==================== encoder_proj
encoder_proj/clock_map.png
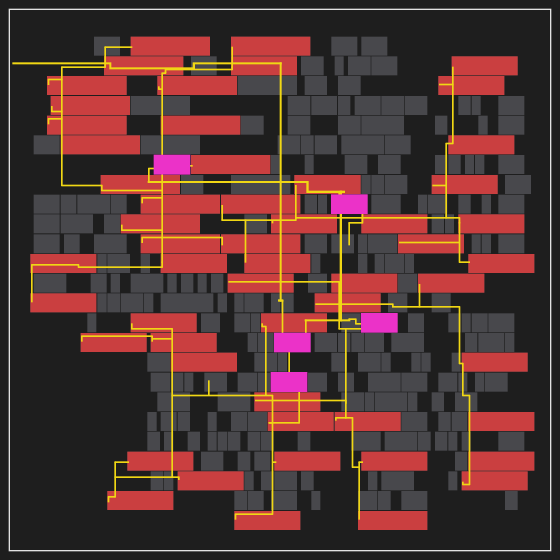

File: config.mk
export PLATFORM = sky130hd
export DESIGN_NAME = encoder_proj
export DESIGN_NICKNAME = d
export VERILOG_FILES = /design/src/rtl/encoder_proj.sv
export SDC_FILE = /design/constraint.sdc
export NUM_CORES = 1
export LEC_CHECK = 0
export ABC_CLOCK_PERIOD_IN_PS = 2700
export CORE_MARGIN = 2
export CORE_UTILIZATION = 55
export CTS_CLUSTER_DIAMETER = 60
export CTS_CLUSTER_SIZE = 10
export DETAILED_ROUTE_END_ITERATION = 6
export MAX_ROUTING_LAYER = met4
export PLACE_DENSITY = 0.76
export REMOVE_ABC_BUFFERS = 1
export SLEW_MARGIN = 20
export SYNTH_ARGS = -nofsm -noshare
export SYNTH_HDL_FRONTEND = slang
export SYNTH_SLANG_ARGS = --single-unit
export TNS_END_PERCENT = 50
File: constraint.sdc
create_clock -name clk -period 2.7 [get_ports clk]
set_input_delay 0.54 -clock clk [delete_from_list [all_inputs] [get_ports clk]]
set_output_delay 0.54 -clock clk [all_outputs]
set_load 0.005 [all_outputs]
File: src/rtl/encoder_proj.sv
// Hamming(7,4) encoder with a small nibble FIFO and a UART-style serializer:
// start bit, cw[0]..cw[6] LSB first, stop bit, each held BIT_DIV clocks.
module encoder_proj #(
  parameter int unsigned DEPTH   = 4,
  parameter int unsigned BIT_DIV = 8
) (
  input  logic       clk,
  input  logic       rst_n,
  input  logic [3:0] data_in,
  input  logic       data_valid,
  output logic       data_ready,
  input  logic       err_en,
  input  logic [2:0] err_pos,
  output logic       tx_out,
  output logic       tx_busy,
  output logic [6:0] cw_last
);

  localparam int unsigned AW       = (DEPTH > 1) ? $clog2(DEPTH) : 1;
  localparam logic [7:0]  DIV_LAST = 8'(BIT_DIV - 1);

  typedef enum logic [1:0] {IDLE, START, DATA, STOP} state_t;

  state_t        state;
  logic [1:0]    rst_sync;
  logic          run;
  logic [3:0]    mem [DEPTH];
  logic [AW-1:0] wr_ptr;
  logic [AW-1:0] rd_ptr;
  logic [AW:0]   count;
  logic          wr_en;
  logic          rd_en;
  logic [6:0]    flip;
  logic [6:0]    rd_word;
  logic [7:0]    div_cnt;
  logic [2:0]    bit_idx;
  logic [6:0]    shreg;
  logic          bit_end;

  function automatic logic [6:0] hamming(input logic [3:0] d);
    hamming = {d[3], d[2], d[1], d[1] ^ d[2] ^ d[3],
               d[0], d[0] ^ d[2] ^ d[3], d[0] ^ d[1] ^ d[3]};
  endfunction

  // FSM is held in IDLE until reset release has passed through two flops
  always_ff @(posedge clk or negedge rst_n) begin
    if (!rst_n) rst_sync <= '0;
    else        rst_sync <= {rst_sync[0], 1'b1};
  end
  assign run = rst_sync[1];

  assign data_ready = (count != (AW + 1)'(DEPTH));
  assign wr_en      = data_valid & data_ready;
  assign rd_en      = run & (state == IDLE) & (count != '0);
  assign flip       = (err_en && err_pos != 3'd7) ? (7'(1) << err_pos) : '0;
  assign rd_word    = hamming(mem[rd_ptr]) ^ flip;
  assign bit_end    = (div_cnt == DIV_LAST);

  always_ff @(posedge clk) begin
    if (wr_en) mem[wr_ptr] <= data_in;
  end

  always_ff @(posedge clk or negedge rst_n) begin
    if (!rst_n) begin
      wr_ptr <= '0;
      rd_ptr <= '0;
      count  <= '0;
    end else begin
      if (wr_en) wr_ptr <= wr_ptr + AW'(1);
      if (rd_en) rd_ptr <= rd_ptr + AW'(1);
      case ({wr_en, rd_en})
        2'b10:   count <= count + (AW + 1)'(1);
        2'b01:   count <= count - (AW + 1)'(1);
        default: count <= count;
      endcase
    end
  end

  // Current data bit always sits in shreg[0]; tx_out is loaded one bit ahead
  always_ff @(posedge clk or negedge rst_n) begin
    if (!rst_n) begin
      state   <= IDLE;
      div_cnt <= '0;
      bit_idx <= '0;
      shreg   <= '0;
      tx_out  <= 1'b1;
      tx_busy <= 1'b0;
      cw_last <= '0;
    end else begin
      case (state)
        IDLE: begin
          if (rd_en) begin
            shreg   <= rd_word;
            cw_last <= rd_word;
            div_cnt <= '0;
            bit_idx <= '0;
            tx_out  <= 1'b0;
            tx_busy <= 1'b1;
            state   <= START;
          end
        end
        START: begin
          if (bit_end) begin
            div_cnt <= '0;
            tx_out  <= shreg[0];
            state   <= DATA;
          end else begin
            div_cnt <= div_cnt + 8'd1;
          end
        end
        DATA: begin
          if (bit_end) begin
            div_cnt <= '0;
            if (bit_idx == 3'd6) begin
              bit_idx <= '0;
              tx_out  <= 1'b1;
              state   <= STOP;
            end else begin
              bit_idx <= bit_idx + 3'd1;
              shreg   <= {1'b0, shreg[6:1]};
              tx_out  <= shreg[1];
            end
          end else begin
            div_cnt <= div_cnt + 8'd1;
          end
        end
        STOP: begin
          if (bit_end) begin
            div_cnt <= '0;
            tx_busy <= 1'b0;
            state   <= IDLE;
          end else begin
            div_cnt <= div_cnt + 8'd1;
          end
        end
        default: state <= IDLE;
      endcase
    end
  end

endmodule

==================== regfile_dump_flat
`config.mk`:
```
export PLATFORM = sky130hd
export DESIGN_NAME = regfile_dump_flat
export DESIGN_NICKNAME = d
export VERILOG_FILES = /design/src/rtl/subarashii_pkg.sv /design/src/rtl/regfile_dump_if.sv /design/src/rtl/regfile_dump.sv /design/src/flat_wrapper.sv
export SDC_FILE = /design/constraint.sdc
export NUM_CORES = 1
export LEC_CHECK = 0
export ABC_AREA = 1
export CORE_MARGIN = 2
export CORE_UTILIZATION = 40
export DETAILED_ROUTE_END_ITERATION = 16
export DONT_BUFFER_PORTS = 1
export RECOVER_POWER = 100
export SKIP_CTS_REPAIR_TIMING = 1
export SLEW_MARGIN = 20
export SYNTH_ARGS = -nofsm -noshare
export SYNTH_HDL_FRONTEND = slang
export SYNTH_SLANG_ARGS = --single-unit
```
`constraint.sdc`:
```
create_clock -name clk -period 3.65 [get_ports clk]
set_input_delay 1.095 -clock clk [delete_from_list [all_inputs] [get_ports clk]]
set_output_delay 1.095 -clock clk [all_outputs]
set_load 0.005 [all_outputs]
```
`src/rtl/subarashii_pkg.sv`:
```
// Shared definitions for the register-file debug dump engine: state encoding
// and default geometry of the CPU register file.
package subarashii_pkg;

  localparam int REG_COUNT  = 16;
  localparam int REG_ADDR_W = 4;
  localparam int WORD_W     = 16;

  localparam logic [2:0] ST_IDLE      = 3'd0;
  localparam logic [2:0] ST_WAIT_HALT = 3'd1;
  localparam logic [2:0] ST_READ      = 3'd2;
  localparam logic [2:0] ST_SEND      = 3'd3;
  localparam logic [2:0] ST_FINISH    = 3'd4;

  typedef enum logic [2:0] {
    IDLE      = ST_IDLE,
    WAIT_HALT = ST_WAIT_HALT,
    READ      = ST_READ,
    SEND      = ST_SEND,
    FINISH    = ST_FINISH
  } dump_state_t;

endpackage

```
`src/rtl/regfile_dump_if.sv`:
```
// Tagged register-value stream from the dump engine toward the debug link.
interface regfile_dump_if #(
  parameter int ADDR_W = subarashii_pkg::REG_ADDR_W,
  parameter int DATA_W = subarashii_pkg::WORD_W
);
  logic              out_valid;
  logic              out_ready;
  logic [DATA_W-1:0] out_data;
  logic [ADDR_W-1:0] out_idx;

  modport master (output out_valid, output out_data, output out_idx, input out_ready);
  modport slave  (input out_valid, input out_data, input out_idx, output out_ready);
endinterface

```
`src/rtl/regfile_dump.sv`:
```
// Debug read-out engine: walks every register through the debug read port
// while the core is halted and emits each value as a tagged stream word.
//
//   state     | meaning
//   IDLE      | waiting for start
//   WAIT_HALT | dump active, core not halted yet
//   READ      | selDbg=idx, sample register on next edge
//   SEND      | word pending on the stream until handshake
//   FINISH    | last word accepted, emit done
module regfile_dump
  import subarashii_pkg::*;
#(
  parameter int NUM_REGS = REG_COUNT,
  parameter int ADDR_W   = REG_ADDR_W,
  parameter int DATA_W   = WORD_W
) (
  input  logic                clk,
  input  logic                rst,
  input  logic                start,
  input  logic                abort,
  input  logic                halted,
  output logic [ADDR_W-1:0]   selDbg,
  input  logic [DATA_W-1:0]   dbgData,
  regfile_dump_if.master      out,
  output logic                busy,
  output logic                done
);

  localparam logic [ADDR_W-1:0] LAST_IDX = ADDR_W'(NUM_REGS - 1);

  dump_state_t       state_q, state_d;
  logic [ADDR_W-1:0] idx_q;
  logic [ADDR_W-1:0] sel_q;
  logic              kill;
  logic              load;
  logic              hs;

  assign kill = abort && (state_q != IDLE);

  always_ff @(posedge clk) begin
    if (rst) state_q <= IDLE;
    else     state_q <= state_d;
  end

  always_comb begin
    state_d = state_q;
    load    = 1'b0;
    hs      = 1'b0;
    if (kill) begin
      state_d = IDLE;
    end else begin
      unique case (state_q)
        IDLE:      if (start) state_d = WAIT_HALT;
        WAIT_HALT: if (halted) state_d = READ;
        READ: begin
          if (halted) begin
            load    = 1'b1;
            state_d = SEND;
          end else begin
            state_d = WAIT_HALT;
          end
        end
        SEND: begin
          if (out.out_valid && out.out_ready) begin
            hs = 1'b1;
            if (idx_q == LAST_IDX) state_d = FINISH;
            else if (halted)       state_d = READ;
            else                   state_d = WAIT_HALT;
          end
        end
        FINISH:    state_d = IDLE;
        default:   state_d = IDLE;
      endcase
    end
  end

  // Select follows idx only while reading; otherwise it holds its last value.
  assign selDbg = (state_q == READ) ? idx_q : sel_q;
  assign busy   = (state_q != IDLE);

  always_ff @(posedge clk) begin
    if (rst) begin
      idx_q         <= '0;
      sel_q         <= '0;
      out.out_valid <= 1'b0;
      out.out_data  <= '0;
      out.out_idx   <= '0;
      done          <= 1'b0;
    end else begin
      sel_q <= selDbg;
      done  <= (state_q == FINISH) && !kill;
      if (kill) begin
        out.out_valid <= 1'b0;
        idx_q         <= '0;
      end else begin
        if ((state_q == IDLE) && start) idx_q <= '0;
        if (load) begin
          out.out_data  <= dbgData;
          out.out_idx   <= idx_q;
          out.out_valid <= 1'b1;
        end
        if (hs) begin
          out.out_valid <= 1'b0;
          if (idx_q != LAST_IDX) idx_q <= idx_q + 1'b1;
        end
        if (state_q == FINISH) idx_q <= '0;
      end
    end
  end

endmodule

```
`src/flat_wrapper.sv`:
```
// flat-port wrapper written by rule: the top's interface ports become plain ports
module regfile_dump_flat import subarashii_pkg::*;
#(
  parameter int NUM_REGS = REG_COUNT,
  parameter int ADDR_W   = REG_ADDR_W,
  parameter int DATA_W   = WORD_W
)
  (clk, rst, start, abort, halted, selDbg, dbgData, busy, done, out_out_valid, out_out_data, out_out_idx, out_out_ready);
  regfile_dump_if #(.ADDR_W(ADDR_W), .DATA_W(DATA_W)) out_i ();
  input  logic clk;
  input  logic rst;
  input  logic start;
  input  logic abort;
  input  logic halted;
  output logic [ADDR_W-1:0] selDbg;
  input  logic [DATA_W-1:0] dbgData;
  output logic busy;
  output logic done;
  output wire logic [$bits(out_i.out_valid)-1:0] out_out_valid;
  output wire logic [$bits(out_i.out_data)-1:0] out_out_data;
  output wire logic [$bits(out_i.out_idx)-1:0] out_out_idx;
  input wire logic [$bits(out_i.out_ready)-1:0] out_out_ready;
  assign out_out_valid = out_i.out_valid;
  assign out_out_data = out_i.out_data;
  assign out_out_idx = out_i.out_idx;
  assign out_i.out_ready = out_out_ready;
  regfile_dump #(.NUM_REGS(NUM_REGS), .ADDR_W(ADDR_W), .DATA_W(DATA_W)) u_core (.clk(clk), .rst(rst), .start(start), .abort(abort), .halted(halted), .selDbg(selDbg), .dbgData(dbgData), .out(out_i), .busy(busy), .done(done));
endmodule
```

==> screenshots <==
Routed metal, one colour a layer.
Bar = 20 um.
Plate I
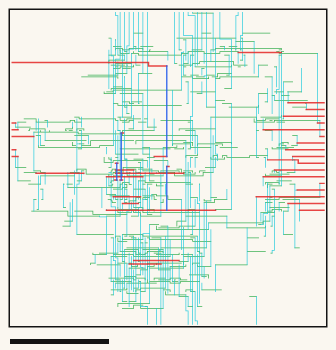
Plate II
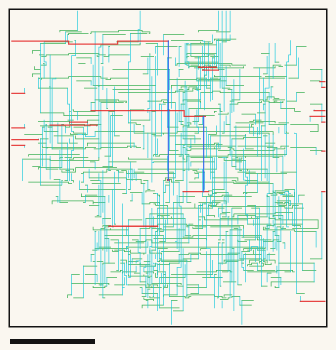
- most wire: Plate II
- largest die: Plate II
Plate I: regfile_dump_flat
Plate II: encoder_proj

Key to Plate I:
[red] met3 | wire length: 253 um
[green] met1 | wire length: 1230 um
[cyan] met2 | wire length: 1480 um
[blue] met4 | wire length: 40.1 um

encoder_proj/final_congestion.png
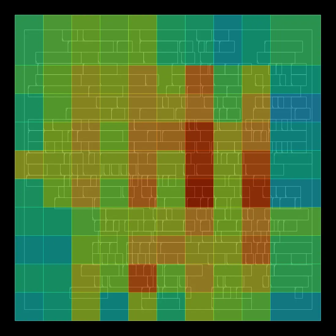
post-route core utilization: 64.3%
routing usage on met3: 4.61%
routed length per placed instance: 14.0 um
global routing met1 resource utilization: 24.1%

Notes on encoder_proj/clock_map.png above:
[red] flip-flops | count: 54
[yellow] clock wires | length: 624 um
[magenta] cells driving clock nets | count: 5
routed clock nets: 6
clk pwr: 0.483 mW
clock network fraction of total power: 14.6%

==> flow_summary_export.csv, encoder_proj <==
group,metric,value,unit
synthesis,fraction_of_the_yosys_area_taken_by_sequential_cells,52.7,%
synthesis,post_synth_tally_of_flip_flops_with_integrated_enable,16,
floorplanning,core_area,4750,um2
synthesis,mux_area_share,5.66,%
status,status,"complete, no violations",
placement,post_dp_cell_area,2960,um2
finish,comb_share,38.5,%
sta,rsz0062_at_grt,"no",
setup_path,critical_path_depth,11,
finish,finalNonFillerCells,331,
synthesis,yosysTopAreaCell,"sky130_fd_sc_hd__dfrtp_1",
finish,clock_cell_area_share,3.11,%
finish,final_cell_mix,"37 x sky130_fd_sc_hd__dfrtp_1, 29 x sky130_fd_sc_hd__nand2_1, 22 x sky130_fd_sc_hd__o21ai_0, 19 x sky130_fd_sc_hd__clkdlybuf4s50_1, 16 x sky130_fd_sc_hd__edfxtp_1",
finish,layout.sequential_cells,54,
detailed_routing,wl_met3,137,um
regfile_dump_flat/clock_map.png
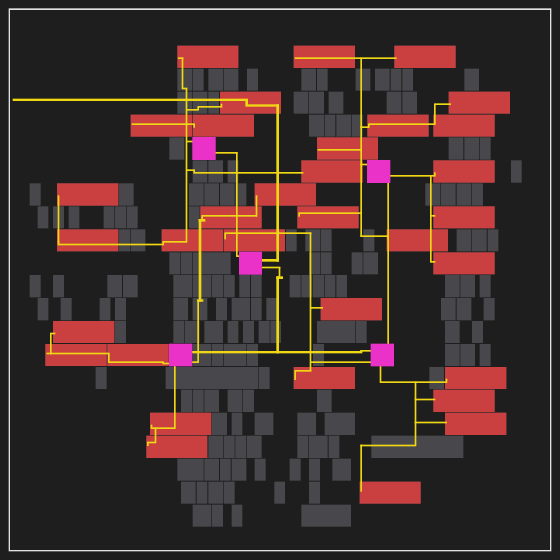
[yellow] clock wires | length: 427 um
[magenta] cells driving clock nets | count: 5
[red] flip-flops | count: 33
routed clock nets: 6
clk latency late pin: 0.33 ns
clock network fraction of total power: 43.3%
clock skew: 0.00297 ns
clk pwr: 0.339 mW

==> flow_summary_export.csv, regfile_dump_flat <==
group,metric,value,unit
status,status,"complete, no violations",
synthesis,synth.top_cells.by_count,"34 x sky130_fd_sc_hd__inv_1, 33 x sky130_fd_sc_hd__dfxtp_1, 26 x sky130_fd_sc_hd__nand2_1, 22 x sky130_fd_sc_hd__a21oi_1, 16 x sky130_fd_sc_hd__nor2_1",
detailed_routing,wl_per_cell,12.4,um
detailed_routing,via_count,1206,
synthesis,synth.yosys.num_cells,193,
finish,final.fill_count,350,
clock_network,clock_tree.buffer_depth,2,
setup_path,critical_path.n_buffers_inverters,1,
pwr,comb_power_share,7.7,%
synthesis,synth_cell_type_count,28,
sta,timing.hold.ws,0.471,ns
detailed_routing,route.layer.met1.wl,1.23,mm
clock_network,clk_root_buffer_cell,"sky130_fd_sc_hd__clkbuf_4",
setup_path,critical_path_depth,4,
synthesis,syn-instance-count,193,
clock_network,tritoncts_clock_tree,"done",
pwr,seq-power,0.383,mW
pwr,total_leakage_power,0.629,nW
clock_network,cts-buffers-inserted,5,
synthesis,yosysTopAreaCell,"sky130_fd_sc_hd__dfxtp_1",
detailed_routing,highest_routing_layer_actually_used,"met4",

==================== ac_controller_param
ac_controller_param/final_congestion.png
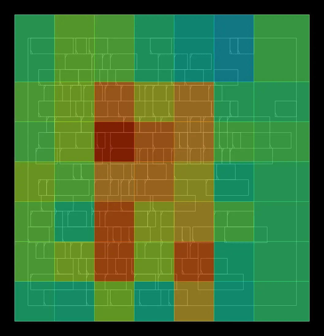

[src/rtl/ac_controller_param.sv]
// Air-conditioner controller: desired temperature set by edge-detected
// up/down buttons, simulated real temperature ramping toward it.
// Optional macro AC_DRIP_EN enables the drip-tray counter and pingando.
// Ports:
//   clk_2      in   system clock, rising edge
//   reset      in   synchronous active-high reset
//   aumenta    in   raise-desired button (rising edge acts)
//   diminui    in   lower-desired button (rising edge acts)
//   desejo     out  desired temperature
//   real_temp  out  real temperature
//   state      out  00 ESTAVEL, 01 AUMENTANDO, 10 DIMINUINDO
//   pingando   out  drip indicator (0 when AC_DRIP_EN undefined)
module ac_controller_param #(
    parameter int TEMP_W      = 5,
    parameter int TEMP_MIN    = 20,
    parameter int TEMP_MAX    = 27,
    parameter int TEMP_RESET  = 20,
    parameter int STEP_CYCLES = 4,
    parameter int DRIP_STEPS  = 4
) (
    input  logic              clk_2,
    input  logic              reset,
    input  logic              aumenta,
    input  logic              diminui,
    output logic [TEMP_W-1:0] desejo,
    output logic [TEMP_W-1:0] real_temp,
    output logic [1:0]        state,
    output logic              pingando
);

    typedef enum logic [1:0] {
        ESTAVEL    = 2'b00,
        AUMENTANDO = 2'b01,
        DIMINUINDO = 2'b10
    } state_t;

    localparam int CNT_W =
        (STEP_CYCLES > 1) ? $clog2(STEP_CYCLES) : 1;

    localparam logic [TEMP_W-1:0] T_MIN = TEMP_W'(TEMP_MIN);
    localparam logic [TEMP_W-1:0] T_MAX = TEMP_W'(TEMP_MAX);
    localparam logic [TEMP_W-1:0] T_RST = TEMP_W'(TEMP_RESET);
    localparam logic [CNT_W-1:0]  STEP_LAST =
        CNT_W'(STEP_CYCLES - 1);

    logic              aumenta_q, aumenta_d;
    logic              diminui_q, diminui_d;
    logic [TEMP_W-1:0] desejo_q, desejo_d;
    logic [TEMP_W-1:0] real_q, real_d;
    state_t            state_q, state_d;
    logic [CNT_W-1:0]  step_cnt_q, step_cnt_d;
    logic              up_rise, dn_rise;
    logic              real_inc, real_dec;

    always_comb begin
        aumenta_d  = aumenta;
        diminui_d  = diminui;
        up_rise    = aumenta & ~aumenta_q;
        dn_rise    = diminui & ~diminui_q;
        desejo_d   = desejo_q;
        real_d     = real_q;
        state_d    = ESTAVEL;
        step_cnt_d = step_cnt_q;
        real_inc   = 1'b0;
        real_dec   = 1'b0;

        // Simultaneous rises cancel; limits saturate.
        if (up_rise && !dn_rise && desejo_q < T_MAX) begin
            desejo_d = desejo_q + 1'b1;
        end else if (dn_rise && !up_rise && desejo_q > T_MIN) begin
            desejo_d = desejo_q - 1'b1;
        end

        if (real_q < desejo_q) begin
            state_d = AUMENTANDO;
        end else if (real_q > desejo_q) begin
            state_d = DIMINUINDO;
        end

        // A direct AUMENTANDO<->DIMINUINDO swap restarts the step timer
        // just as passing through ESTAVEL would.
        if (state_q == ESTAVEL ||
            (state_d != ESTAVEL && state_d != state_q)) begin
            step_cnt_d = '0;
        end else if (step_cnt_q == STEP_LAST) begin
            step_cnt_d = '0;
            if (state_q == AUMENTANDO && real_q < desejo_q) begin
                real_inc = 1'b1;
            end else if (state_q == DIMINUINDO && real_q > desejo_q) begin
                real_dec = 1'b1;
            end
        end else begin
            step_cnt_d = step_cnt_q + 1'b1;
        end

        if (real_inc) begin
            real_d = real_q + 1'b1;
        end else if (real_dec) begin
            real_d = real_q - 1'b1;
        end
    end

    always_ff @(posedge clk_2) begin
        if (reset) begin
            aumenta_q  <= 1'b0;
            diminui_q  <= 1'b0;
            desejo_q   <= T_RST;
            real_q     <= T_RST;
            state_q    <= ESTAVEL;
            step_cnt_q <= '0;
        end else begin
            aumenta_q  <= aumenta_d;
            diminui_q  <= diminui_d;
            desejo_q   <= desejo_d;
            real_q     <= real_d;
            state_q    <= state_d;
            step_cnt_q <= step_cnt_d;
        end
    end

`ifdef AC_DRIP_EN
    localparam int DRIP_W = $clog2(DRIP_STEPS + 1);
    localparam logic [DRIP_W-1:0] DRIP_MAX = DRIP_W'(DRIP_STEPS);

    logic [DRIP_W-1:0] drip_cnt_q, drip_cnt_d;
    logic              pingando_q, pingando_d;

    always_comb begin
        drip_cnt_d = drip_cnt_q;
        pingando_d = (drip_cnt_q == DRIP_MAX);
        if (real_inc) begin
            drip_cnt_d = '0;
        end else if (real_dec && drip_cnt_q != DRIP_MAX) begin
            drip_cnt_d = drip_cnt_q + 1'b1;
        end
    end

    always_ff @(posedge clk_2) begin
        if (reset) begin
            drip_cnt_q <= '0;
            pingando_q <= 1'b0;
        end else begin
            drip_cnt_q <= drip_cnt_d;
            pingando_q <= pingando_d;
        end
    end

    assign pingando = pingando_q;
`else
    assign pingando = 1'b0;
`endif

    assign desejo    = desejo_q;
    assign real_temp = real_q;
    assign state     = state_q;

endmodule

[config.mk]
export PLATFORM = sky130hd
export DESIGN_NAME = ac_controller_param
export DESIGN_NICKNAME = d
export VERILOG_FILES = /design/src/rtl/ac_controller_param.sv
export SDC_FILE = /design/constraint.sdc
export NUM_CORES = 1
export LEC_CHECK = 0
export CORE_AREA = 2 2 49 51
export DETAILED_ROUTE_END_ITERATION = 10
export DIE_AREA = 0 0 51 53
export GPL_ROUTABILITY_DRIVEN = 0
export GPL_TIMING_DRIVEN = 0
export MAX_ROUTING_LAYER = met4
export PLACE_DENSITY = 0.75
export SYNTH_ARGS = -nofsm -noshare
export SYNTH_HDL_FRONTEND = slang
export SYNTH_SLANG_ARGS = --single-unit
[constraint.sdc]
create_clock -name clk_2 -period 3.2 [get_ports clk_2]
set_input_delay 0.32 -clock clk_2 [delete_from_list [all_inputs] [get_ports clk_2]]
set_output_delay 0.32 -clock clk_2 [all_outputs]
set_load 0.01 [all_outputs]
==================== uart_byte_feeder
## config.mk

```make
export PLATFORM = sky130hd
export DESIGN_NAME = uart_byte_feeder
export DESIGN_NICKNAME = d
export VERILOG_FILES = /design/src/rtl/uart_byte_feeder.sv
export SDC_FILE = /design/constraint.sdc
export NUM_CORES = 1
export LEC_CHECK = 0
export ABC_AREA = 0
export CAP_MARGIN = 20
export CORE_MARGIN = 10
export CORE_UTILIZATION = 40
export CTS_CLUSTER_SIZE = 30
export DETAILED_ROUTE_END_ITERATION = 8
export GPL_TIMING_DRIVEN = 0
export SYNTH_ARGS = -nofsm -noshare
export SYNTH_HDL_FRONTEND = slang
export SYNTH_SLANG_ARGS = --single-unit
export TNS_END_PERCENT = 30
```

## constraint.sdc

```tcl
create_clock -name clk -period 5.6 [get_ports clk]
set_clock_uncertainty 0.05 [all_clocks]
set_input_delay 1.12 -clock clk [delete_from_list [all_inputs] [get_ports clk]]
set_output_delay 1.12 -clock clk [all_outputs]
set_load 0.05 [all_outputs]
```

## src/rtl/uart_byte_feeder.sv

```systemverilog
// 8N1 UART receiver feeding a small byte FIFO, presented to the hashing core
// through a registered valid/ready handshake.
module uart_byte_feeder #(
   parameter int CLKS_PER_BIT = 104,
   parameter int FIFO_DEPTH   = 16,
   parameter int ADDR_W       = 4
) (
   input  logic              clk,
   input  logic              rst,
   input  logic              uart_rx_i,
   output logic [7:0]        data_o,
   output logic              valid_o,
   input  logic              ready_i,
   output logic [ADDR_W:0]   level_o,
   output logic              overflow_o,
   output logic              frame_err_o
);

   // state   | meaning
   // S_IDLE  | line idle, waiting for a falling edge
   // S_START | waiting half a bit to confirm the start bit
   // S_DATA  | sampling 8 data bits, LSB first, one per bit period
   // S_STOP  | sampling the stop bit, then push or flag a frame error
   typedef enum logic [1:0] {S_IDLE, S_START, S_DATA, S_STOP} rx_state_t;

   localparam int                 BAUD_W   = $clog2(CLKS_PER_BIT);
   localparam logic [BAUD_W-1:0]  BIT_END  = BAUD_W'(CLKS_PER_BIT - 1);
   localparam logic [BAUD_W-1:0]  HALF_END = BAUD_W'(CLKS_PER_BIT / 2 - 1);
   localparam logic [ADDR_W:0]    DEPTH    = (ADDR_W + 1)'(FIFO_DEPTH);

   logic              sync_a, rx_s;
   rx_state_t         state, state_next;
   logic [BAUD_W-1:0] baud, baud_next;
   logic [2:0]        bit_idx, bit_idx_next;
   logic [7:0]        shift, shift_next;
   logic              push, frame_err_next;

   logic [7:0]        mem [FIFO_DEPTH];
   logic [ADDR_W-1:0] rd_ptr, wr_ptr;
   logic [ADDR_W:0]   count, count_next;
   logic              full, pop, wr_en;

   always_ff @(posedge clk) begin
      if (rst) begin
         sync_a <= 1'b1;
         rx_s   <= 1'b1;
      end else begin
         sync_a <= uart_rx_i;
         rx_s   <= sync_a;
      end
   end

   always_ff @(posedge clk) begin
      if (rst) begin
         state       <= S_IDLE;
         baud        <= '0;
         bit_idx     <= '0;
         shift       <= '0;
         frame_err_o <= 1'b0;
      end else begin
         state       <= state_next;
         baud        <= baud_next;
         bit_idx     <= bit_idx_next;
         shift       <= shift_next;
         frame_err_o <= frame_err_next;
      end
   end

   always_comb begin
      state_next     = state;
      baud_next      = baud;
      bit_idx_next   = bit_idx;
      shift_next     = shift;
      push           = 1'b0;
      frame_err_next = 1'b0;
      case (state)
         S_IDLE: begin
            if (!rx_s) begin
               baud_next  = '0;
               state_next = S_START;
            end
         end
         S_START: begin
            if (baud == HALF_END) begin
               baud_next = '0;
               if (rx_s) begin
                  state_next = S_IDLE;
               end else begin
                  bit_idx_next = '0;
                  state_next   = S_DATA;
               end
            end else begin
               baud_next = baud + 1'b1;
            end
         end
         S_DATA: begin
            if (baud == BIT_END) begin
               baud_next           = '0;
               shift_next[bit_idx] = rx_s;
               if (bit_idx == 3'd7) begin
                  state_next = S_STOP;
               end else begin
                  bit_idx_next = bit_idx + 1'b1;
               end
            end else begin
               baud_next = baud + 1'b1;
            end
         end
         S_STOP: begin
            if (baud == BIT_END) begin
               baud_next  = '0;
               state_next = S_IDLE;
               if (rx_s) begin
                  push = 1'b1;
               end else begin
                  frame_err_next = 1'b1;
               end
            end else begin
               baud_next = baud + 1'b1;
            end
         end
         default: state_next = S_IDLE;
      endcase
   end

   // A full FIFO still accepts a push when the head leaves on the same edge.
   assign full  = (count == DEPTH);
   assign pop   = valid_o & ready_i;
   assign wr_en = push & (~full | pop);

   always_comb begin
      count_next = count;
      case ({wr_en, pop})
         2'b10:   count_next = count + 1'b1;
         2'b01:   count_next = count - 1'b1;
         default: count_next = count;
      endcase
   end

   always_ff @(posedge clk) begin
      if (wr_en) begin
         mem[wr_ptr] <= shift;
      end
   end

   always_ff @(posedge clk) begin
      if (rst) begin
         rd_ptr     <= '0;
         wr_ptr     <= '0;
         count      <= '0;
         valid_o    <= 1'b0;
         overflow_o <= 1'b0;
      end else begin
         if (wr_en) begin
            wr_ptr <= wr_ptr + 1'b1;
         end
         if (pop) begin
            rd_ptr <= rd_ptr + 1'b1;
         end
         count   <= count_next;
         valid_o <= (count_next != '0);
         if (push && full && !pop) begin
            overflow_o <= 1'b1;
         end
      end
   end

   assign level_o = count;
   assign data_o  = valid_o ? mem[rd_ptr] : 8'h00;

endmodule

```

==================== mc_compare_accum
**src/rtl/mc_pkg.sv**
```systemverilog
// Shared types for the Monte Carlo compare/accumulate datapath.
package mc_pkg;

  // Comparison applied to every channel of a beat.
  typedef enum logic {
    CMP_GT = 1'b0,
    CMP_GE = 1'b1
  } mc_cmp_mode_e;

  // Run-control states of the accumulator.
  typedef enum logic [1:0] {
    IDLE  = 2'd0,
    RUN   = 2'd1,
    DRAIN = 2'd2,
    DONE  = 2'd3
  } mc_accum_state_e;

  // Per-channel hit decision from the raw greater-than and equal flags.
  function automatic logic mc_hit(input logic gt, input logic eq, input mc_cmp_mode_e mode);
    return gt | ((mode == CMP_GE) & eq);
  endfunction

endpackage

```
**src/rtl/mc_popcount.sv**
```systemverilog
// Combinational population count of a hit vector.
module mc_popcount #(
  parameter int unsigned WIDTH = 2
) (
  input  logic [WIDTH-1:0]             vec_i,
  output logic [$clog2(WIDTH+1)-1:0]   count_o
);

  localparam int unsigned CntW = $clog2(WIDTH + 1);

  // Sum the set bits of the vector.
  always_comb begin
    count_o = '0;
    for (int unsigned i = 0; i < WIDTH; i++) begin
      count_o = count_o + CntW'(vec_i[i]);
    end
  end

endmodule

```
**src/rtl/mc_compare_accum.sv**
```systemverilog
// Multi-channel registered comparator with saturating hit accumulation.
// Optional build macro MC_CMP_PIPE_EN: registers the hit vector between the compare and the
// popcount/accumulate step, adding one cycle of hit latency and a DRAIN state.
module mc_compare_accum
  import mc_pkg::*;
#(
  parameter int unsigned INPUT_WIDTH = 4,
  parameter int unsigned CHANNELS    = 2,
  parameter int unsigned COUNT_WIDTH = 32
) (
  input  logic                            clk,
  input  logic                            rst,
  input  logic                            start,
  input  logic [COUNT_WIDTH-1:0]          n_samples,
  input  logic                            cmp_mode,
  input  logic                            in_valid,
  input  logic [CHANNELS*INPUT_WIDTH-1:0] a,
  input  logic [CHANNELS*INPUT_WIDTH-1:0] b,
  output logic                            in_ready,
  output logic [COUNT_WIDTH-1:0]          hits,
  output logic [COUNT_WIDTH-1:0]          beats,
  output logic                            sat,
  output logic                            busy,
  output logic                            done
);

  localparam int unsigned PopW = $clog2(CHANNELS + 1);

`ifdef MC_CMP_PIPE_EN
  localparam bit PipeEn = 1'b1;
`else
  localparam bit PipeEn = 1'b0;
`endif

  mc_accum_state_e          state_q, state_d;
  mc_cmp_mode_e             mode_q, mode_d;
  logic [COUNT_WIDTH-1:0]   n_q, n_d;
  logic [COUNT_WIDTH-1:0]   beats_q, beats_d;
  logic [COUNT_WIDTH-1:0]   hits_q, hits_d;
  logic                     sat_q, sat_d;

  logic [CHANNELS-1:0]      hit_vec;
  logic [CHANNELS-1:0]      acc_vec;
  logic                     acc_en;
  logic [PopW-1:0]          pop;
  logic [COUNT_WIDTH:0]     sum;
  logic                     beat_acc;
  logic                     last_beat;

  assign beat_acc  = in_valid && (state_q == RUN);
  // beats never exceeds n_q inside a run, so the increment cannot wrap here.
  assign last_beat = (beats_q + COUNT_WIDTH'(1)) == n_q;

  // Per-channel comparison of the presented operand pair.
  always_comb begin
    hit_vec = '0;
    for (int unsigned i = 0; i < CHANNELS; i++) begin
      hit_vec[i] = mc_hit(a[i*INPUT_WIDTH +: INPUT_WIDTH] >  b[i*INPUT_WIDTH +: INPUT_WIDTH],
                          a[i*INPUT_WIDTH +: INPUT_WIDTH] == b[i*INPUT_WIDTH +: INPUT_WIDTH],
                          mode_q);
    end
  end

`ifdef MC_CMP_PIPE_EN
  logic [CHANNELS-1:0] vec_q;
  logic                vec_vld_q;

  // Hit-vector stage; its contents are accumulated one edge after acceptance.
  always_ff @(posedge clk) begin
    if (rst) begin
      vec_q     <= '0;
      vec_vld_q <= 1'b0;
    end else begin
      vec_q     <= beat_acc ? hit_vec : '0;
      vec_vld_q <= beat_acc;
    end
  end

  assign acc_vec = vec_q;
  assign acc_en  = vec_vld_q;
`else
  assign acc_vec = hit_vec;
  assign acc_en  = beat_acc;
`endif

  mc_popcount #(
    .WIDTH (CHANNELS)
  ) u_popcount (
    .vec_i   (acc_vec),
    .count_o (pop)
  );

  // One extra bit catches overflow for saturation.
  assign sum = {1'b0, hits_q} + (COUNT_WIDTH + 1)'(pop);

  // Next-state: run control, start latching, beat counting and hit accumulation.
  always_comb begin
    state_d = state_q;
    mode_d  = mode_q;
    n_d     = n_q;
    beats_d = beats_q;
    hits_d  = hits_q;
    sat_d   = sat_q;

    unique case (state_q)
      IDLE: begin
        if (start) begin
          mode_d  = mc_cmp_mode_e'(cmp_mode);
          n_d     = n_samples;
          beats_d = '0;
          hits_d  = '0;
          sat_d   = 1'b0;
          state_d = (n_samples == '0) ? DONE : RUN;
        end
      end
      RUN: begin
        if (beat_acc) begin
          beats_d = beats_q + COUNT_WIDTH'(1);
          if (last_beat) begin
            state_d = PipeEn ? DRAIN : DONE;
          end
        end
      end
      DRAIN:   state_d = DONE;
      DONE:    state_d = IDLE;
      default: state_d = IDLE;
    endcase

    // Accumulation never coincides with an accepted start, which only happens in IDLE.
    if (acc_en) begin
      if (sum[COUNT_WIDTH]) begin
        hits_d = '1;
        sat_d  = 1'b1;
      end else begin
        hits_d = sum[COUNT_WIDTH-1:0];
      end
    end
  end

  // State and result registers with synchronous reset.
  always_ff @(posedge clk) begin
    if (rst) begin
      state_q <= IDLE;
      mode_q  <= CMP_GT;
      n_q     <= '0;
      beats_q <= '0;
      hits_q  <= '0;
      sat_q   <= 1'b0;
    end else begin
      state_q <= state_d;
      mode_q  <= mode_d;
      n_q     <= n_d;
      beats_q <= beats_d;
      hits_q  <= hits_d;
      sat_q   <= sat_d;
    end
  end

  // Outputs decoded from registered state.
  always_comb begin
    in_ready = (state_q == RUN);
    busy     = (state_q == RUN) || (state_q == DRAIN);
    done     = (state_q == DONE);
    hits     = hits_q;
    beats    = beats_q;
    sat      = sat_q;
  end

endmodule

```
**config.mk**
```make
export PLATFORM = sky130hd
export DESIGN_NAME = mc_compare_accum
export DESIGN_NICKNAME = d
export VERILOG_FILES = /design/src/rtl/mc_pkg.sv /design/src/rtl/mc_popcount.sv /design/src/rtl/mc_compare_accum.sv
export SDC_FILE = /design/constraint.sdc
export NUM_CORES = 1
export LEC_CHECK = 0
export CORE_MARGIN = 5
export CORE_UTILIZATION = 45
export DETAILED_ROUTE_END_ITERATION = 7
export GPL_TIMING_DRIVEN = 0
export PLACE_DENSITY_LB_ADDON = 0.05
export SLEW_MARGIN = 20
export SYNTH_ARGS = -nofsm -noshare
export SYNTH_HDL_FRONTEND = slang
export SYNTH_SLANG_ARGS = --single-unit
export TNS_END_PERCENT = 10
```
**constraint.sdc**
```tcl
create_clock -name clk -period 3.9 [get_ports clk]
set_input_delay 0.78 -clock clk [delete_from_list [all_inputs] [get_ports clk]]
set_output_delay 0.78 -clock clk [all_outputs]
set_load 0.03 [all_outputs]
```
==================== sqr_flat
## config.mk

```make
export PLATFORM = sky130hd
export DESIGN_NAME = sqr_flat
export DESIGN_NICKNAME = d
export VERILOG_FILES = /design/src/rtl/sqr_if.sv /design/src/rtl/sqr.sv /design/src/flat_wrapper.sv
export SDC_FILE = /design/constraint.sdc
export NUM_CORES = 1
export LEC_CHECK = 0
export ABC_AREA = 1
export CORE_MARGIN = 2
export CORE_UTILIZATION = 52
export CTS_BUF_LIST = sky130_fd_sc_hd__clkbuf_16
export DETAILED_ROUTE_END_ITERATION = 10
export PLACE_DENSITY = 0.76
export SLEW_MARGIN = 40
export SYNTH_ARGS = -nofsm -noshare
export SYNTH_HDL_FRONTEND = slang
export SYNTH_SLANG_ARGS = --single-unit
```

## constraint.sdc

```tcl
create_clock -name clk_i -period 2.05 [get_ports clk_i]
set_clock_uncertainty 0.05 [all_clocks]
set_input_delay 0.41 -clock clk_i [delete_from_list [all_inputs] [get_ports clk_i]]
set_output_delay 0.41 -clock clk_i [all_outputs]
set_load 0.03 [all_outputs]
```

## src/rtl/sqr_if.sv

```systemverilog
// sqr_if: start/busy/ready handshake plus operand and result bus shared by the
// sqr squarer and the sqrt unit, so one controller can drive either.
//   start_i  master -> slave  request, sampled while the slave is idle
//   a_bi     master -> slave  operand, IN_W bits, unsigned
//   ready    slave -> master  1 = idle, able to accept start_i
//   busy_o   slave -> master  1 = computation in progress
//   y_bo     slave -> master  result, 2*IN_W bits, holds last completed value
interface sqr_if #(
    parameter int unsigned IN_W = 8
);
    localparam int unsigned OUT_W = 2 * IN_W;

    logic              start_i;
    logic [IN_W-1:0]   a_bi;
    logic              ready;
    logic              busy_o;
    logic [OUT_W-1:0]  y_bo;

    modport master (
        output start_i, a_bi,
        input  ready, busy_o, y_bo
    );

    modport slave (
        input  start_i, a_bi,
        output ready, busy_o, y_bo
    );
endinterface

```

## src/rtl/sqr.sv

```systemverilog
// sqr: sequential shift-add squarer, y_bo = a_bi * a_bi, one multiplier bit
// per clock. Handshake-compatible with the sqrt unit.
// Ports:
//   clk_i   clock, all state updates on posedge
//   rst_i   synchronous active-high reset; aborts any operation in flight
//   bus     sqr_if.slave: start_i, a_bi in; ready, busy_o, y_bo out
// Parameters:
//   IN_W    operand width (>= 2); must match the IN_W of the connected sqr_if
// Build option:
//   SQR_EARLY_EXIT_EN  when defined, finish as soon as the remaining
//                      multiplier bits are all zero (latency tracks the
//                      operand's highest set bit, minimum one cycle)
module sqr #(
    parameter int unsigned IN_W = 8
) (
    input  logic  clk_i,
    input  logic  rst_i,
    sqr_if.slave  bus
);
    localparam int unsigned OUT_W = 2 * IN_W;
    localparam int unsigned CNT_W = $clog2(IN_W);

    typedef enum logic {
        S_IDLE,
        S_WORK
    } state_t;

    state_t            r_state;
    logic [OUT_W-1:0]  r_mcand;
    logic [IN_W-1:0]   r_mplier;
    logic [OUT_W-1:0]  r_acc;
    logic [CNT_W-1:0]  r_cnt;
    logic              r_busy;
    logic              r_ready;
    logic [OUT_W-1:0]  r_y;

    logic [OUT_W-1:0]  w_acc_next;
    logic [IN_W-1:0]   w_mplier_next;
    logic              w_last;

    always_comb begin
        w_acc_next    = r_acc + (r_mplier[0] ? r_mcand : '0);
        w_mplier_next = r_mplier >> 1;
`ifdef SQR_EARLY_EXIT_EN
        // No set bits left to add: the accumulator is already final.
        w_last        = (r_cnt == CNT_W'(IN_W - 1)) || (w_mplier_next == '0);
`else
        w_last        = (r_cnt == CNT_W'(IN_W - 1));
`endif
    end

    always_ff @(posedge clk_i) begin
        if (rst_i) begin
            r_state  <= S_IDLE;
            r_mcand  <= '0;
            r_mplier <= '0;
            r_acc    <= '0;
            r_cnt    <= '0;
            r_busy   <= 1'b0;
            r_ready  <= 1'b1;
            r_y      <= '0;
        end else begin
            case (r_state)
                S_IDLE: begin
                    if (bus.start_i) begin
                        r_mcand  <= OUT_W'(bus.a_bi);
                        r_mplier <= bus.a_bi;
                        r_acc    <= '0;
                        r_cnt    <= '0;
                        r_busy   <= 1'b1;
                        r_ready  <= 1'b0;
                        r_state  <= S_WORK;
                    end
                end
                S_WORK: begin
                    r_acc    <= w_acc_next;
                    r_mcand  <= r_mcand << 1;
                    r_mplier <= w_mplier_next;
                    r_cnt    <= r_cnt + 1'b1;
                    if (w_last) begin
                        r_y     <= w_acc_next;
                        r_busy  <= 1'b0;
                        r_ready <= 1'b1;
                        r_state <= S_IDLE;
                    end
                end
                default: begin
                    r_state <= S_IDLE;
                    r_busy  <= 1'b0;
                    r_ready <= 1'b1;
                end
            endcase
        end
    end

    assign bus.busy_o = r_busy;
    assign bus.ready  = r_ready;
    assign bus.y_bo   = r_y;
endmodule
```

## src/flat_wrapper.sv

```systemverilog
// flat-port wrapper written by rule: the top's interface ports become plain ports
module sqr_flat 
#(
    parameter int unsigned IN_W = 8
)
  (clk_i, rst_i, bus_start_i, bus_a_bi, bus_ready, bus_busy_o, bus_y_bo);
  sqr_if #(.IN_W(IN_W)) bus_i ();
  input  logic clk_i;
  input  logic rst_i;
  input wire logic [$bits(bus_i.start_i)-1:0] bus_start_i;
  input wire logic [$bits(bus_i.a_bi)-1:0] bus_a_bi;
  output wire logic [$bits(bus_i.ready)-1:0] bus_ready;
  output wire logic [$bits(bus_i.busy_o)-1:0] bus_busy_o;
  output wire logic [$bits(bus_i.y_bo)-1:0] bus_y_bo;
  assign bus_i.start_i = bus_start_i;
  assign bus_i.a_bi = bus_a_bi;
  assign bus_ready = bus_i.ready;
  assign bus_busy_o = bus_i.busy_o;
  assign bus_y_bo = bus_i.y_bo;
  sqr #(.IN_W(IN_W)) u_core (.clk_i(clk_i), .rst_i(rst_i), .bus(bus_i));
endmodule
```

==================== median_ctrl
$ cat src/rtl/median_pkg.sv
// Shared types and constants for the median window sequencer.
package median_pkg;

    localparam int unsigned SETTLE_CYC = 2;
    localparam int unsigned MED_CNT_W  = 8;

    typedef enum logic [2:0] {
        StIdle,
        StFill,
        StSettle1,
        StSettle2,
        StOut
    } med_state_e;

    // A programmed length of zero still runs a one-sample window.
    function automatic logic [MED_CNT_W-1:0] clamp_len(input logic [MED_CNT_W-1:0] len);
        return (len == '0) ? MED_CNT_W'(1) : len;
    endfunction

endpackage

$ cat src/rtl/median_ctrl.sv
// Window sequencer for the median Sorter: clear, fill, settle, capture, then hand the
// result downstream on a valid/ready handshake.
module median_ctrl
    import median_pkg::*;
#(
    parameter int unsigned DATA_SIZE = 8,
    parameter int unsigned DEPTH     = 16
) (
    input  logic                 clk_i,
    input  logic                 rst_ni,
    input  logic                 enable_i,
    input  logic [MED_CNT_W-1:0] win_len_i,
    input  logic [DATA_SIZE-1:0] din_i,
    input  logic                 din_valid_i,
    output logic                 din_ready_o,
    output logic                 sort_rst_o,
    output logic                 sort_valid_o,
    output logic [DATA_SIZE-1:0] sort_din_o,
    input  logic [DATA_SIZE-1:0] sort_do_i,
    input  logic [MED_CNT_W-1:0] sort_ncells_i,
    output logic [DATA_SIZE-1:0] med_o,
    output logic [MED_CNT_W-1:0] med_cells_o,
    output logic                 med_sat_o,
    output logic                 med_valid_o,
    input  logic                 med_ready_i,
    output logic                 busy_o
);

    med_state_e             state_q;
    logic [MED_CNT_W-1:0]   len_q;
    logic [MED_CNT_W-1:0]   cnt_q;
    logic                   din_ready_q;
    logic                   sort_rst_q;
    logic                   busy_q;
    logic [DATA_SIZE-1:0]   med_q;
    logic [MED_CNT_W-1:0]   med_cells_q;
    logic                   med_sat_q;
    logic                   med_valid_q;
    logic                   accept;

    // din_ready_q is only ever set while in FILL, so it doubles as the FILL qualifier.
    assign accept = din_valid_i & din_ready_q;

    always_ff @(posedge clk_i or negedge rst_ni) begin
        if (!rst_ni) begin
            state_q     <= StIdle;
            len_q       <= MED_CNT_W'(1);
            cnt_q       <= '0;
            din_ready_q <= 1'b0;
            sort_rst_q  <= 1'b1;
            busy_q      <= 1'b0;
            med_q       <= '0;
            med_cells_q <= '0;
            med_sat_q   <= 1'b0;
            med_valid_q <= 1'b0;
        end else begin
            unique case (state_q)
                StIdle: begin
                    if (enable_i) begin
                        len_q       <= clamp_len(win_len_i);
                        cnt_q       <= '0;
                        din_ready_q <= 1'b1;
                        sort_rst_q  <= 1'b0;
                        busy_q      <= 1'b1;
                        state_q     <= StFill;
                    end
                end
                StFill: begin
                    // Abort wins over a simultaneous final accept.
                    if (!enable_i) begin
                        din_ready_q <= 1'b0;
                        sort_rst_q  <= 1'b1;
                        busy_q      <= 1'b0;
                        state_q     <= StIdle;
                    end else if (accept) begin
                        cnt_q <= cnt_q + MED_CNT_W'(1);
                        if (cnt_q == len_q - MED_CNT_W'(1)) begin
                            din_ready_q <= 1'b0;
                            state_q     <= StSettle1;
                        end
                    end
                end
                StSettle1: begin
                    state_q <= StSettle2;
                end
                StSettle2: begin
                    med_q       <= sort_do_i;
                    med_cells_q <= sort_ncells_i;
                    med_sat_q   <= (sort_ncells_i == MED_CNT_W'(DEPTH));
                    med_valid_q <= 1'b1;
                    state_q     <= StOut;
                end
                StOut: begin
                    if (med_ready_i) begin
                        med_valid_q <= 1'b0;
                        sort_rst_q  <= 1'b1;
                        busy_q      <= 1'b0;
                        state_q     <= StIdle;
                    end
                end
                default: begin
                    state_q <= StIdle;
                end
            endcase
        end
    end

    assign din_ready_o  = din_ready_q;
    assign sort_rst_o   = sort_rst_q;
    assign sort_valid_o = accept;
    assign sort_din_o   = din_i;
    assign med_o        = med_q;
    assign med_cells_o  = med_cells_q;
    assign med_sat_o    = med_sat_q;
    assign med_valid_o  = med_valid_q;
    assign busy_o       = busy_q;

endmodule

$ cat config.mk
export PLATFORM = sky130hd
export DESIGN_NAME = median_ctrl
export DESIGN_NICKNAME = d
export VERILOG_FILES = /design/src/rtl/median_pkg.sv /design/src/rtl/median_ctrl.sv
export SDC_FILE = /design/constraint.sdc
export NUM_CORES = 1
export LEC_CHECK = 0
export CORE_MARGIN = 2
export CORE_UTILIZATION = 51
export CTS_BUF_LIST = sky130_fd_sc_hd__clkbuf_4 sky130_fd_sc_hd__clkbuf_8
export DETAILED_ROUTE_END_ITERATION = 7
export GPL_TIMING_DRIVEN = 0
export PLACE_DENSITY = 0.9
export REMOVE_ABC_BUFFERS = 1
export SLEW_MARGIN = 20
export SYNTH_ARGS = -nofsm -noshare
export SYNTH_HDL_FRONTEND = slang
export SYNTH_SLANG_ARGS = --single-unit
$ cat constraint.sdc
create_clock -name clk_i -period 4.66 [get_ports clk_i]
set_input_delay 0.699 -clock clk_i [delete_from_list [all_inputs] [get_ports clk_i]]
set_output_delay 0.699 -clock clk_i [all_outputs]
set_load 0.05 [all_outputs]
mc_compare_accum/final_congestion.png
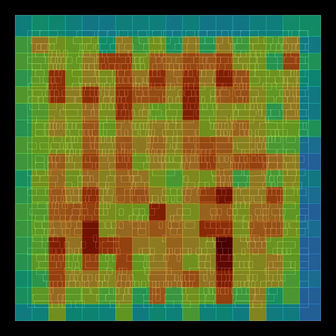
global-route layer with the greatest usage: met2
routing usage on met3: 4.83%

mc_compare_accum/pdn.png
Bar = 50 um. Pins as bars on the die edge.
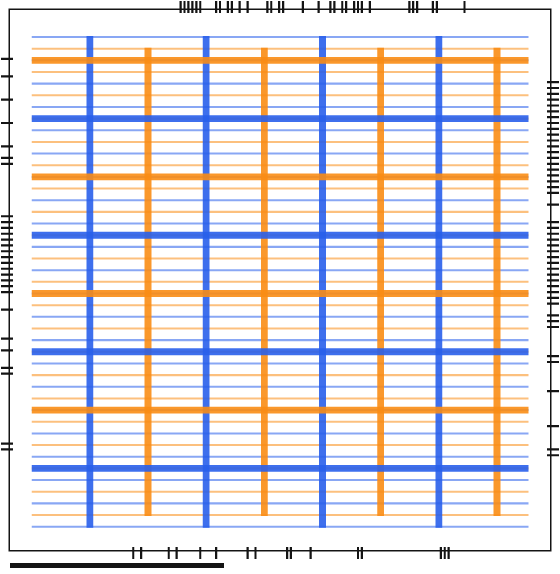
[orange] VDD
[blue] VSS
rows: 42
met5 straps: 8
signal pins: 121
y dimension of the die: 126 um
Worst IR Drop VDD: 0.000249 V
Die X: 126 um
Floorplan Core Area: 13200 um2

==> flow_summary_export.csv, mc_compare_accum <==
group,metric,value,unit
finish,nonClockInverterCount,18,
finish,antennaDiodeCount,0,
placement,post_dp_cell_area,7460,um2
clock_network,cts_htree_levels,3,
detailed_routing,highest_routing_layer_actually_used,"met4",
worst_hold_path,worst_hold_stages,2,
pwr,seq-power,1.08,mW
setup_path,regToRegSetupSlack,0.28,ns
status,status,"complete, no violations",
setup_path,crit_fanout,5,
finish,biggestCellCategory,"logic gates",
finish,n_all_buffers,189,
pwr,total_switching_power,0.720,mW
finish,finalNonFillerCells,1145,
sta,max_freq,271,MHz
finish,layout-area-overhead-vs-synth,32.0,%
finish,final_design_area_no_fill,7990,um2
floorplanning,nWellTaps,176,
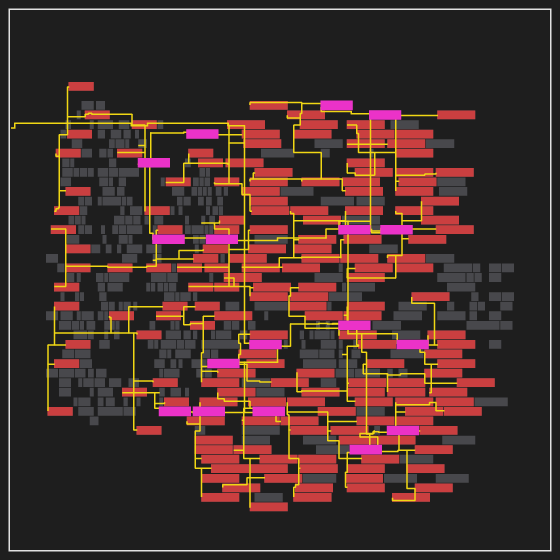
uart_byte_feeder/clock_map.png
[yellow] clock wires | length: 1900 um
[red] flip-flops | count: 170
[magenta] cells driving clock nets | count: 17
routed clock nets: 18
clock network fraction of total power: 39.5%
clk latency late pin: 0.42 ns
clk pwr: 1.16 mW

==> flow_summary_export.csv, uart_byte_feeder <==
group,metric,value,unit
placement,detailedPlacementHpwl,9.87,mm
synthesis,yosys_chip_area,7140,um2
global_route,global_routing_usage_summed_across_all_routing_layers,12.6,%
synthesis,ys.warnings.count,0,
clock_network,clock_tree.buffer_depth,2,
global_route,grt_util_met1,15.5,%
detailed_routing,dr.pass1.iters,4,
global_route,use_met3,3.99,%
detailed_routing,drtAntennaViolNets,0,
status,status,"complete, no violations",
floorplanning,ios,20,
clock_network,cts_resized,0,
sta,timing.final.ws_setup,1.21,ns
finish,n_all_buffers,42,
setup_path,critical_path_depth,5,
global_route,grt_start_max_net_pins,18,
sta,timing.hold.ws,0.363,ns
finish,mostFrequentLayoutCell,"sky130_fd_sc_hd__edfxtp_1",
worst_hold_path,holdCritPathClass,"register to register",
ac_controller_param/cell_classes.png
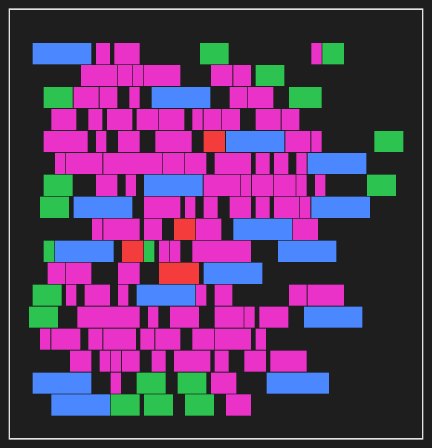
[red] clock drivers and dummy loads | cells: 4
[magenta] all other logic | cells: 99
[blue] flops | cells: 16
[green] other buffers and delay cells | cells: 18
Floorplan Core Area: 2150 um2
Placement Rows: 17
post-route core utilization: 60.5%

ac_controller_param/clock_map.png
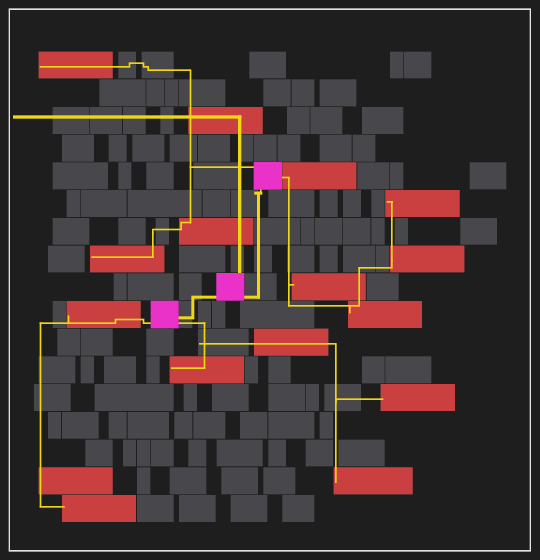
[magenta] cells driving clock nets | count: 3
[red] flip-flops | count: 16
[yellow] clock wires | length: 229 um
routed clock nets: 4
flops lie: widely spread
clk pwr: 0.138 mW
clk latency late pin: 0.29 ns
clock network fraction of total power: 17.5%
clock skew: 0.00444 ns

## Picture notes: ac_controller_param/final_congestion.png
routing usage on met3: 3.67%
global routing usage summed across all routing layers: 18.7%
global routing met1 resource utilization: 22.9%
met2 GRT Util: 29.9%
global-route layer with the greatest usage: met2

==> flow_summary_export.csv, ac_controller_param <==
group,metric,value,unit
status,status,"complete, no violations",
job,stage_log_warnings,26,
setup_path,regToRegSetupSlack,0.36,ns
clock_network,worst_setup_hold_path_clk_slew,0.10,ns
global_route,globalRoute.totalOverflow,0,
sta,hold_violations,0,
sta,final_min_period_over_clock_period,88.8,%
finish,layout.sequential_cells,16,
synthesis,flop_cell,"sky130_fd_sc_hd__dfxtp_1",
pwr,seq-power,0.288,mW
sta,timing.final.ws_setup,0.360,ns
finish,clock_buffers,4,
synthesis,xor_share,4.03,%
synthesis,yosysTopAreaCell,"sky130_fd_sc_hd__dfxtp_1",
clock_network,cts_resized,0,
detailed_routing,drtAntennaViolNets,0,
worst_hold_path,hp-start,"reset",
finish,buf_share,12.8,%
synthesis,yosys_register_bits,16,
setup_path,worst_path_largest_cell_delay,0.46,ns
detailed_routing,detail_route.drc_violations,0,
setup_path,critical_path.n_buffers_inverters,3,
finish,drive_above_1_share,12.4,%
clock_network,hold_buffers_post_cts,0,
median_ctrl/clock_map.png
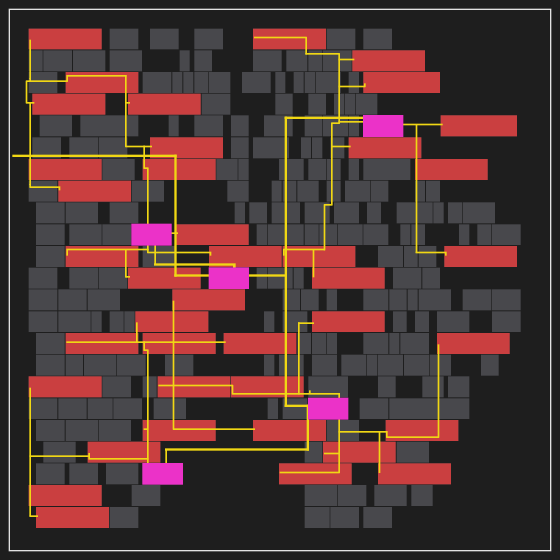
[yellow] clock wires | length: 508 um
[red] flip-flops | count: 40
[magenta] cells driving clock nets | count: 5
routed clock nets: 6

==> flow_summary_export.csv, median_ctrl <==
group,metric,value,unit
status,status,"complete, no violations",
global_route,groute.layer.met2.usage,33.5,%
synthesis,fraction_of_the_yosys_area_taken_by_sequential_cells,48.7,%
finish,logic_gates,125,
setup_path,timing.critical_path.from,"din_valid_i",
clock_network,tritoncts_clock_tree,"done",
global_route,use_met3,9.83,%
setup_path,reg2regPathDepth,7,
floorplanning,num_rows,23,
synthesis,syn-instance-count,188,
finish,final_design_area_no_fill,2650,um2
pwr,netSwitchingFraction,45.8,%
synthesis,synth.yosys.num_cells,188,
clock_network,cts-buffers-inserted,5,
placement,port_buffers,50,
synthesis,yosys_register_bits,40,
finish,layout-area-overhead-vs-synth,28.4,%
detailed_routing,initial_detailed_routing_violation_count,71,
synthesis,syn-mean-instance-area,11.0,um2
pwr,pg_clk,0.240,mW
detailed_routing,dr.pass1.iters,4,
sta,max_freq,343,MHz
global_route,global_routing_usage_summed_across_all_routing_layers,20.2,%
detailed_routing,route.layer.met1.wl,1.73,mm
placement,detailedPlacementHpwl,2.96,mm
synthesis,xor_share,5.95,%
finish,biggestCellCategory,"sequential cells",
setup_path,crit_fanout,4,
synthesis,yosysTopAreaCell,"sky130_fd_sc_hd__dfrtp_1",
sqr_flat/clock_map.png
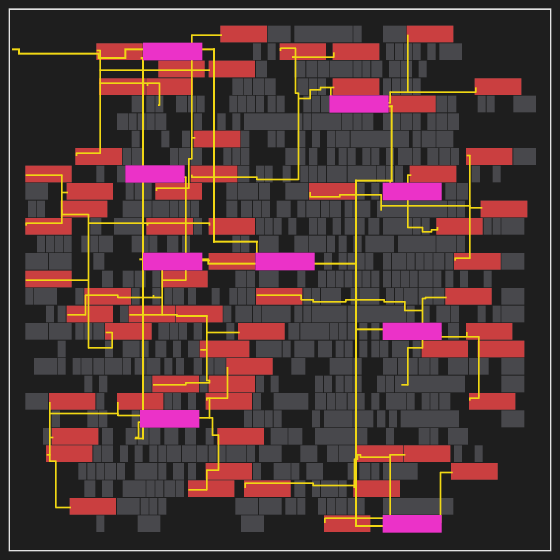
[red] flip-flops | count: 62
[magenta] cells driving clock nets | count: 9
[yellow] clock wires | length: 898 um
flops lie: widely spread

==> flow_summary_export.csv, sqr_flat <==
group,metric,value,unit
sta,timing.final.ws_setup,0.104,ns
finish,finalNetCount,564,
sta,timing.final.crit_period,1.95,ns
detailed_routing,via_count,3123,
detailed_routing,wl_met3,326,um
setup_path,crit_fanout,6,
floorplanning,die_area,7050,um2
setup_path,slowest_stage,"sky130_fd_sc_hd__ha_1",
synthesis,syn-instance-count,499,
clock_network,tritoncts_clock_tree,"done",
setup_path,critical_path_required,2.26,ns
placement,port_buffers,28,
pwr,peakVddDrop,0.000597,V
finish,final_design_area_no_fill,4150,um2
job,drv.max_cap_violation_count,0,
finish,mostFrequentLayoutCell,"sky130_fd_sc_hd__nand2_1",
placement,detailedPlacementHpwl,5.25,mm
finish,final_cell_mix,"173 x sky130_fd_sc_hd__nand2_1, 83 x sky130_fd_sc_hd__inv_1, 61 x sky130_fd_sc_hd__dfxtp_1, 32 x sky130_fd_sc_hd__a21oi_1, 28 x sky130_fd_sc_hd__clkdlybuf4s50_1",
pwr,group_drawing_the_most_power,"clock",
setup_path,critical_path_depth,11,
status,status,"complete, no violations",
setup_path,cp.arrival,2.16,ns
pwr,p_per_area,760,nW/um2
synthesis,topCellsByArea,"sky130_fd_sc_hd__dfxtp_1 37%, sky130_fd_sc_hd__nand2_1 20%, sky130_fd_sc_hd__inv_1 9.3%, sky130_fd_sc_hd__ha_1 6.4%, sky130_fd_sc_hd__a21oi_1 5.4%",
sta,timing.hold.ws,0.397,ns
synthesis,synth_cell_type_count,33,
finish,biggestCellCategory,"logic gates",
synthesis,ys.warnings.count,0,

==================== pll_reconfig_seq
==> src/rtl/pll_reconfig_seq.sv <==
// pll_reconfig_seq: programs N, M and NUM_C post-scale C counters of an
// ALTPLL through the ALTPLL_RECONFIG scan-chain interface in one transaction.
// Ports: clock_ctr/sys_reset (sync, active-high); start/ready handshake with
// n_val/m_val/c_val; done pulse and sticky error; counter_type_ctr,
// counter_param_ctr, config_data_in, write_param_ctr, reconfig_ctr,
// reset_ctr, pll_areset_in_ctr toward the reconfig block; busy_ctr from it.
// Optional busy-wait watchdog: define PLL_RECONFIG_TIMEOUT_EN.
module pll_reconfig_seq #(
  parameter int NUM_C        = 1,
  parameter int SETUP_CYC    = 5,
  parameter int WRITE_CYC    = 10,
  parameter int BUSY_TIMEOUT = 1023
) (
  input  logic             clock_ctr,
  input  logic             sys_reset,
  input  logic             start,
  input  logic [7:0]       n_val,
  input  logic [7:0]       m_val,
  input  logic [8*NUM_C-1:0] c_val,
  output logic             ready,
  output logic             done,
  output logic             error,
  output logic [3:0]       counter_type_ctr,
  output logic [2:0]       counter_param_ctr,
  output logic [8:0]       config_data_in,
  output logic             write_param_ctr,
  output logic             reconfig_ctr,
  output logic             reset_ctr,
  output logic             pll_areset_in_ctr,
  input  logic             busy_ctr
);

  if (NUM_C < 1 || NUM_C > 8 || SETUP_CYC < 1 ||
      WRITE_CYC < 1 || BUSY_TIMEOUT < 1) begin : g_bad_param
    $error("pll_reconfig_seq: parameter out of range");
  end

  localparam int KW = $clog2(NUM_C + 2);
  localparam logic [KW-1:0] K_LAST = KW'(NUM_C + 1);

  typedef enum logic [3:0] {
    S_RST, S_RST_PLL, S_RST_REC, S_IDLE, S_CHECK, S_SETUP,
    S_WRITE, S_WWAIT, S_RECONF, S_RWAIT, S_DONE, S_TO_RST
  } state_t;

  state_t state, state_n;
  logic [15:0] cnt, cnt_ld;
  logic [KW-1:0] k;
  logic phase;
  logic [7:0] n_sh, m_sh;
  logic [8*NUM_C-1:0] c_sh;
  logic [7:0] cur_v;
  logic any_zero, one_wr, last_wr, last_ctr, active, to_hit;

  // value of the counter currently being written (k: 0=N, 1=M, 2+i=Ci)
  always_comb begin
    cur_v = n_sh;
    if (k == KW'(1)) cur_v = m_sh;
    for (int i = 0; i < NUM_C; i++)
      if (int'(k) == i + 2) cur_v = c_sh[8*i +: 8];
  end

  always_comb begin
    any_zero = (n_sh == 8'd0) || (m_sh == 8'd0);
    for (int i = 0; i < NUM_C; i++)
      if (c_sh[8*i +: 8] == 8'd0) any_zero = 1'b1;
  end

  assign one_wr   = (cur_v == 8'd1);
  assign last_wr  = one_wr || phase;
  assign last_ctr = (k == K_LAST);

`ifdef PLL_RECONFIG_TIMEOUT_EN
  logic [15:0] wd;
  logic in_wait;
  assign in_wait = (state == S_WWAIT) || (state == S_RWAIT);
  assign to_hit  = in_wait && busy_ctr && (wd == 16'(BUSY_TIMEOUT - 1));
  always_ff @(posedge clock_ctr) begin
    if (sys_reset || !(in_wait && busy_ctr)) wd <= '0;
    else wd <= wd + 16'd1;
  end
`else
  assign to_hit = 1'b0;
`endif

  always_comb begin
    state_n = state;
    unique case (state)
      S_RST:     state_n = S_RST_PLL;
      S_RST_PLL: state_n = S_RST_REC;
      S_RST_REC: if (cnt == '0) state_n = S_IDLE;
      S_IDLE:    if (start) state_n = S_CHECK;
      S_CHECK:   state_n = any_zero ? S_IDLE : S_SETUP;
      S_SETUP:   if (cnt == '0) state_n = S_WRITE;
      S_WRITE:   state_n = S_WWAIT;
      S_WWAIT:
        if (cnt == '0 && !busy_ctr)
          state_n = (last_wr && last_ctr) ? S_RECONF : S_SETUP;
      S_RECONF:  state_n = S_RWAIT;
      S_RWAIT:   if (cnt == '0 && !busy_ctr) state_n = S_DONE;
      S_DONE:    state_n = S_IDLE;
      S_TO_RST:  if (cnt == '0) state_n = S_IDLE;
      default:   state_n = S_RST;
    endcase
    if (to_hit) state_n = S_TO_RST;
  end

  // delay reload value for the state being entered
  always_comb begin
    cnt_ld = '0;
    unique case (state_n)
      S_SETUP:             cnt_ld = 16'(SETUP_CYC - 1);
      S_WWAIT:             cnt_ld = 16'(WRITE_CYC - 1);
      S_RWAIT:             cnt_ld = 16'd1;
      S_RST_REC, S_TO_RST: cnt_ld = 16'd9;
      default:             cnt_ld = '0;
    endcase
  end

  always_ff @(posedge clock_ctr) begin
    if (sys_reset) begin
      state <= S_RST;
      cnt   <= '0;
      k     <= '0;
      phase <= 1'b0;
      error <= 1'b0;
      n_sh  <= '0;
      m_sh  <= '0;
      c_sh  <= '0;
    end else begin
      state <= state_n;
      if (state_n != state) cnt <= cnt_ld;
      else if (cnt != '0) cnt <= cnt - 16'd1;
      if (state == S_IDLE && start) begin
        n_sh  <= n_val;
        m_sh  <= m_val;
        c_sh  <= c_val;
        error <= 1'b0;
        k     <= '0;
        phase <= 1'b0;
      end
      if (state == S_CHECK && any_zero) error <= 1'b1;
      if (state == S_WWAIT && state_n == S_SETUP) begin
        if (last_wr) begin
          k     <= k + KW'(1);
          phase <= 1'b0;
        end else begin
          phase <= 1'b1;
        end
      end
      if (to_hit) error <= 1'b1;
    end
  end

  // scan-chain fields follow k/phase, so they hold through the tail states
  assign active = state inside {S_SETUP, S_WRITE, S_WWAIT,
                                S_RECONF, S_RWAIT, S_DONE};

  always_comb begin
    counter_type_ctr  = 4'b0000;
    counter_param_ctr = 3'b000;
    config_data_in    = 9'd0;
    if (active) begin
      counter_type_ctr = (k < KW'(2)) ? 4'(k) : 4'(k) + 4'd2;
      if (one_wr) begin
        counter_param_ctr = 3'b100;
        config_data_in    = 9'd1;
      end else if (phase) begin
        counter_param_ctr = 3'b001;
        config_data_in    = {2'b00, cur_v[7:1]};
      end else begin
        counter_param_ctr = 3'b000;
        config_data_in    = {1'b0, {1'b0, cur_v[7:1]} + {7'd0, cur_v[0]}};
      end
    end
  end

  assign ready             = (state == S_IDLE);
  assign done              = (state == S_DONE);
  assign write_param_ctr   = (state == S_WRITE);
  assign reconfig_ctr      = (state == S_RECONF);
  assign pll_areset_in_ctr = (state == S_RST_PLL);
  assign reset_ctr         = (state == S_RST_REC) || (state == S_TO_RST);

endmodule

==> config.mk <==
export PLATFORM = sky130hd
export DESIGN_NAME = pll_reconfig_seq
export DESIGN_NICKNAME = d
export VERILOG_FILES = /design/src/rtl/pll_reconfig_seq.sv
export SDC_FILE = /design/constraint.sdc
export NUM_CORES = 1
export LEC_CHECK = 0
export CORE_MARGIN = 3
export CORE_UTILIZATION = 40
export DETAILED_ROUTE_END_ITERATION = 6
export PLACE_DENSITY = 0.64
export SYNTH_ARGS = -nofsm -noshare
export SYNTH_HDL_FRONTEND = slang
export SYNTH_SLANG_ARGS = --single-unit
export TNS_END_PERCENT = 30
==> constraint.sdc <==
create_clock -name clock_ctr -period 3.7 [get_ports clock_ctr]
set_clock_uncertainty 0.05 [all_clocks]
set_input_delay 0.37 -clock clock_ctr [delete_from_list [all_inputs] [get_ports clock_ctr]]
set_output_delay 0.37 -clock clock_ctr [all_outputs]
set_load 0.1 [all_outputs]
==================== move_capture
`src/rtl/move_capture.sv`:
```
// Two-player input stage: synchronizes and edge-detects raw buttons, captures one
// action per player per turn and releases both as simultaneous single-cycle pulses.
module move_capture #(
    parameter int unsigned TURN_CYCLES = 8,
    parameter int unsigned GAP_CYCLES  = 2
) (
    input  logic       clk,
    input  logic       reset,
    input  logic       en,
    input  logic [5:0] btn1,
    input  logic [5:0] btn2,
    output logic       punch1_o,
    output logic       kick1_o,
    output logic       wait1_o,
    output logic       jump1_o,
    output logic       left1_o,
    output logic       right1_o,
    output logic       punch2_o,
    output logic       kick2_o,
    output logic       wait2_o,
    output logic       jump2_o,
    output logic       left2_o,
    output logic       right2_o,
    output logic       turn_strobe,
    output logic       pending1,
    output logic       pending2,
    output logic       dropped1,
    output logic       dropped2,
    output logic [3:0] turn_count
);

    localparam int unsigned CMAX = (TURN_CYCLES > GAP_CYCLES) ? TURN_CYCLES : GAP_CYCLES;
    localparam int unsigned CW   = $clog2(CMAX) + 1;

    typedef enum logic [1:0] {IDLE, COLLECT, COMMIT, GAP} state_t;

    state_t        state, nstate;
    logic [CW-1:0] cnt, cnt_n;
    logic [5:0]    s1a, s1b, h1, s2a, s2b, h2;
    logic [5:0]    rise1, rise2;
    logic [2:0]    slot1, slot2, slot1_n, slot2_n;
    logic          pend1, pend2, pend1_n, pend2_n;
    logic [5:0]    act1, act2, act1_n, act2_n;
    logic          drop1, drop2, drop1_n, drop2_n;
    logic [3:0]    tcnt, tcnt_n;

    // Slot code is the button bit index, so lowest set bit gives the priority order.
    function automatic logic [2:0] prio(input logic [5:0] r);
        logic [2:0] code;
        logic       found;
        code  = '0;
        found = 1'b0;
        for (int unsigned i = 0; i < 6; i++) begin
            if (r[i] && !found) begin
                code  = 3'(i);
                found = 1'b1;
            end
        end
        return code;
    endfunction

    // An empty slot commits as wait (bit 5).
    function automatic logic [5:0] decode(input logic p, input logic [2:0] c);
        return p ? (6'd1 << c) : 6'b100000;
    endfunction

    always_ff @(posedge clk or negedge reset) begin
        if (!reset) begin
            s1a <= '0; s1b <= '0; h1 <= '0;
            s2a <= '0; s2b <= '0; h2 <= '0;
        end else begin
            s1a <= btn1; s1b <= s1a; h1 <= s1b;
            s2a <= btn2; s2b <= s2a; h2 <= s2b;
        end
    end

    assign rise1 = s1b & ~h1;
    assign rise2 = s2b & ~h2;

    always_ff @(posedge clk or negedge reset) begin
        if (!reset) begin
            state <= IDLE;
            cnt   <= '0;
            slot1 <= '0;
            slot2 <= '0;
            pend1 <= 1'b0;
            pend2 <= 1'b0;
            act1  <= '0;
            act2  <= '0;
            drop1 <= 1'b0;
            drop2 <= 1'b0;
            tcnt  <= '0;
        end else begin
            state <= nstate;
            cnt   <= cnt_n;
            slot1 <= slot1_n;
            slot2 <= slot2_n;
            pend1 <= pend1_n;
            pend2 <= pend2_n;
            act1  <= act1_n;
            act2  <= act2_n;
            drop1 <= drop1_n;
            drop2 <= drop2_n;
            tcnt  <= tcnt_n;
        end
    end

    always_comb begin
        nstate  = state;
        cnt_n   = cnt;
        slot1_n = slot1;
        slot2_n = slot2;
        pend1_n = pend1;
        pend2_n = pend2;
        act1_n  = '0;
        act2_n  = '0;
        drop1_n = 1'b0;
        drop2_n = 1'b0;
        tcnt_n  = tcnt;
        case (state)
            IDLE: begin
                if (en) begin
                    nstate = COLLECT;
                    cnt_n  = '0;
                end
            end
            COLLECT: begin
                cnt_n = cnt + 1'b1;
                if (!en) begin
                    nstate  = IDLE;
                    slot1_n = '0;
                    slot2_n = '0;
                    pend1_n = 1'b0;
                    pend2_n = 1'b0;
                end else begin
                    if (|rise1) begin
                        if (!pend1) begin
                            slot1_n = prio(rise1);
                            pend1_n = 1'b1;
                        end else begin
                            drop1_n = 1'b1;
                        end
                    end
                    if (|rise2) begin
                        if (!pend2) begin
                            slot2_n = prio(rise2);
                            pend2_n = 1'b1;
                        end else begin
                            drop2_n = 1'b1;
                        end
                    end
                    // A capture on the timeout edge still makes it into this turn.
                    if ((pend1 && pend2) || (cnt == CW'(TURN_CYCLES - 1))) begin
                        nstate = COMMIT;
                        act1_n = decode(pend1_n, slot1_n);
                        act2_n = decode(pend2_n, slot2_n);
                    end
                end
            end
            COMMIT: begin
                slot1_n = '0;
                slot2_n = '0;
                pend1_n = 1'b0;
                pend2_n = 1'b0;
                tcnt_n  = tcnt + 1'b1;
                cnt_n   = '0;
                nstate  = en ? GAP : IDLE;
            end
            GAP: begin
                cnt_n = cnt + 1'b1;
                if (!en) begin
                    nstate = IDLE;
                end else if (cnt == CW'(GAP_CYCLES - 1)) begin
                    nstate = COLLECT;
                    cnt_n  = '0;
                end
            end
            default: nstate = IDLE;
        endcase
    end

    assign {wait1_o, right1_o, left1_o, jump1_o, kick1_o, punch1_o} = act1;
    assign {wait2_o, right2_o, left2_o, jump2_o, kick2_o, punch2_o} = act2;
    assign turn_strobe = (state == COMMIT);
    assign pending1    = pend1;
    assign pending2    = pend2;
    assign dropped1    = drop1;
    assign dropped2    = drop2;
    assign turn_count  = tcnt;

endmodule
```
`config.mk`:
```
export PLATFORM = sky130hd
export DESIGN_NAME = move_capture
export DESIGN_NICKNAME = d
export VERILOG_FILES = /design/src/rtl/move_capture.sv
export SDC_FILE = /design/constraint.sdc
export NUM_CORES = 1
export LEC_CHECK = 0
export ABC_CLOCK_PERIOD_IN_PS = 2050
export CORE_AREA = 2 2 73 92
export CTS_BUF_LIST = sky130_fd_sc_hd__clkbuf_4
export CTS_CLUSTER_SIZE = 30
export DETAILED_ROUTE_END_ITERATION = 10
export DIE_AREA = 0 0 75 94
export PLACE_DENSITY = 0.75
export RECOVER_POWER = 50
export SYNTH_ARGS = -nofsm -noshare
export SYNTH_HDL_FRONTEND = slang
export SYNTH_SLANG_ARGS = --single-unit
```
`constraint.sdc`:
```
create_clock -name clk -period 2.05 [get_ports clk]
set_input_delay 0.205 -clock clk [delete_from_list [all_inputs] [get_ports clk]]
set_output_delay 0.205 -clock clk [all_outputs]
set_load 0.01 [all_outputs]
```
==================== mem_port_arbiter
[config.mk]
export PLATFORM = sky130hd
export DESIGN_NAME = mem_port_arbiter
export DESIGN_NICKNAME = d
export VERILOG_FILES = /design/src/rtl/mem_port_arbiter_pkg.sv /design/src/rtl/mem_port_arbiter_rr_arb2.sv /design/src/rtl/mem_port_arbiter.sv
export SDC_FILE = /design/constraint.sdc
export NUM_CORES = 1
export LEC_CHECK = 0
export CAP_MARGIN = 40
export CORE_UTILIZATION = 39
export CTS_CLUSTER_SIZE = 20
export DETAILED_ROUTE_END_ITERATION = 16
export PLACE_DENSITY = 0.89
export SLEW_MARGIN = 10
export SYNTH_ARGS = -nofsm -noshare
export SYNTH_HDL_FRONTEND = slang
export SYNTH_SLANG_ARGS = --single-unit
[constraint.sdc]
create_clock -name clk -period 8.5 [get_ports clk]
set_clock_uncertainty 0.1 [all_clocks]
set_input_delay 2.55 -clock clk [delete_from_list [all_inputs] [get_ports clk]]
set_output_delay 2.55 -clock clk [all_outputs]
set_load 0.02 [all_outputs]
[src/rtl/mem_port_arbiter_pkg.sv]
// Shared constants and encodings for the unified instruction/data memory port.
// Owner encoding doubles as the bit index into the two-bit request/grant vectors.
package mem_port_arbiter_pkg;

    localparam int MEM_DSIZE = 16;
    localparam int MEM_ISIZE = 16;

    typedef enum logic {
        OWN_IF = 1'b0,
        OWN_DM = 1'b1
    } owner_e;

    localparam int IDX_IF = 0;
    localparam int IDX_DM = 1;

    localparam logic PRIO_RR       = 1'b0;
    localparam logic PRIO_FIXED_DM = 1'b1;

endpackage

[src/rtl/mem_port_arbiter_rr_arb2.sv]
// Two-input arbiter: round-robin on ties, or fixed data-port priority.
// Bit 0 is the fetch port, bit 1 the data port.
module rr_arb2
    import mem_port_arbiter_pkg::*;
(
    input  logic       clk,
    input  logic       rst,
    input  logic [1:0] req_i,
    input  logic       mode_i,
    output logic [1:0] gnt_o
);

    owner_e last_owner_q;
    owner_e last_owner_d;

    always_comb begin
        gnt_o = req_i;
        if (req_i == 2'b11) begin
            if (mode_i == PRIO_FIXED_DM) begin
                gnt_o = 2'b10;
            end else if (last_owner_q == OWN_DM) begin
                gnt_o = 2'b01;
            end else begin
                gnt_o = 2'b10;
            end
        end

        last_owner_d = last_owner_q;
        if (gnt_o[IDX_DM]) begin
            last_owner_d = OWN_DM;
        end else if (gnt_o[IDX_IF]) begin
            last_owner_d = OWN_IF;
        end
    end

    // Reset to DM so the first tie after reset goes to fetch.
    always_ff @(posedge clk or posedge rst) begin
        if (rst) begin
            last_owner_q <= OWN_DM;
        end else begin
            last_owner_q <= last_owner_d;
        end
    end

endmodule

[src/rtl/mem_port_arbiter.sv]
// Shares one single-port memory between the fetch port and the load/store port,
// tracks the single outstanding read and routes the returned word to its owner.
module mem_port_arbiter
    import mem_port_arbiter_pkg::*;
#(
    parameter int          DSIZE     = MEM_DSIZE,
    parameter int          ISIZE     = MEM_ISIZE,
    parameter int unsigned PRIO_MODE = 0,
    parameter int          CNT_W     = 16
) (
    input  logic             clk,
    input  logic             rst,
    input  logic             if_req,
    input  logic [ISIZE-1:0] if_addr,
    output logic             if_gnt,
    output logic             if_rvalid,
    output logic [DSIZE-1:0] if_rdata,
    input  logic             dm_req,
    input  logic             dm_we,
    input  logic [ISIZE-1:0] dm_addr,
    input  logic [DSIZE-1:0] dm_wdata,
    output logic             dm_gnt,
    output logic             dm_rvalid,
    output logic [DSIZE-1:0] dm_rdata,
    output logic             mem_en,
    output logic             mem_wen,
    output logic [ISIZE-1:0] mem_addr,
    output logic [DSIZE-1:0] mem_wdata,
    input  logic [DSIZE-1:0] mem_rdata,
    output logic             cpu_stall,
    output logic [CNT_W-1:0] conflict_cnt
);

    localparam logic ARB_MODE = (PRIO_MODE == 1) ? PRIO_FIXED_DM : PRIO_RR;

    logic [1:0] req;
    logic [1:0] gnt;
    logic       rd_grant;

    logic             rd_pend_q,  rd_pend_d;
    owner_e           rd_owner_q, rd_owner_d;
    logic [DSIZE-1:0] if_rdata_q, if_rdata_d;
    logic [DSIZE-1:0] dm_rdata_q, dm_rdata_d;
    logic [CNT_W-1:0] cnt_q,      cnt_d;

    // Requests are masked during reset so every output reads zero while it is held.
    assign req = {dm_req, if_req} & {2{~rst}};

    rr_arb2 u_arb (
        .clk    (clk),
        .rst    (rst),
        .req_i  (req),
        .mode_i (ARB_MODE),
        .gnt_o  (gnt)
    );

    assign if_gnt    = gnt[IDX_IF];
    assign dm_gnt    = gnt[IDX_DM];
    assign mem_en    = if_gnt | dm_gnt;
    assign mem_wen   = dm_gnt & dm_we;
    assign rd_grant  = mem_en & ~mem_wen;
    assign cpu_stall = |(req & ~gnt);

    always_comb begin
        mem_addr  = '0;
        mem_wdata = '0;
        if (dm_gnt) begin
            mem_addr = dm_addr;
            if (dm_we) begin
                mem_wdata = dm_wdata;
            end
        end else if (if_gnt) begin
            mem_addr = if_addr;
        end
    end

    // Returned word is forwarded straight from memory in the rvalid cycle and captured for holding.
    assign if_rvalid = rd_pend_q & (rd_owner_q == OWN_IF);
    assign dm_rvalid = rd_pend_q & (rd_owner_q == OWN_DM);
    assign if_rdata  = if_rvalid ? mem_rdata : if_rdata_q;
    assign dm_rdata  = dm_rvalid ? mem_rdata : dm_rdata_q;
    assign conflict_cnt = cnt_q;

    always_comb begin
        rd_pend_d  = rd_grant;
        rd_owner_d = rd_owner_q;
        if (rd_grant) begin
            rd_owner_d = dm_gnt ? OWN_DM : OWN_IF;
        end
        if_rdata_d = if_rdata;
        dm_rdata_d = dm_rdata;
        cnt_d      = cnt_q;
        if ((&req) && (cnt_q != '1)) begin
            cnt_d = cnt_q + 1'b1;
        end
    end

    always_ff @(posedge clk or posedge rst) begin
        if (rst) begin
            rd_pend_q  <= 1'b0;
            rd_owner_q <= OWN_IF;
            if_rdata_q <= '0;
            dm_rdata_q <= '0;
            cnt_q      <= '0;
        end else begin
            rd_pend_q  <= rd_pend_d;
            rd_owner_q <= rd_owner_d;
            if_rdata_q <= if_rdata_d;
            dm_rdata_q <= dm_rdata_d;
            cnt_q      <= cnt_d;
        end
    end

endmodule

==================== sd_stripe_route_sel
### config.mk
export PLATFORM = sky130hd
export DESIGN_NAME = sd_stripe_route_sel
export DESIGN_NICKNAME = d
export VERILOG_FILES = /design/src/rtl/sd_stripe_route_sel.sv
export SDC_FILE = /design/constraint.sdc
export NUM_CORES = 1
export LEC_CHECK = 0
export ABC_AREA = 1
export CAP_MARGIN = 20
export CORE_MARGIN = 4
export CORE_UTILIZATION = 41
export CTS_CLUSTER_SIZE = 20
export DETAILED_ROUTE_END_ITERATION = 8
export GPL_ROUTABILITY_DRIVEN = 0
export PLACE_DENSITY = 0.81
export SYNTH_ARGS = -nofsm -noshare
export SYNTH_HDL_FRONTEND = slang
export SYNTH_SLANG_ARGS = --single-unit
### constraint.sdc
create_clock -name clk -period 1.8 [get_ports clk]
set_input_delay 0.27 -clock clk [delete_from_list [all_inputs] [get_ports clk]]
set_output_delay 0.27 -clock clk [all_outputs]
set_load 0.005 [all_outputs]
### src/rtl/sd_stripe_route_sel.sv
// Routes one block of words from a selected SD read channel to the SRAM write path,
// rebuilding a failed channel as the XOR of the survivors (RAID5 degraded mode).
module sd_stripe_route_sel #(
    parameter int DATA_W        = 32,
    parameter int NUM_SD        = 3,
    parameter int ID_W          = 2,
    parameter int BLOCK_WORDS   = 128,
    parameter int FALLBACK_LAST = 1
) (
    input  logic                     clk,
    input  logic                     n_rst,
    input  logic                     map_load,
    input  logic [NUM_SD*ID_W-1:0]   map_in,
    input  logic                     start,
    input  logic [ID_W-1:0]          sel_id,
    input  logic [NUM_SD-1:0]        fail_mask,
    input  logic [NUM_SD*DATA_W-1:0] sd_data,
    input  logic [NUM_SD-1:0]        sd_valid,
    output logic [NUM_SD-1:0]        sd_ready,
    output logic [DATA_W-1:0]        out_data,
    output logic                     out_valid,
    input  logic                     out_ready,
    output logic                     out_last,
    output logic                     degraded,
    output logic                     busy,
    output logic                     done,
    output logic                     err
);

    localparam int CNT_W = (BLOCK_WORDS > 1) ? $clog2(BLOCK_WORDS) : 1;
    localparam logic [CNT_W-1:0] LAST_BEAT = CNT_W'(BLOCK_WORDS - 1);

    typedef enum logic {IDLE, RUN} state_t;

    state_t                   state, state_nxt;
    logic [NUM_SD*ID_W-1:0]   map_q, map_eff;
    logic [NUM_SD-1:0]        contrib_q, src_onehot, lookup_mask;
    logic                     found, src_failed, multi_fail, lookup_err;
    logic                     start_ok, start_bad;
    logic [CNT_W-1:0]         beat_cnt;
    logic                     last_taken;
    logic                     all_valid, can_load, consume, out_xfer, block_end;
    logic [DATA_W-1:0]        xor_word;

    // A map_load in the same idle cycle as start must be visible to that start's lookup.
    assign map_eff = (map_load && state == IDLE) ? map_in : map_q;

    always_comb begin
        found                  = 1'b0;
        src_onehot             = '0;
        src_onehot[NUM_SD-1]   = 1'b1;
        for (int k = NUM_SD - 1; k >= 0; k--) begin
            if (map_eff[k*ID_W +: ID_W] == sel_id) begin
                found         = 1'b1;
                src_onehot    = '0;
                src_onehot[k] = 1'b1;
            end
        end
        src_failed  = |(src_onehot & fail_mask);
        multi_fail  = |(fail_mask & (fail_mask - NUM_SD'(1)));
        lookup_mask = src_failed ? ~fail_mask : src_onehot;
        lookup_err  = (!found && (FALLBACK_LAST == 0)) ||
                      (src_failed && (multi_fail || (~fail_mask == '0)));
    end

    assign start_ok  = (state == IDLE) && start && !lookup_err;
    assign start_bad = (state == IDLE) && start && lookup_err;

    // Consume only when every contributor is valid together and the output slot frees up.
    assign all_valid = &(sd_valid | ~contrib_q);
    assign can_load  = !out_valid || out_ready;
    assign consume   = (state == RUN) && !last_taken && all_valid && can_load;
    assign sd_ready  = consume ? contrib_q : '0;
    assign out_xfer  = out_valid && out_ready;
    assign block_end = (state == RUN) && out_xfer && out_last;
    assign busy      = (state == RUN);

    always_comb begin
        xor_word = '0;
        for (int k = 0; k < NUM_SD; k++) begin
            if (contrib_q[k]) xor_word ^= sd_data[k*DATA_W +: DATA_W];
        end
    end

    always_ff @(posedge clk or negedge n_rst) begin
        if (!n_rst) state <= IDLE;
        else        state <= state_nxt;
    end

    always_comb begin
        state_nxt = state;
        case (state)
            IDLE:    if (start_ok)  state_nxt = RUN;
            RUN:     if (block_end) state_nxt = IDLE;
            default: state_nxt = IDLE;
        endcase
    end

    always_ff @(posedge clk or negedge n_rst) begin
        if (!n_rst) begin
            map_q      <= '0;
            contrib_q  <= '0;
            degraded   <= 1'b0;
            beat_cnt   <= '0;
            last_taken <= 1'b0;
            done       <= 1'b0;
            err        <= 1'b0;
        end else begin
            done <= block_end;
            err  <= start_bad;
            if (map_load && state == IDLE) map_q <= map_in;
            if (start_ok) begin
                contrib_q <= lookup_mask;
                degraded  <= src_failed;
            end else if (block_end) begin
                contrib_q <= '0;
                degraded  <= 1'b0;
            end
            // last_taken stops a following block's first beat from slipping in before block end.
            if (consume) begin
                beat_cnt <= (beat_cnt == LAST_BEAT) ? '0 : beat_cnt + CNT_W'(1);
                if (beat_cnt == LAST_BEAT) last_taken <= 1'b1;
            end else if (block_end) begin
                last_taken <= 1'b0;
            end
        end
    end

    always_ff @(posedge clk or negedge n_rst) begin
        if (!n_rst) begin
            out_data  <= '0;
            out_valid <= 1'b0;
            out_last  <= 1'b0;
        end else if (consume) begin
            out_data  <= xor_word;
            out_valid <= 1'b1;
            out_last  <= (beat_cnt == LAST_BEAT);
        end else if (out_xfer) begin
            out_valid <= 1'b0;
            out_last  <= 1'b0;
        end
    end

endmodule

pll_reconfig_seq/pdn.png
Bar = 20 um. Pins as bars on the die edge.
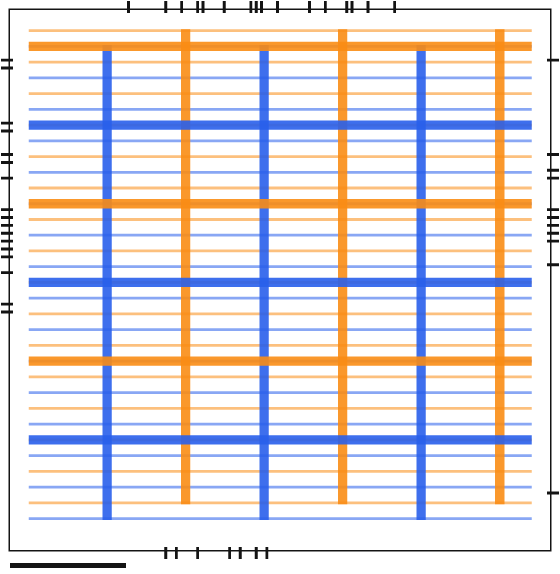
[orange] VDD
[blue] VSS
rows: 31
met4 straps: 6

pll_reconfig_seq/clock_map.png
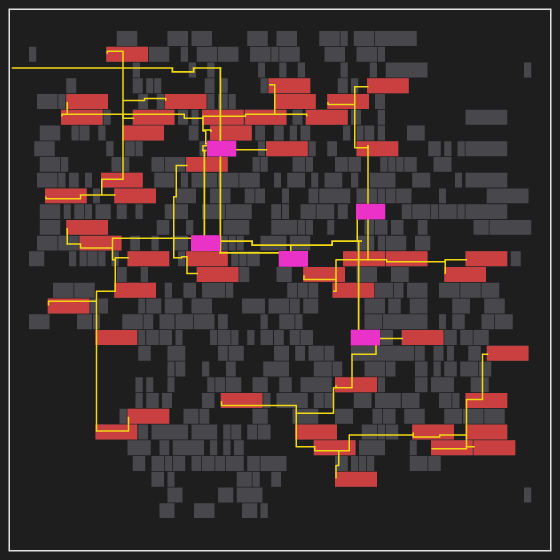
[magenta] cells driving clock nets | count: 5
[red] flip-flops | count: 48
[yellow] clock wires | length: 590 um
routed clock nets: 6
flops lie: widely spread

==> flow_summary_export.csv, pll_reconfig_seq <==
group,metric,value,unit
status,status,"complete, no violations",
sta,max_slew_headroom,34.8,%
pwr,peakVddDrop,0.000307,V
synthesis,synth_largest_type_area_fraction,31.5,%
setup_path,timing.setup.critical_path_class,"register to output pin",
setup_path,worst_path_largest_cell_delay,0.41,ns
global_route,antenna_found_initial,0,
synthesis,topCellsByArea,"sky130_fd_sc_hd__dfxtp_1 32%, sky130_fd_sc_hd__nand2_1 8.7%, sky130_fd_sc_hd__a21oi_1 6.2%, sky130_fd_sc_hd__nor2_1 4.2%, sky130_fd_sc_hd__xor2_1 3.4%",
setup_path,reg2regPathDepth,13,
pwr,group_drawing_the_most_power,"combinational cells",
detailed_routing,post_drt_via_cell_ratio,5.29,
clock_network,hold_buffers_post_cts,0,
setup_path,crit_path_end_kind,"output pin",
synthesis,syn-instance-count,395,
finish,drive_above_1_share,13.2,%
global_route,groute.layer.met2.usage,27.9,%
finish,finalNonFillerCells,524,
finish,final_core_utilization,50.3,%
setup_path,crit-reg2reg-capture,"cnt[0]",
placement,post_dp_cell_area,3570,um2
finish,buf_share,14.1,%
floorplanning,nWellTaps,99,
setup_path,crit_fanout,8,
pwr,netSwitchingFraction,46.3,%
detailed_routing,route.layer.met1.wl,3.50,mm
synthesis,mapped_area,3050,um2
sd_stripe_route_sel/metal_stack.png
Bar = 20 um.
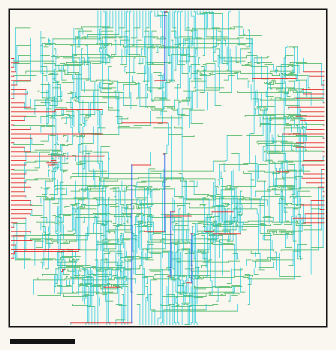
[red] met3 | wire length: 552 um
[green] met1 | wire length: 3590 um
[cyan] met2 | wire length: 4710 um
[blue] met4 | wire length: 128 um
Post-Route WL: 8.98 mm
routed length per placed instance: 13.2 um
global routing usage summed across all routing layers: 18.9%
total number of vias: 3240

==> flow_summary_export.csv, sd_stripe_route_sel <==
group,metric,value,unit
global_route,antenna_found_initial,0,
finish,max_flop_register,"out_data",
pwr,part_of_the_power_in_registers,46.7,%
finish,layout.sequential_cells,53,
finish,layout_top_registers,"out_data: 32 flops, beat_cnt: 7 flops, map_q: 4 flops",
clock_network,cts-buffers-inserted,5,
detailed_routing,detail_route.drc_violations,0,
sta,final_min_period_over_clock_period,95.3,%
floorplanning,core_util_floorplan,42.0,%
finish,finalNetCount,693,
global_route,groute.layer.met2.usage,35.9,%
floorplanning,die_width,96.8,um
pwr,total_switching_power,0.590,mW
synthesis,adder_share,0.697,%
finish,area.sequential,1330,um2
setup_path,timing.setup.critical_path_class,"register to output pin",
synthesis,yosysTopAreaCell,"sky130_fd_sc_hd__dfrtp_1",
global_route,grt_start_max_net_pins,71,
detailed_routing,post_drt_via_cell_ratio,4.76,
global_route,grt_util_met1,21.1,%
placement,place_ws,-0.272,ns
synthesis,synth.top_cells.by_count,"157 x sky130_fd_sc_hd__nand2_1, 65 x sky130_fd_sc_hd__xnor2_1, 53 x sky130_fd_sc_hd__dfrtp_1, 37 x sky130_fd_sc_hd__o21ai_0, 26 x sky130_fd_sc_hd__nand3_1",
synthesis,mapped_area,3230,um2
status,status,"complete, no violations",
global_route,grt_pass1_vias,3354,
mem_port_arbiter/final_congestion.png
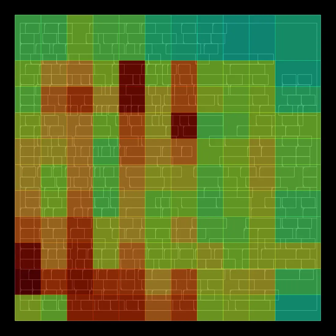
met2 GRT Util: 43.1%
global-route layer with the greatest usage: met2
post-route core utilization: 69.8%

==> flow_summary_export.csv, mem_port_arbiter <==
group,metric,value,unit
floorplanning,nWellTaps,75,
detailed_routing,detail_route.drc_violations,0,
global_route,grt_first_pass_wirelength,11.7,mm
synthesis,most_common_cell,"sky130_fd_sc_hd__dfrtp_1",
detailed_routing,dr.pass1.iters,4,
clock_network,cts_resized,0,
detailed_routing,via_count,2221,
clock_network,worst_setup_hold_path_clk_slew,0.09,ns
sta,setup_viol,0,
detailed_routing,post_drt_via_cell_ratio,5.21,
clock_network,cts-buffers-inserted,5,
status,status,"complete, no violations",
placement,detailedPlacementHpwl,6.34,mm
pwr,total_switching_power,0.276,mW
setup_path,critical_path_required,5.85,ns
pwr,comb_power_share,42.5,%
clock_network,cts_post_setup_buffers_inserted,0,
detailed_routing,met2RoutedLength,3.97,mm
sta,timing.final.ws_setup,0.870,ns
finish,comb_share,26.1,%
global_route,global_routing_usage_summed_across_all_routing_layers,24.7,%
floorplanning,core_util_floorplan,40.7,%
pwr,total_leakage_power,1.78,nW
pwr,intPower,0.590,mW
finish,clock_cell_area_share,2.81,%
sta,timing.hold.ws,0.402,ns
synthesis,ys.warnings.count,0,
move_capture/final_congestion.png
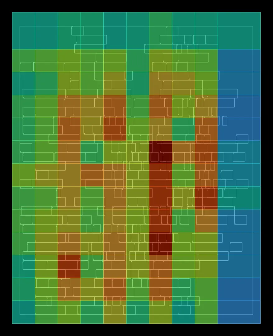
routing usage on met3: 3.22%
met2 GRT Util: 22.7%
global-route layer with the greatest usage: met2
routed length per placed instance: 13.1 um
global routing met1 resource utilization: 18.9%

move_capture/clock_map.png
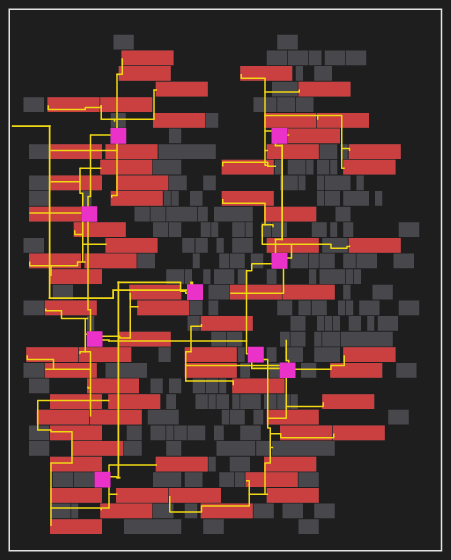
[magenta] cells driving clock nets | count: 9
[red] flip-flops | count: 68
[yellow] clock wires | length: 754 um
routed clock nets: 10
clock skew: 0.0113 ns
clk latency late pin: 0.40 ns
clock network fraction of total power: 23.3%
clk pwr: 0.813 mW

==> flow_summary_export.csv, move_capture <==
group,metric,value,unit
status,status,"complete, no violations",
detailed_routing,highest_routing_layer_actually_used,"met4",
setup_path,timing.critical_path.from,"state[0]",
synthesis,most_common_cell,"sky130_fd_sc_hd__dfrtp_1",
setup_path,setup.worst_path.start_class,"register",
pwr,comb_cell_power,1.02,mW
pwr,group_drawing_the_most_power,"sequential cells",
sta,finalSetupTns,0,ns
finish,nonClockInverterCount,14,
detailed_routing,route.layer.met1.wl,1.94,mm
detailed_routing,dr.pass1.iters,4,
clock_network,cts_post_setup_buffers_inserted,0,
job,stage_log_warnings,30,
worst_hold_path,holdCritPathClass,"input pin to register",
synthesis,ys.warnings.count,0,
global_route,grt_pass1_vias,1755,
finish,seq-cell-share,51.2,%
synthesis,synthSimpleGateAreaFrac,14.0,%


## Gallery

Routed metal, one colour a layer.
panel A
Bar = 20 um.
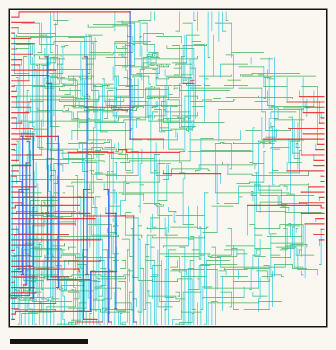
panel B
Bar = 20 um.
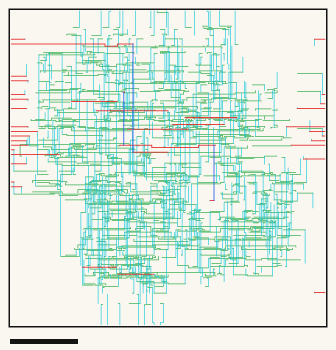
panel C
Bar = 20 um.
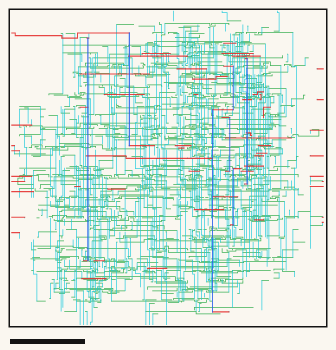
panel D
Bar = 20 um.
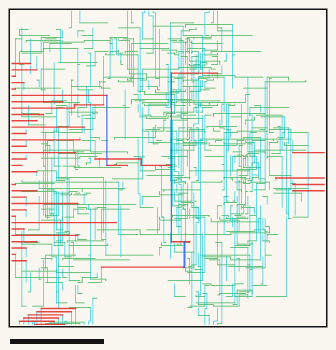
panel E
Bar = 50 um.
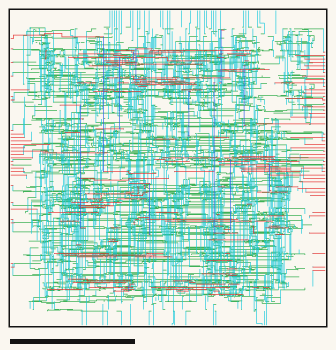
panel F
Bar = 20 um.
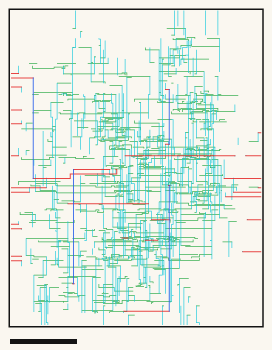
For sqr_flat, see panel C.
For mc_compare_accum, see panel E.
For mem_port_arbiter, see panel A.
For move_capture, see panel F.
For pll_reconfig_seq, see panel B.
For median_ctrl, see panel D.

Key to panel C:
[blue] met4 | wire length: 217 um
[cyan] met2 | wire length: 3760 um
[green] met1 | wire length: 3580 um
[red] met3 | wire length: 326 um


==> screenshots <==
PDN straps and rails.
Bar = 20 um. Pins as bars on the die edge.
image #1
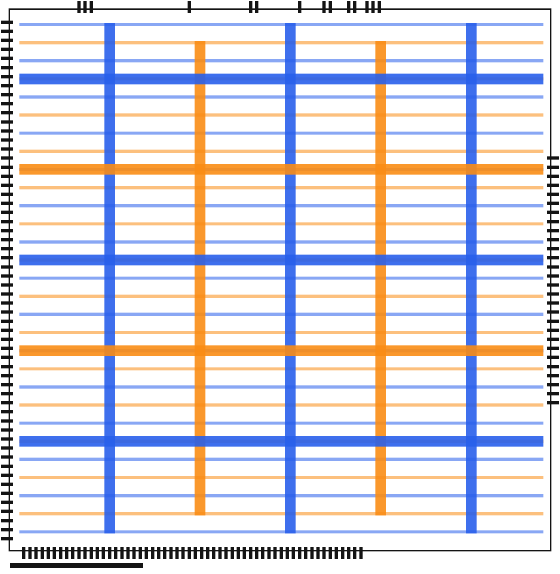
image #2
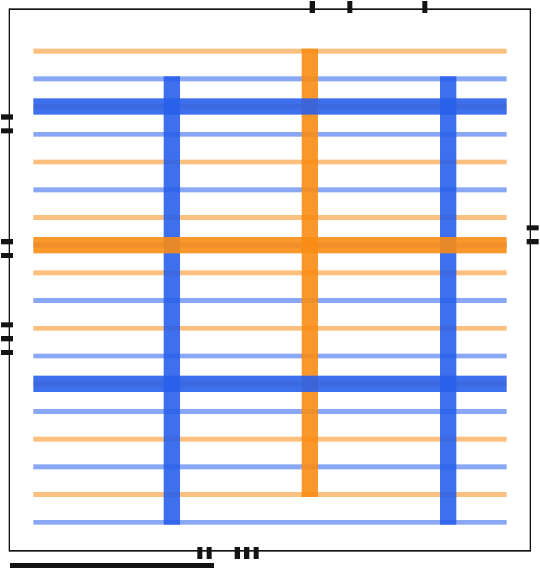
image #3
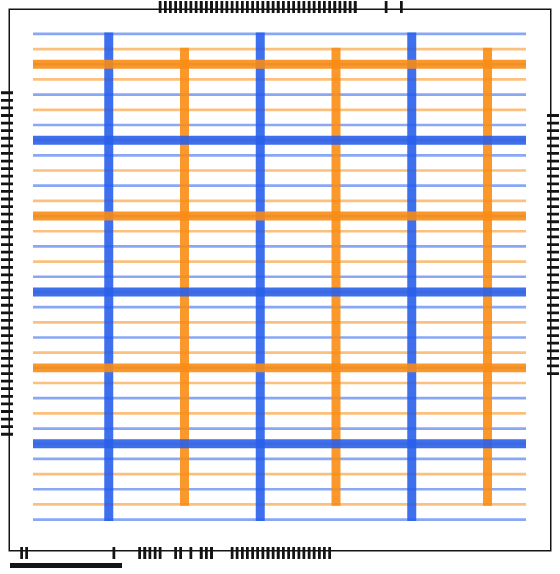
image #4
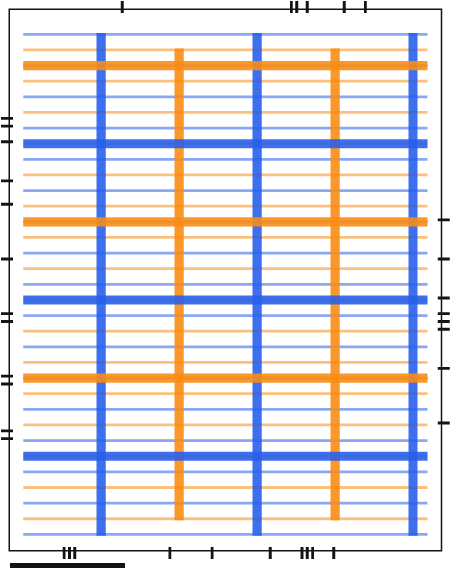
image #5
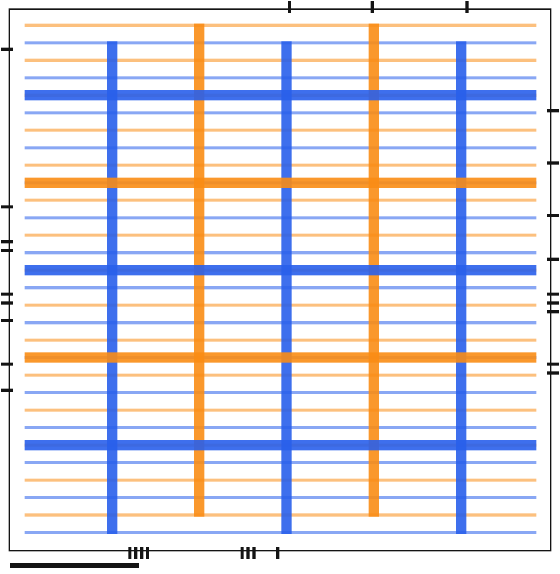
image #6
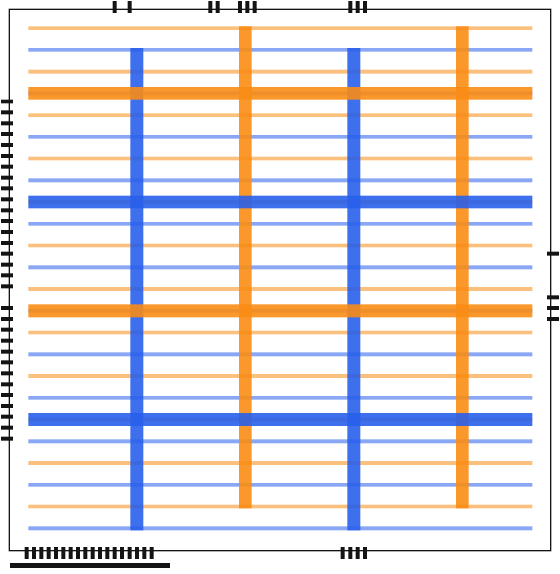
- mem_port_arbiter = image #1
- median_ctrl = image #6
- sd_stripe_route_sel = image #3
- sqr_flat = image #5
- ac_controller_param = image #2
- move_capture = image #4
- fewest pins: image #2

No activity file was given, so power comes from the tool's default toggle rates.
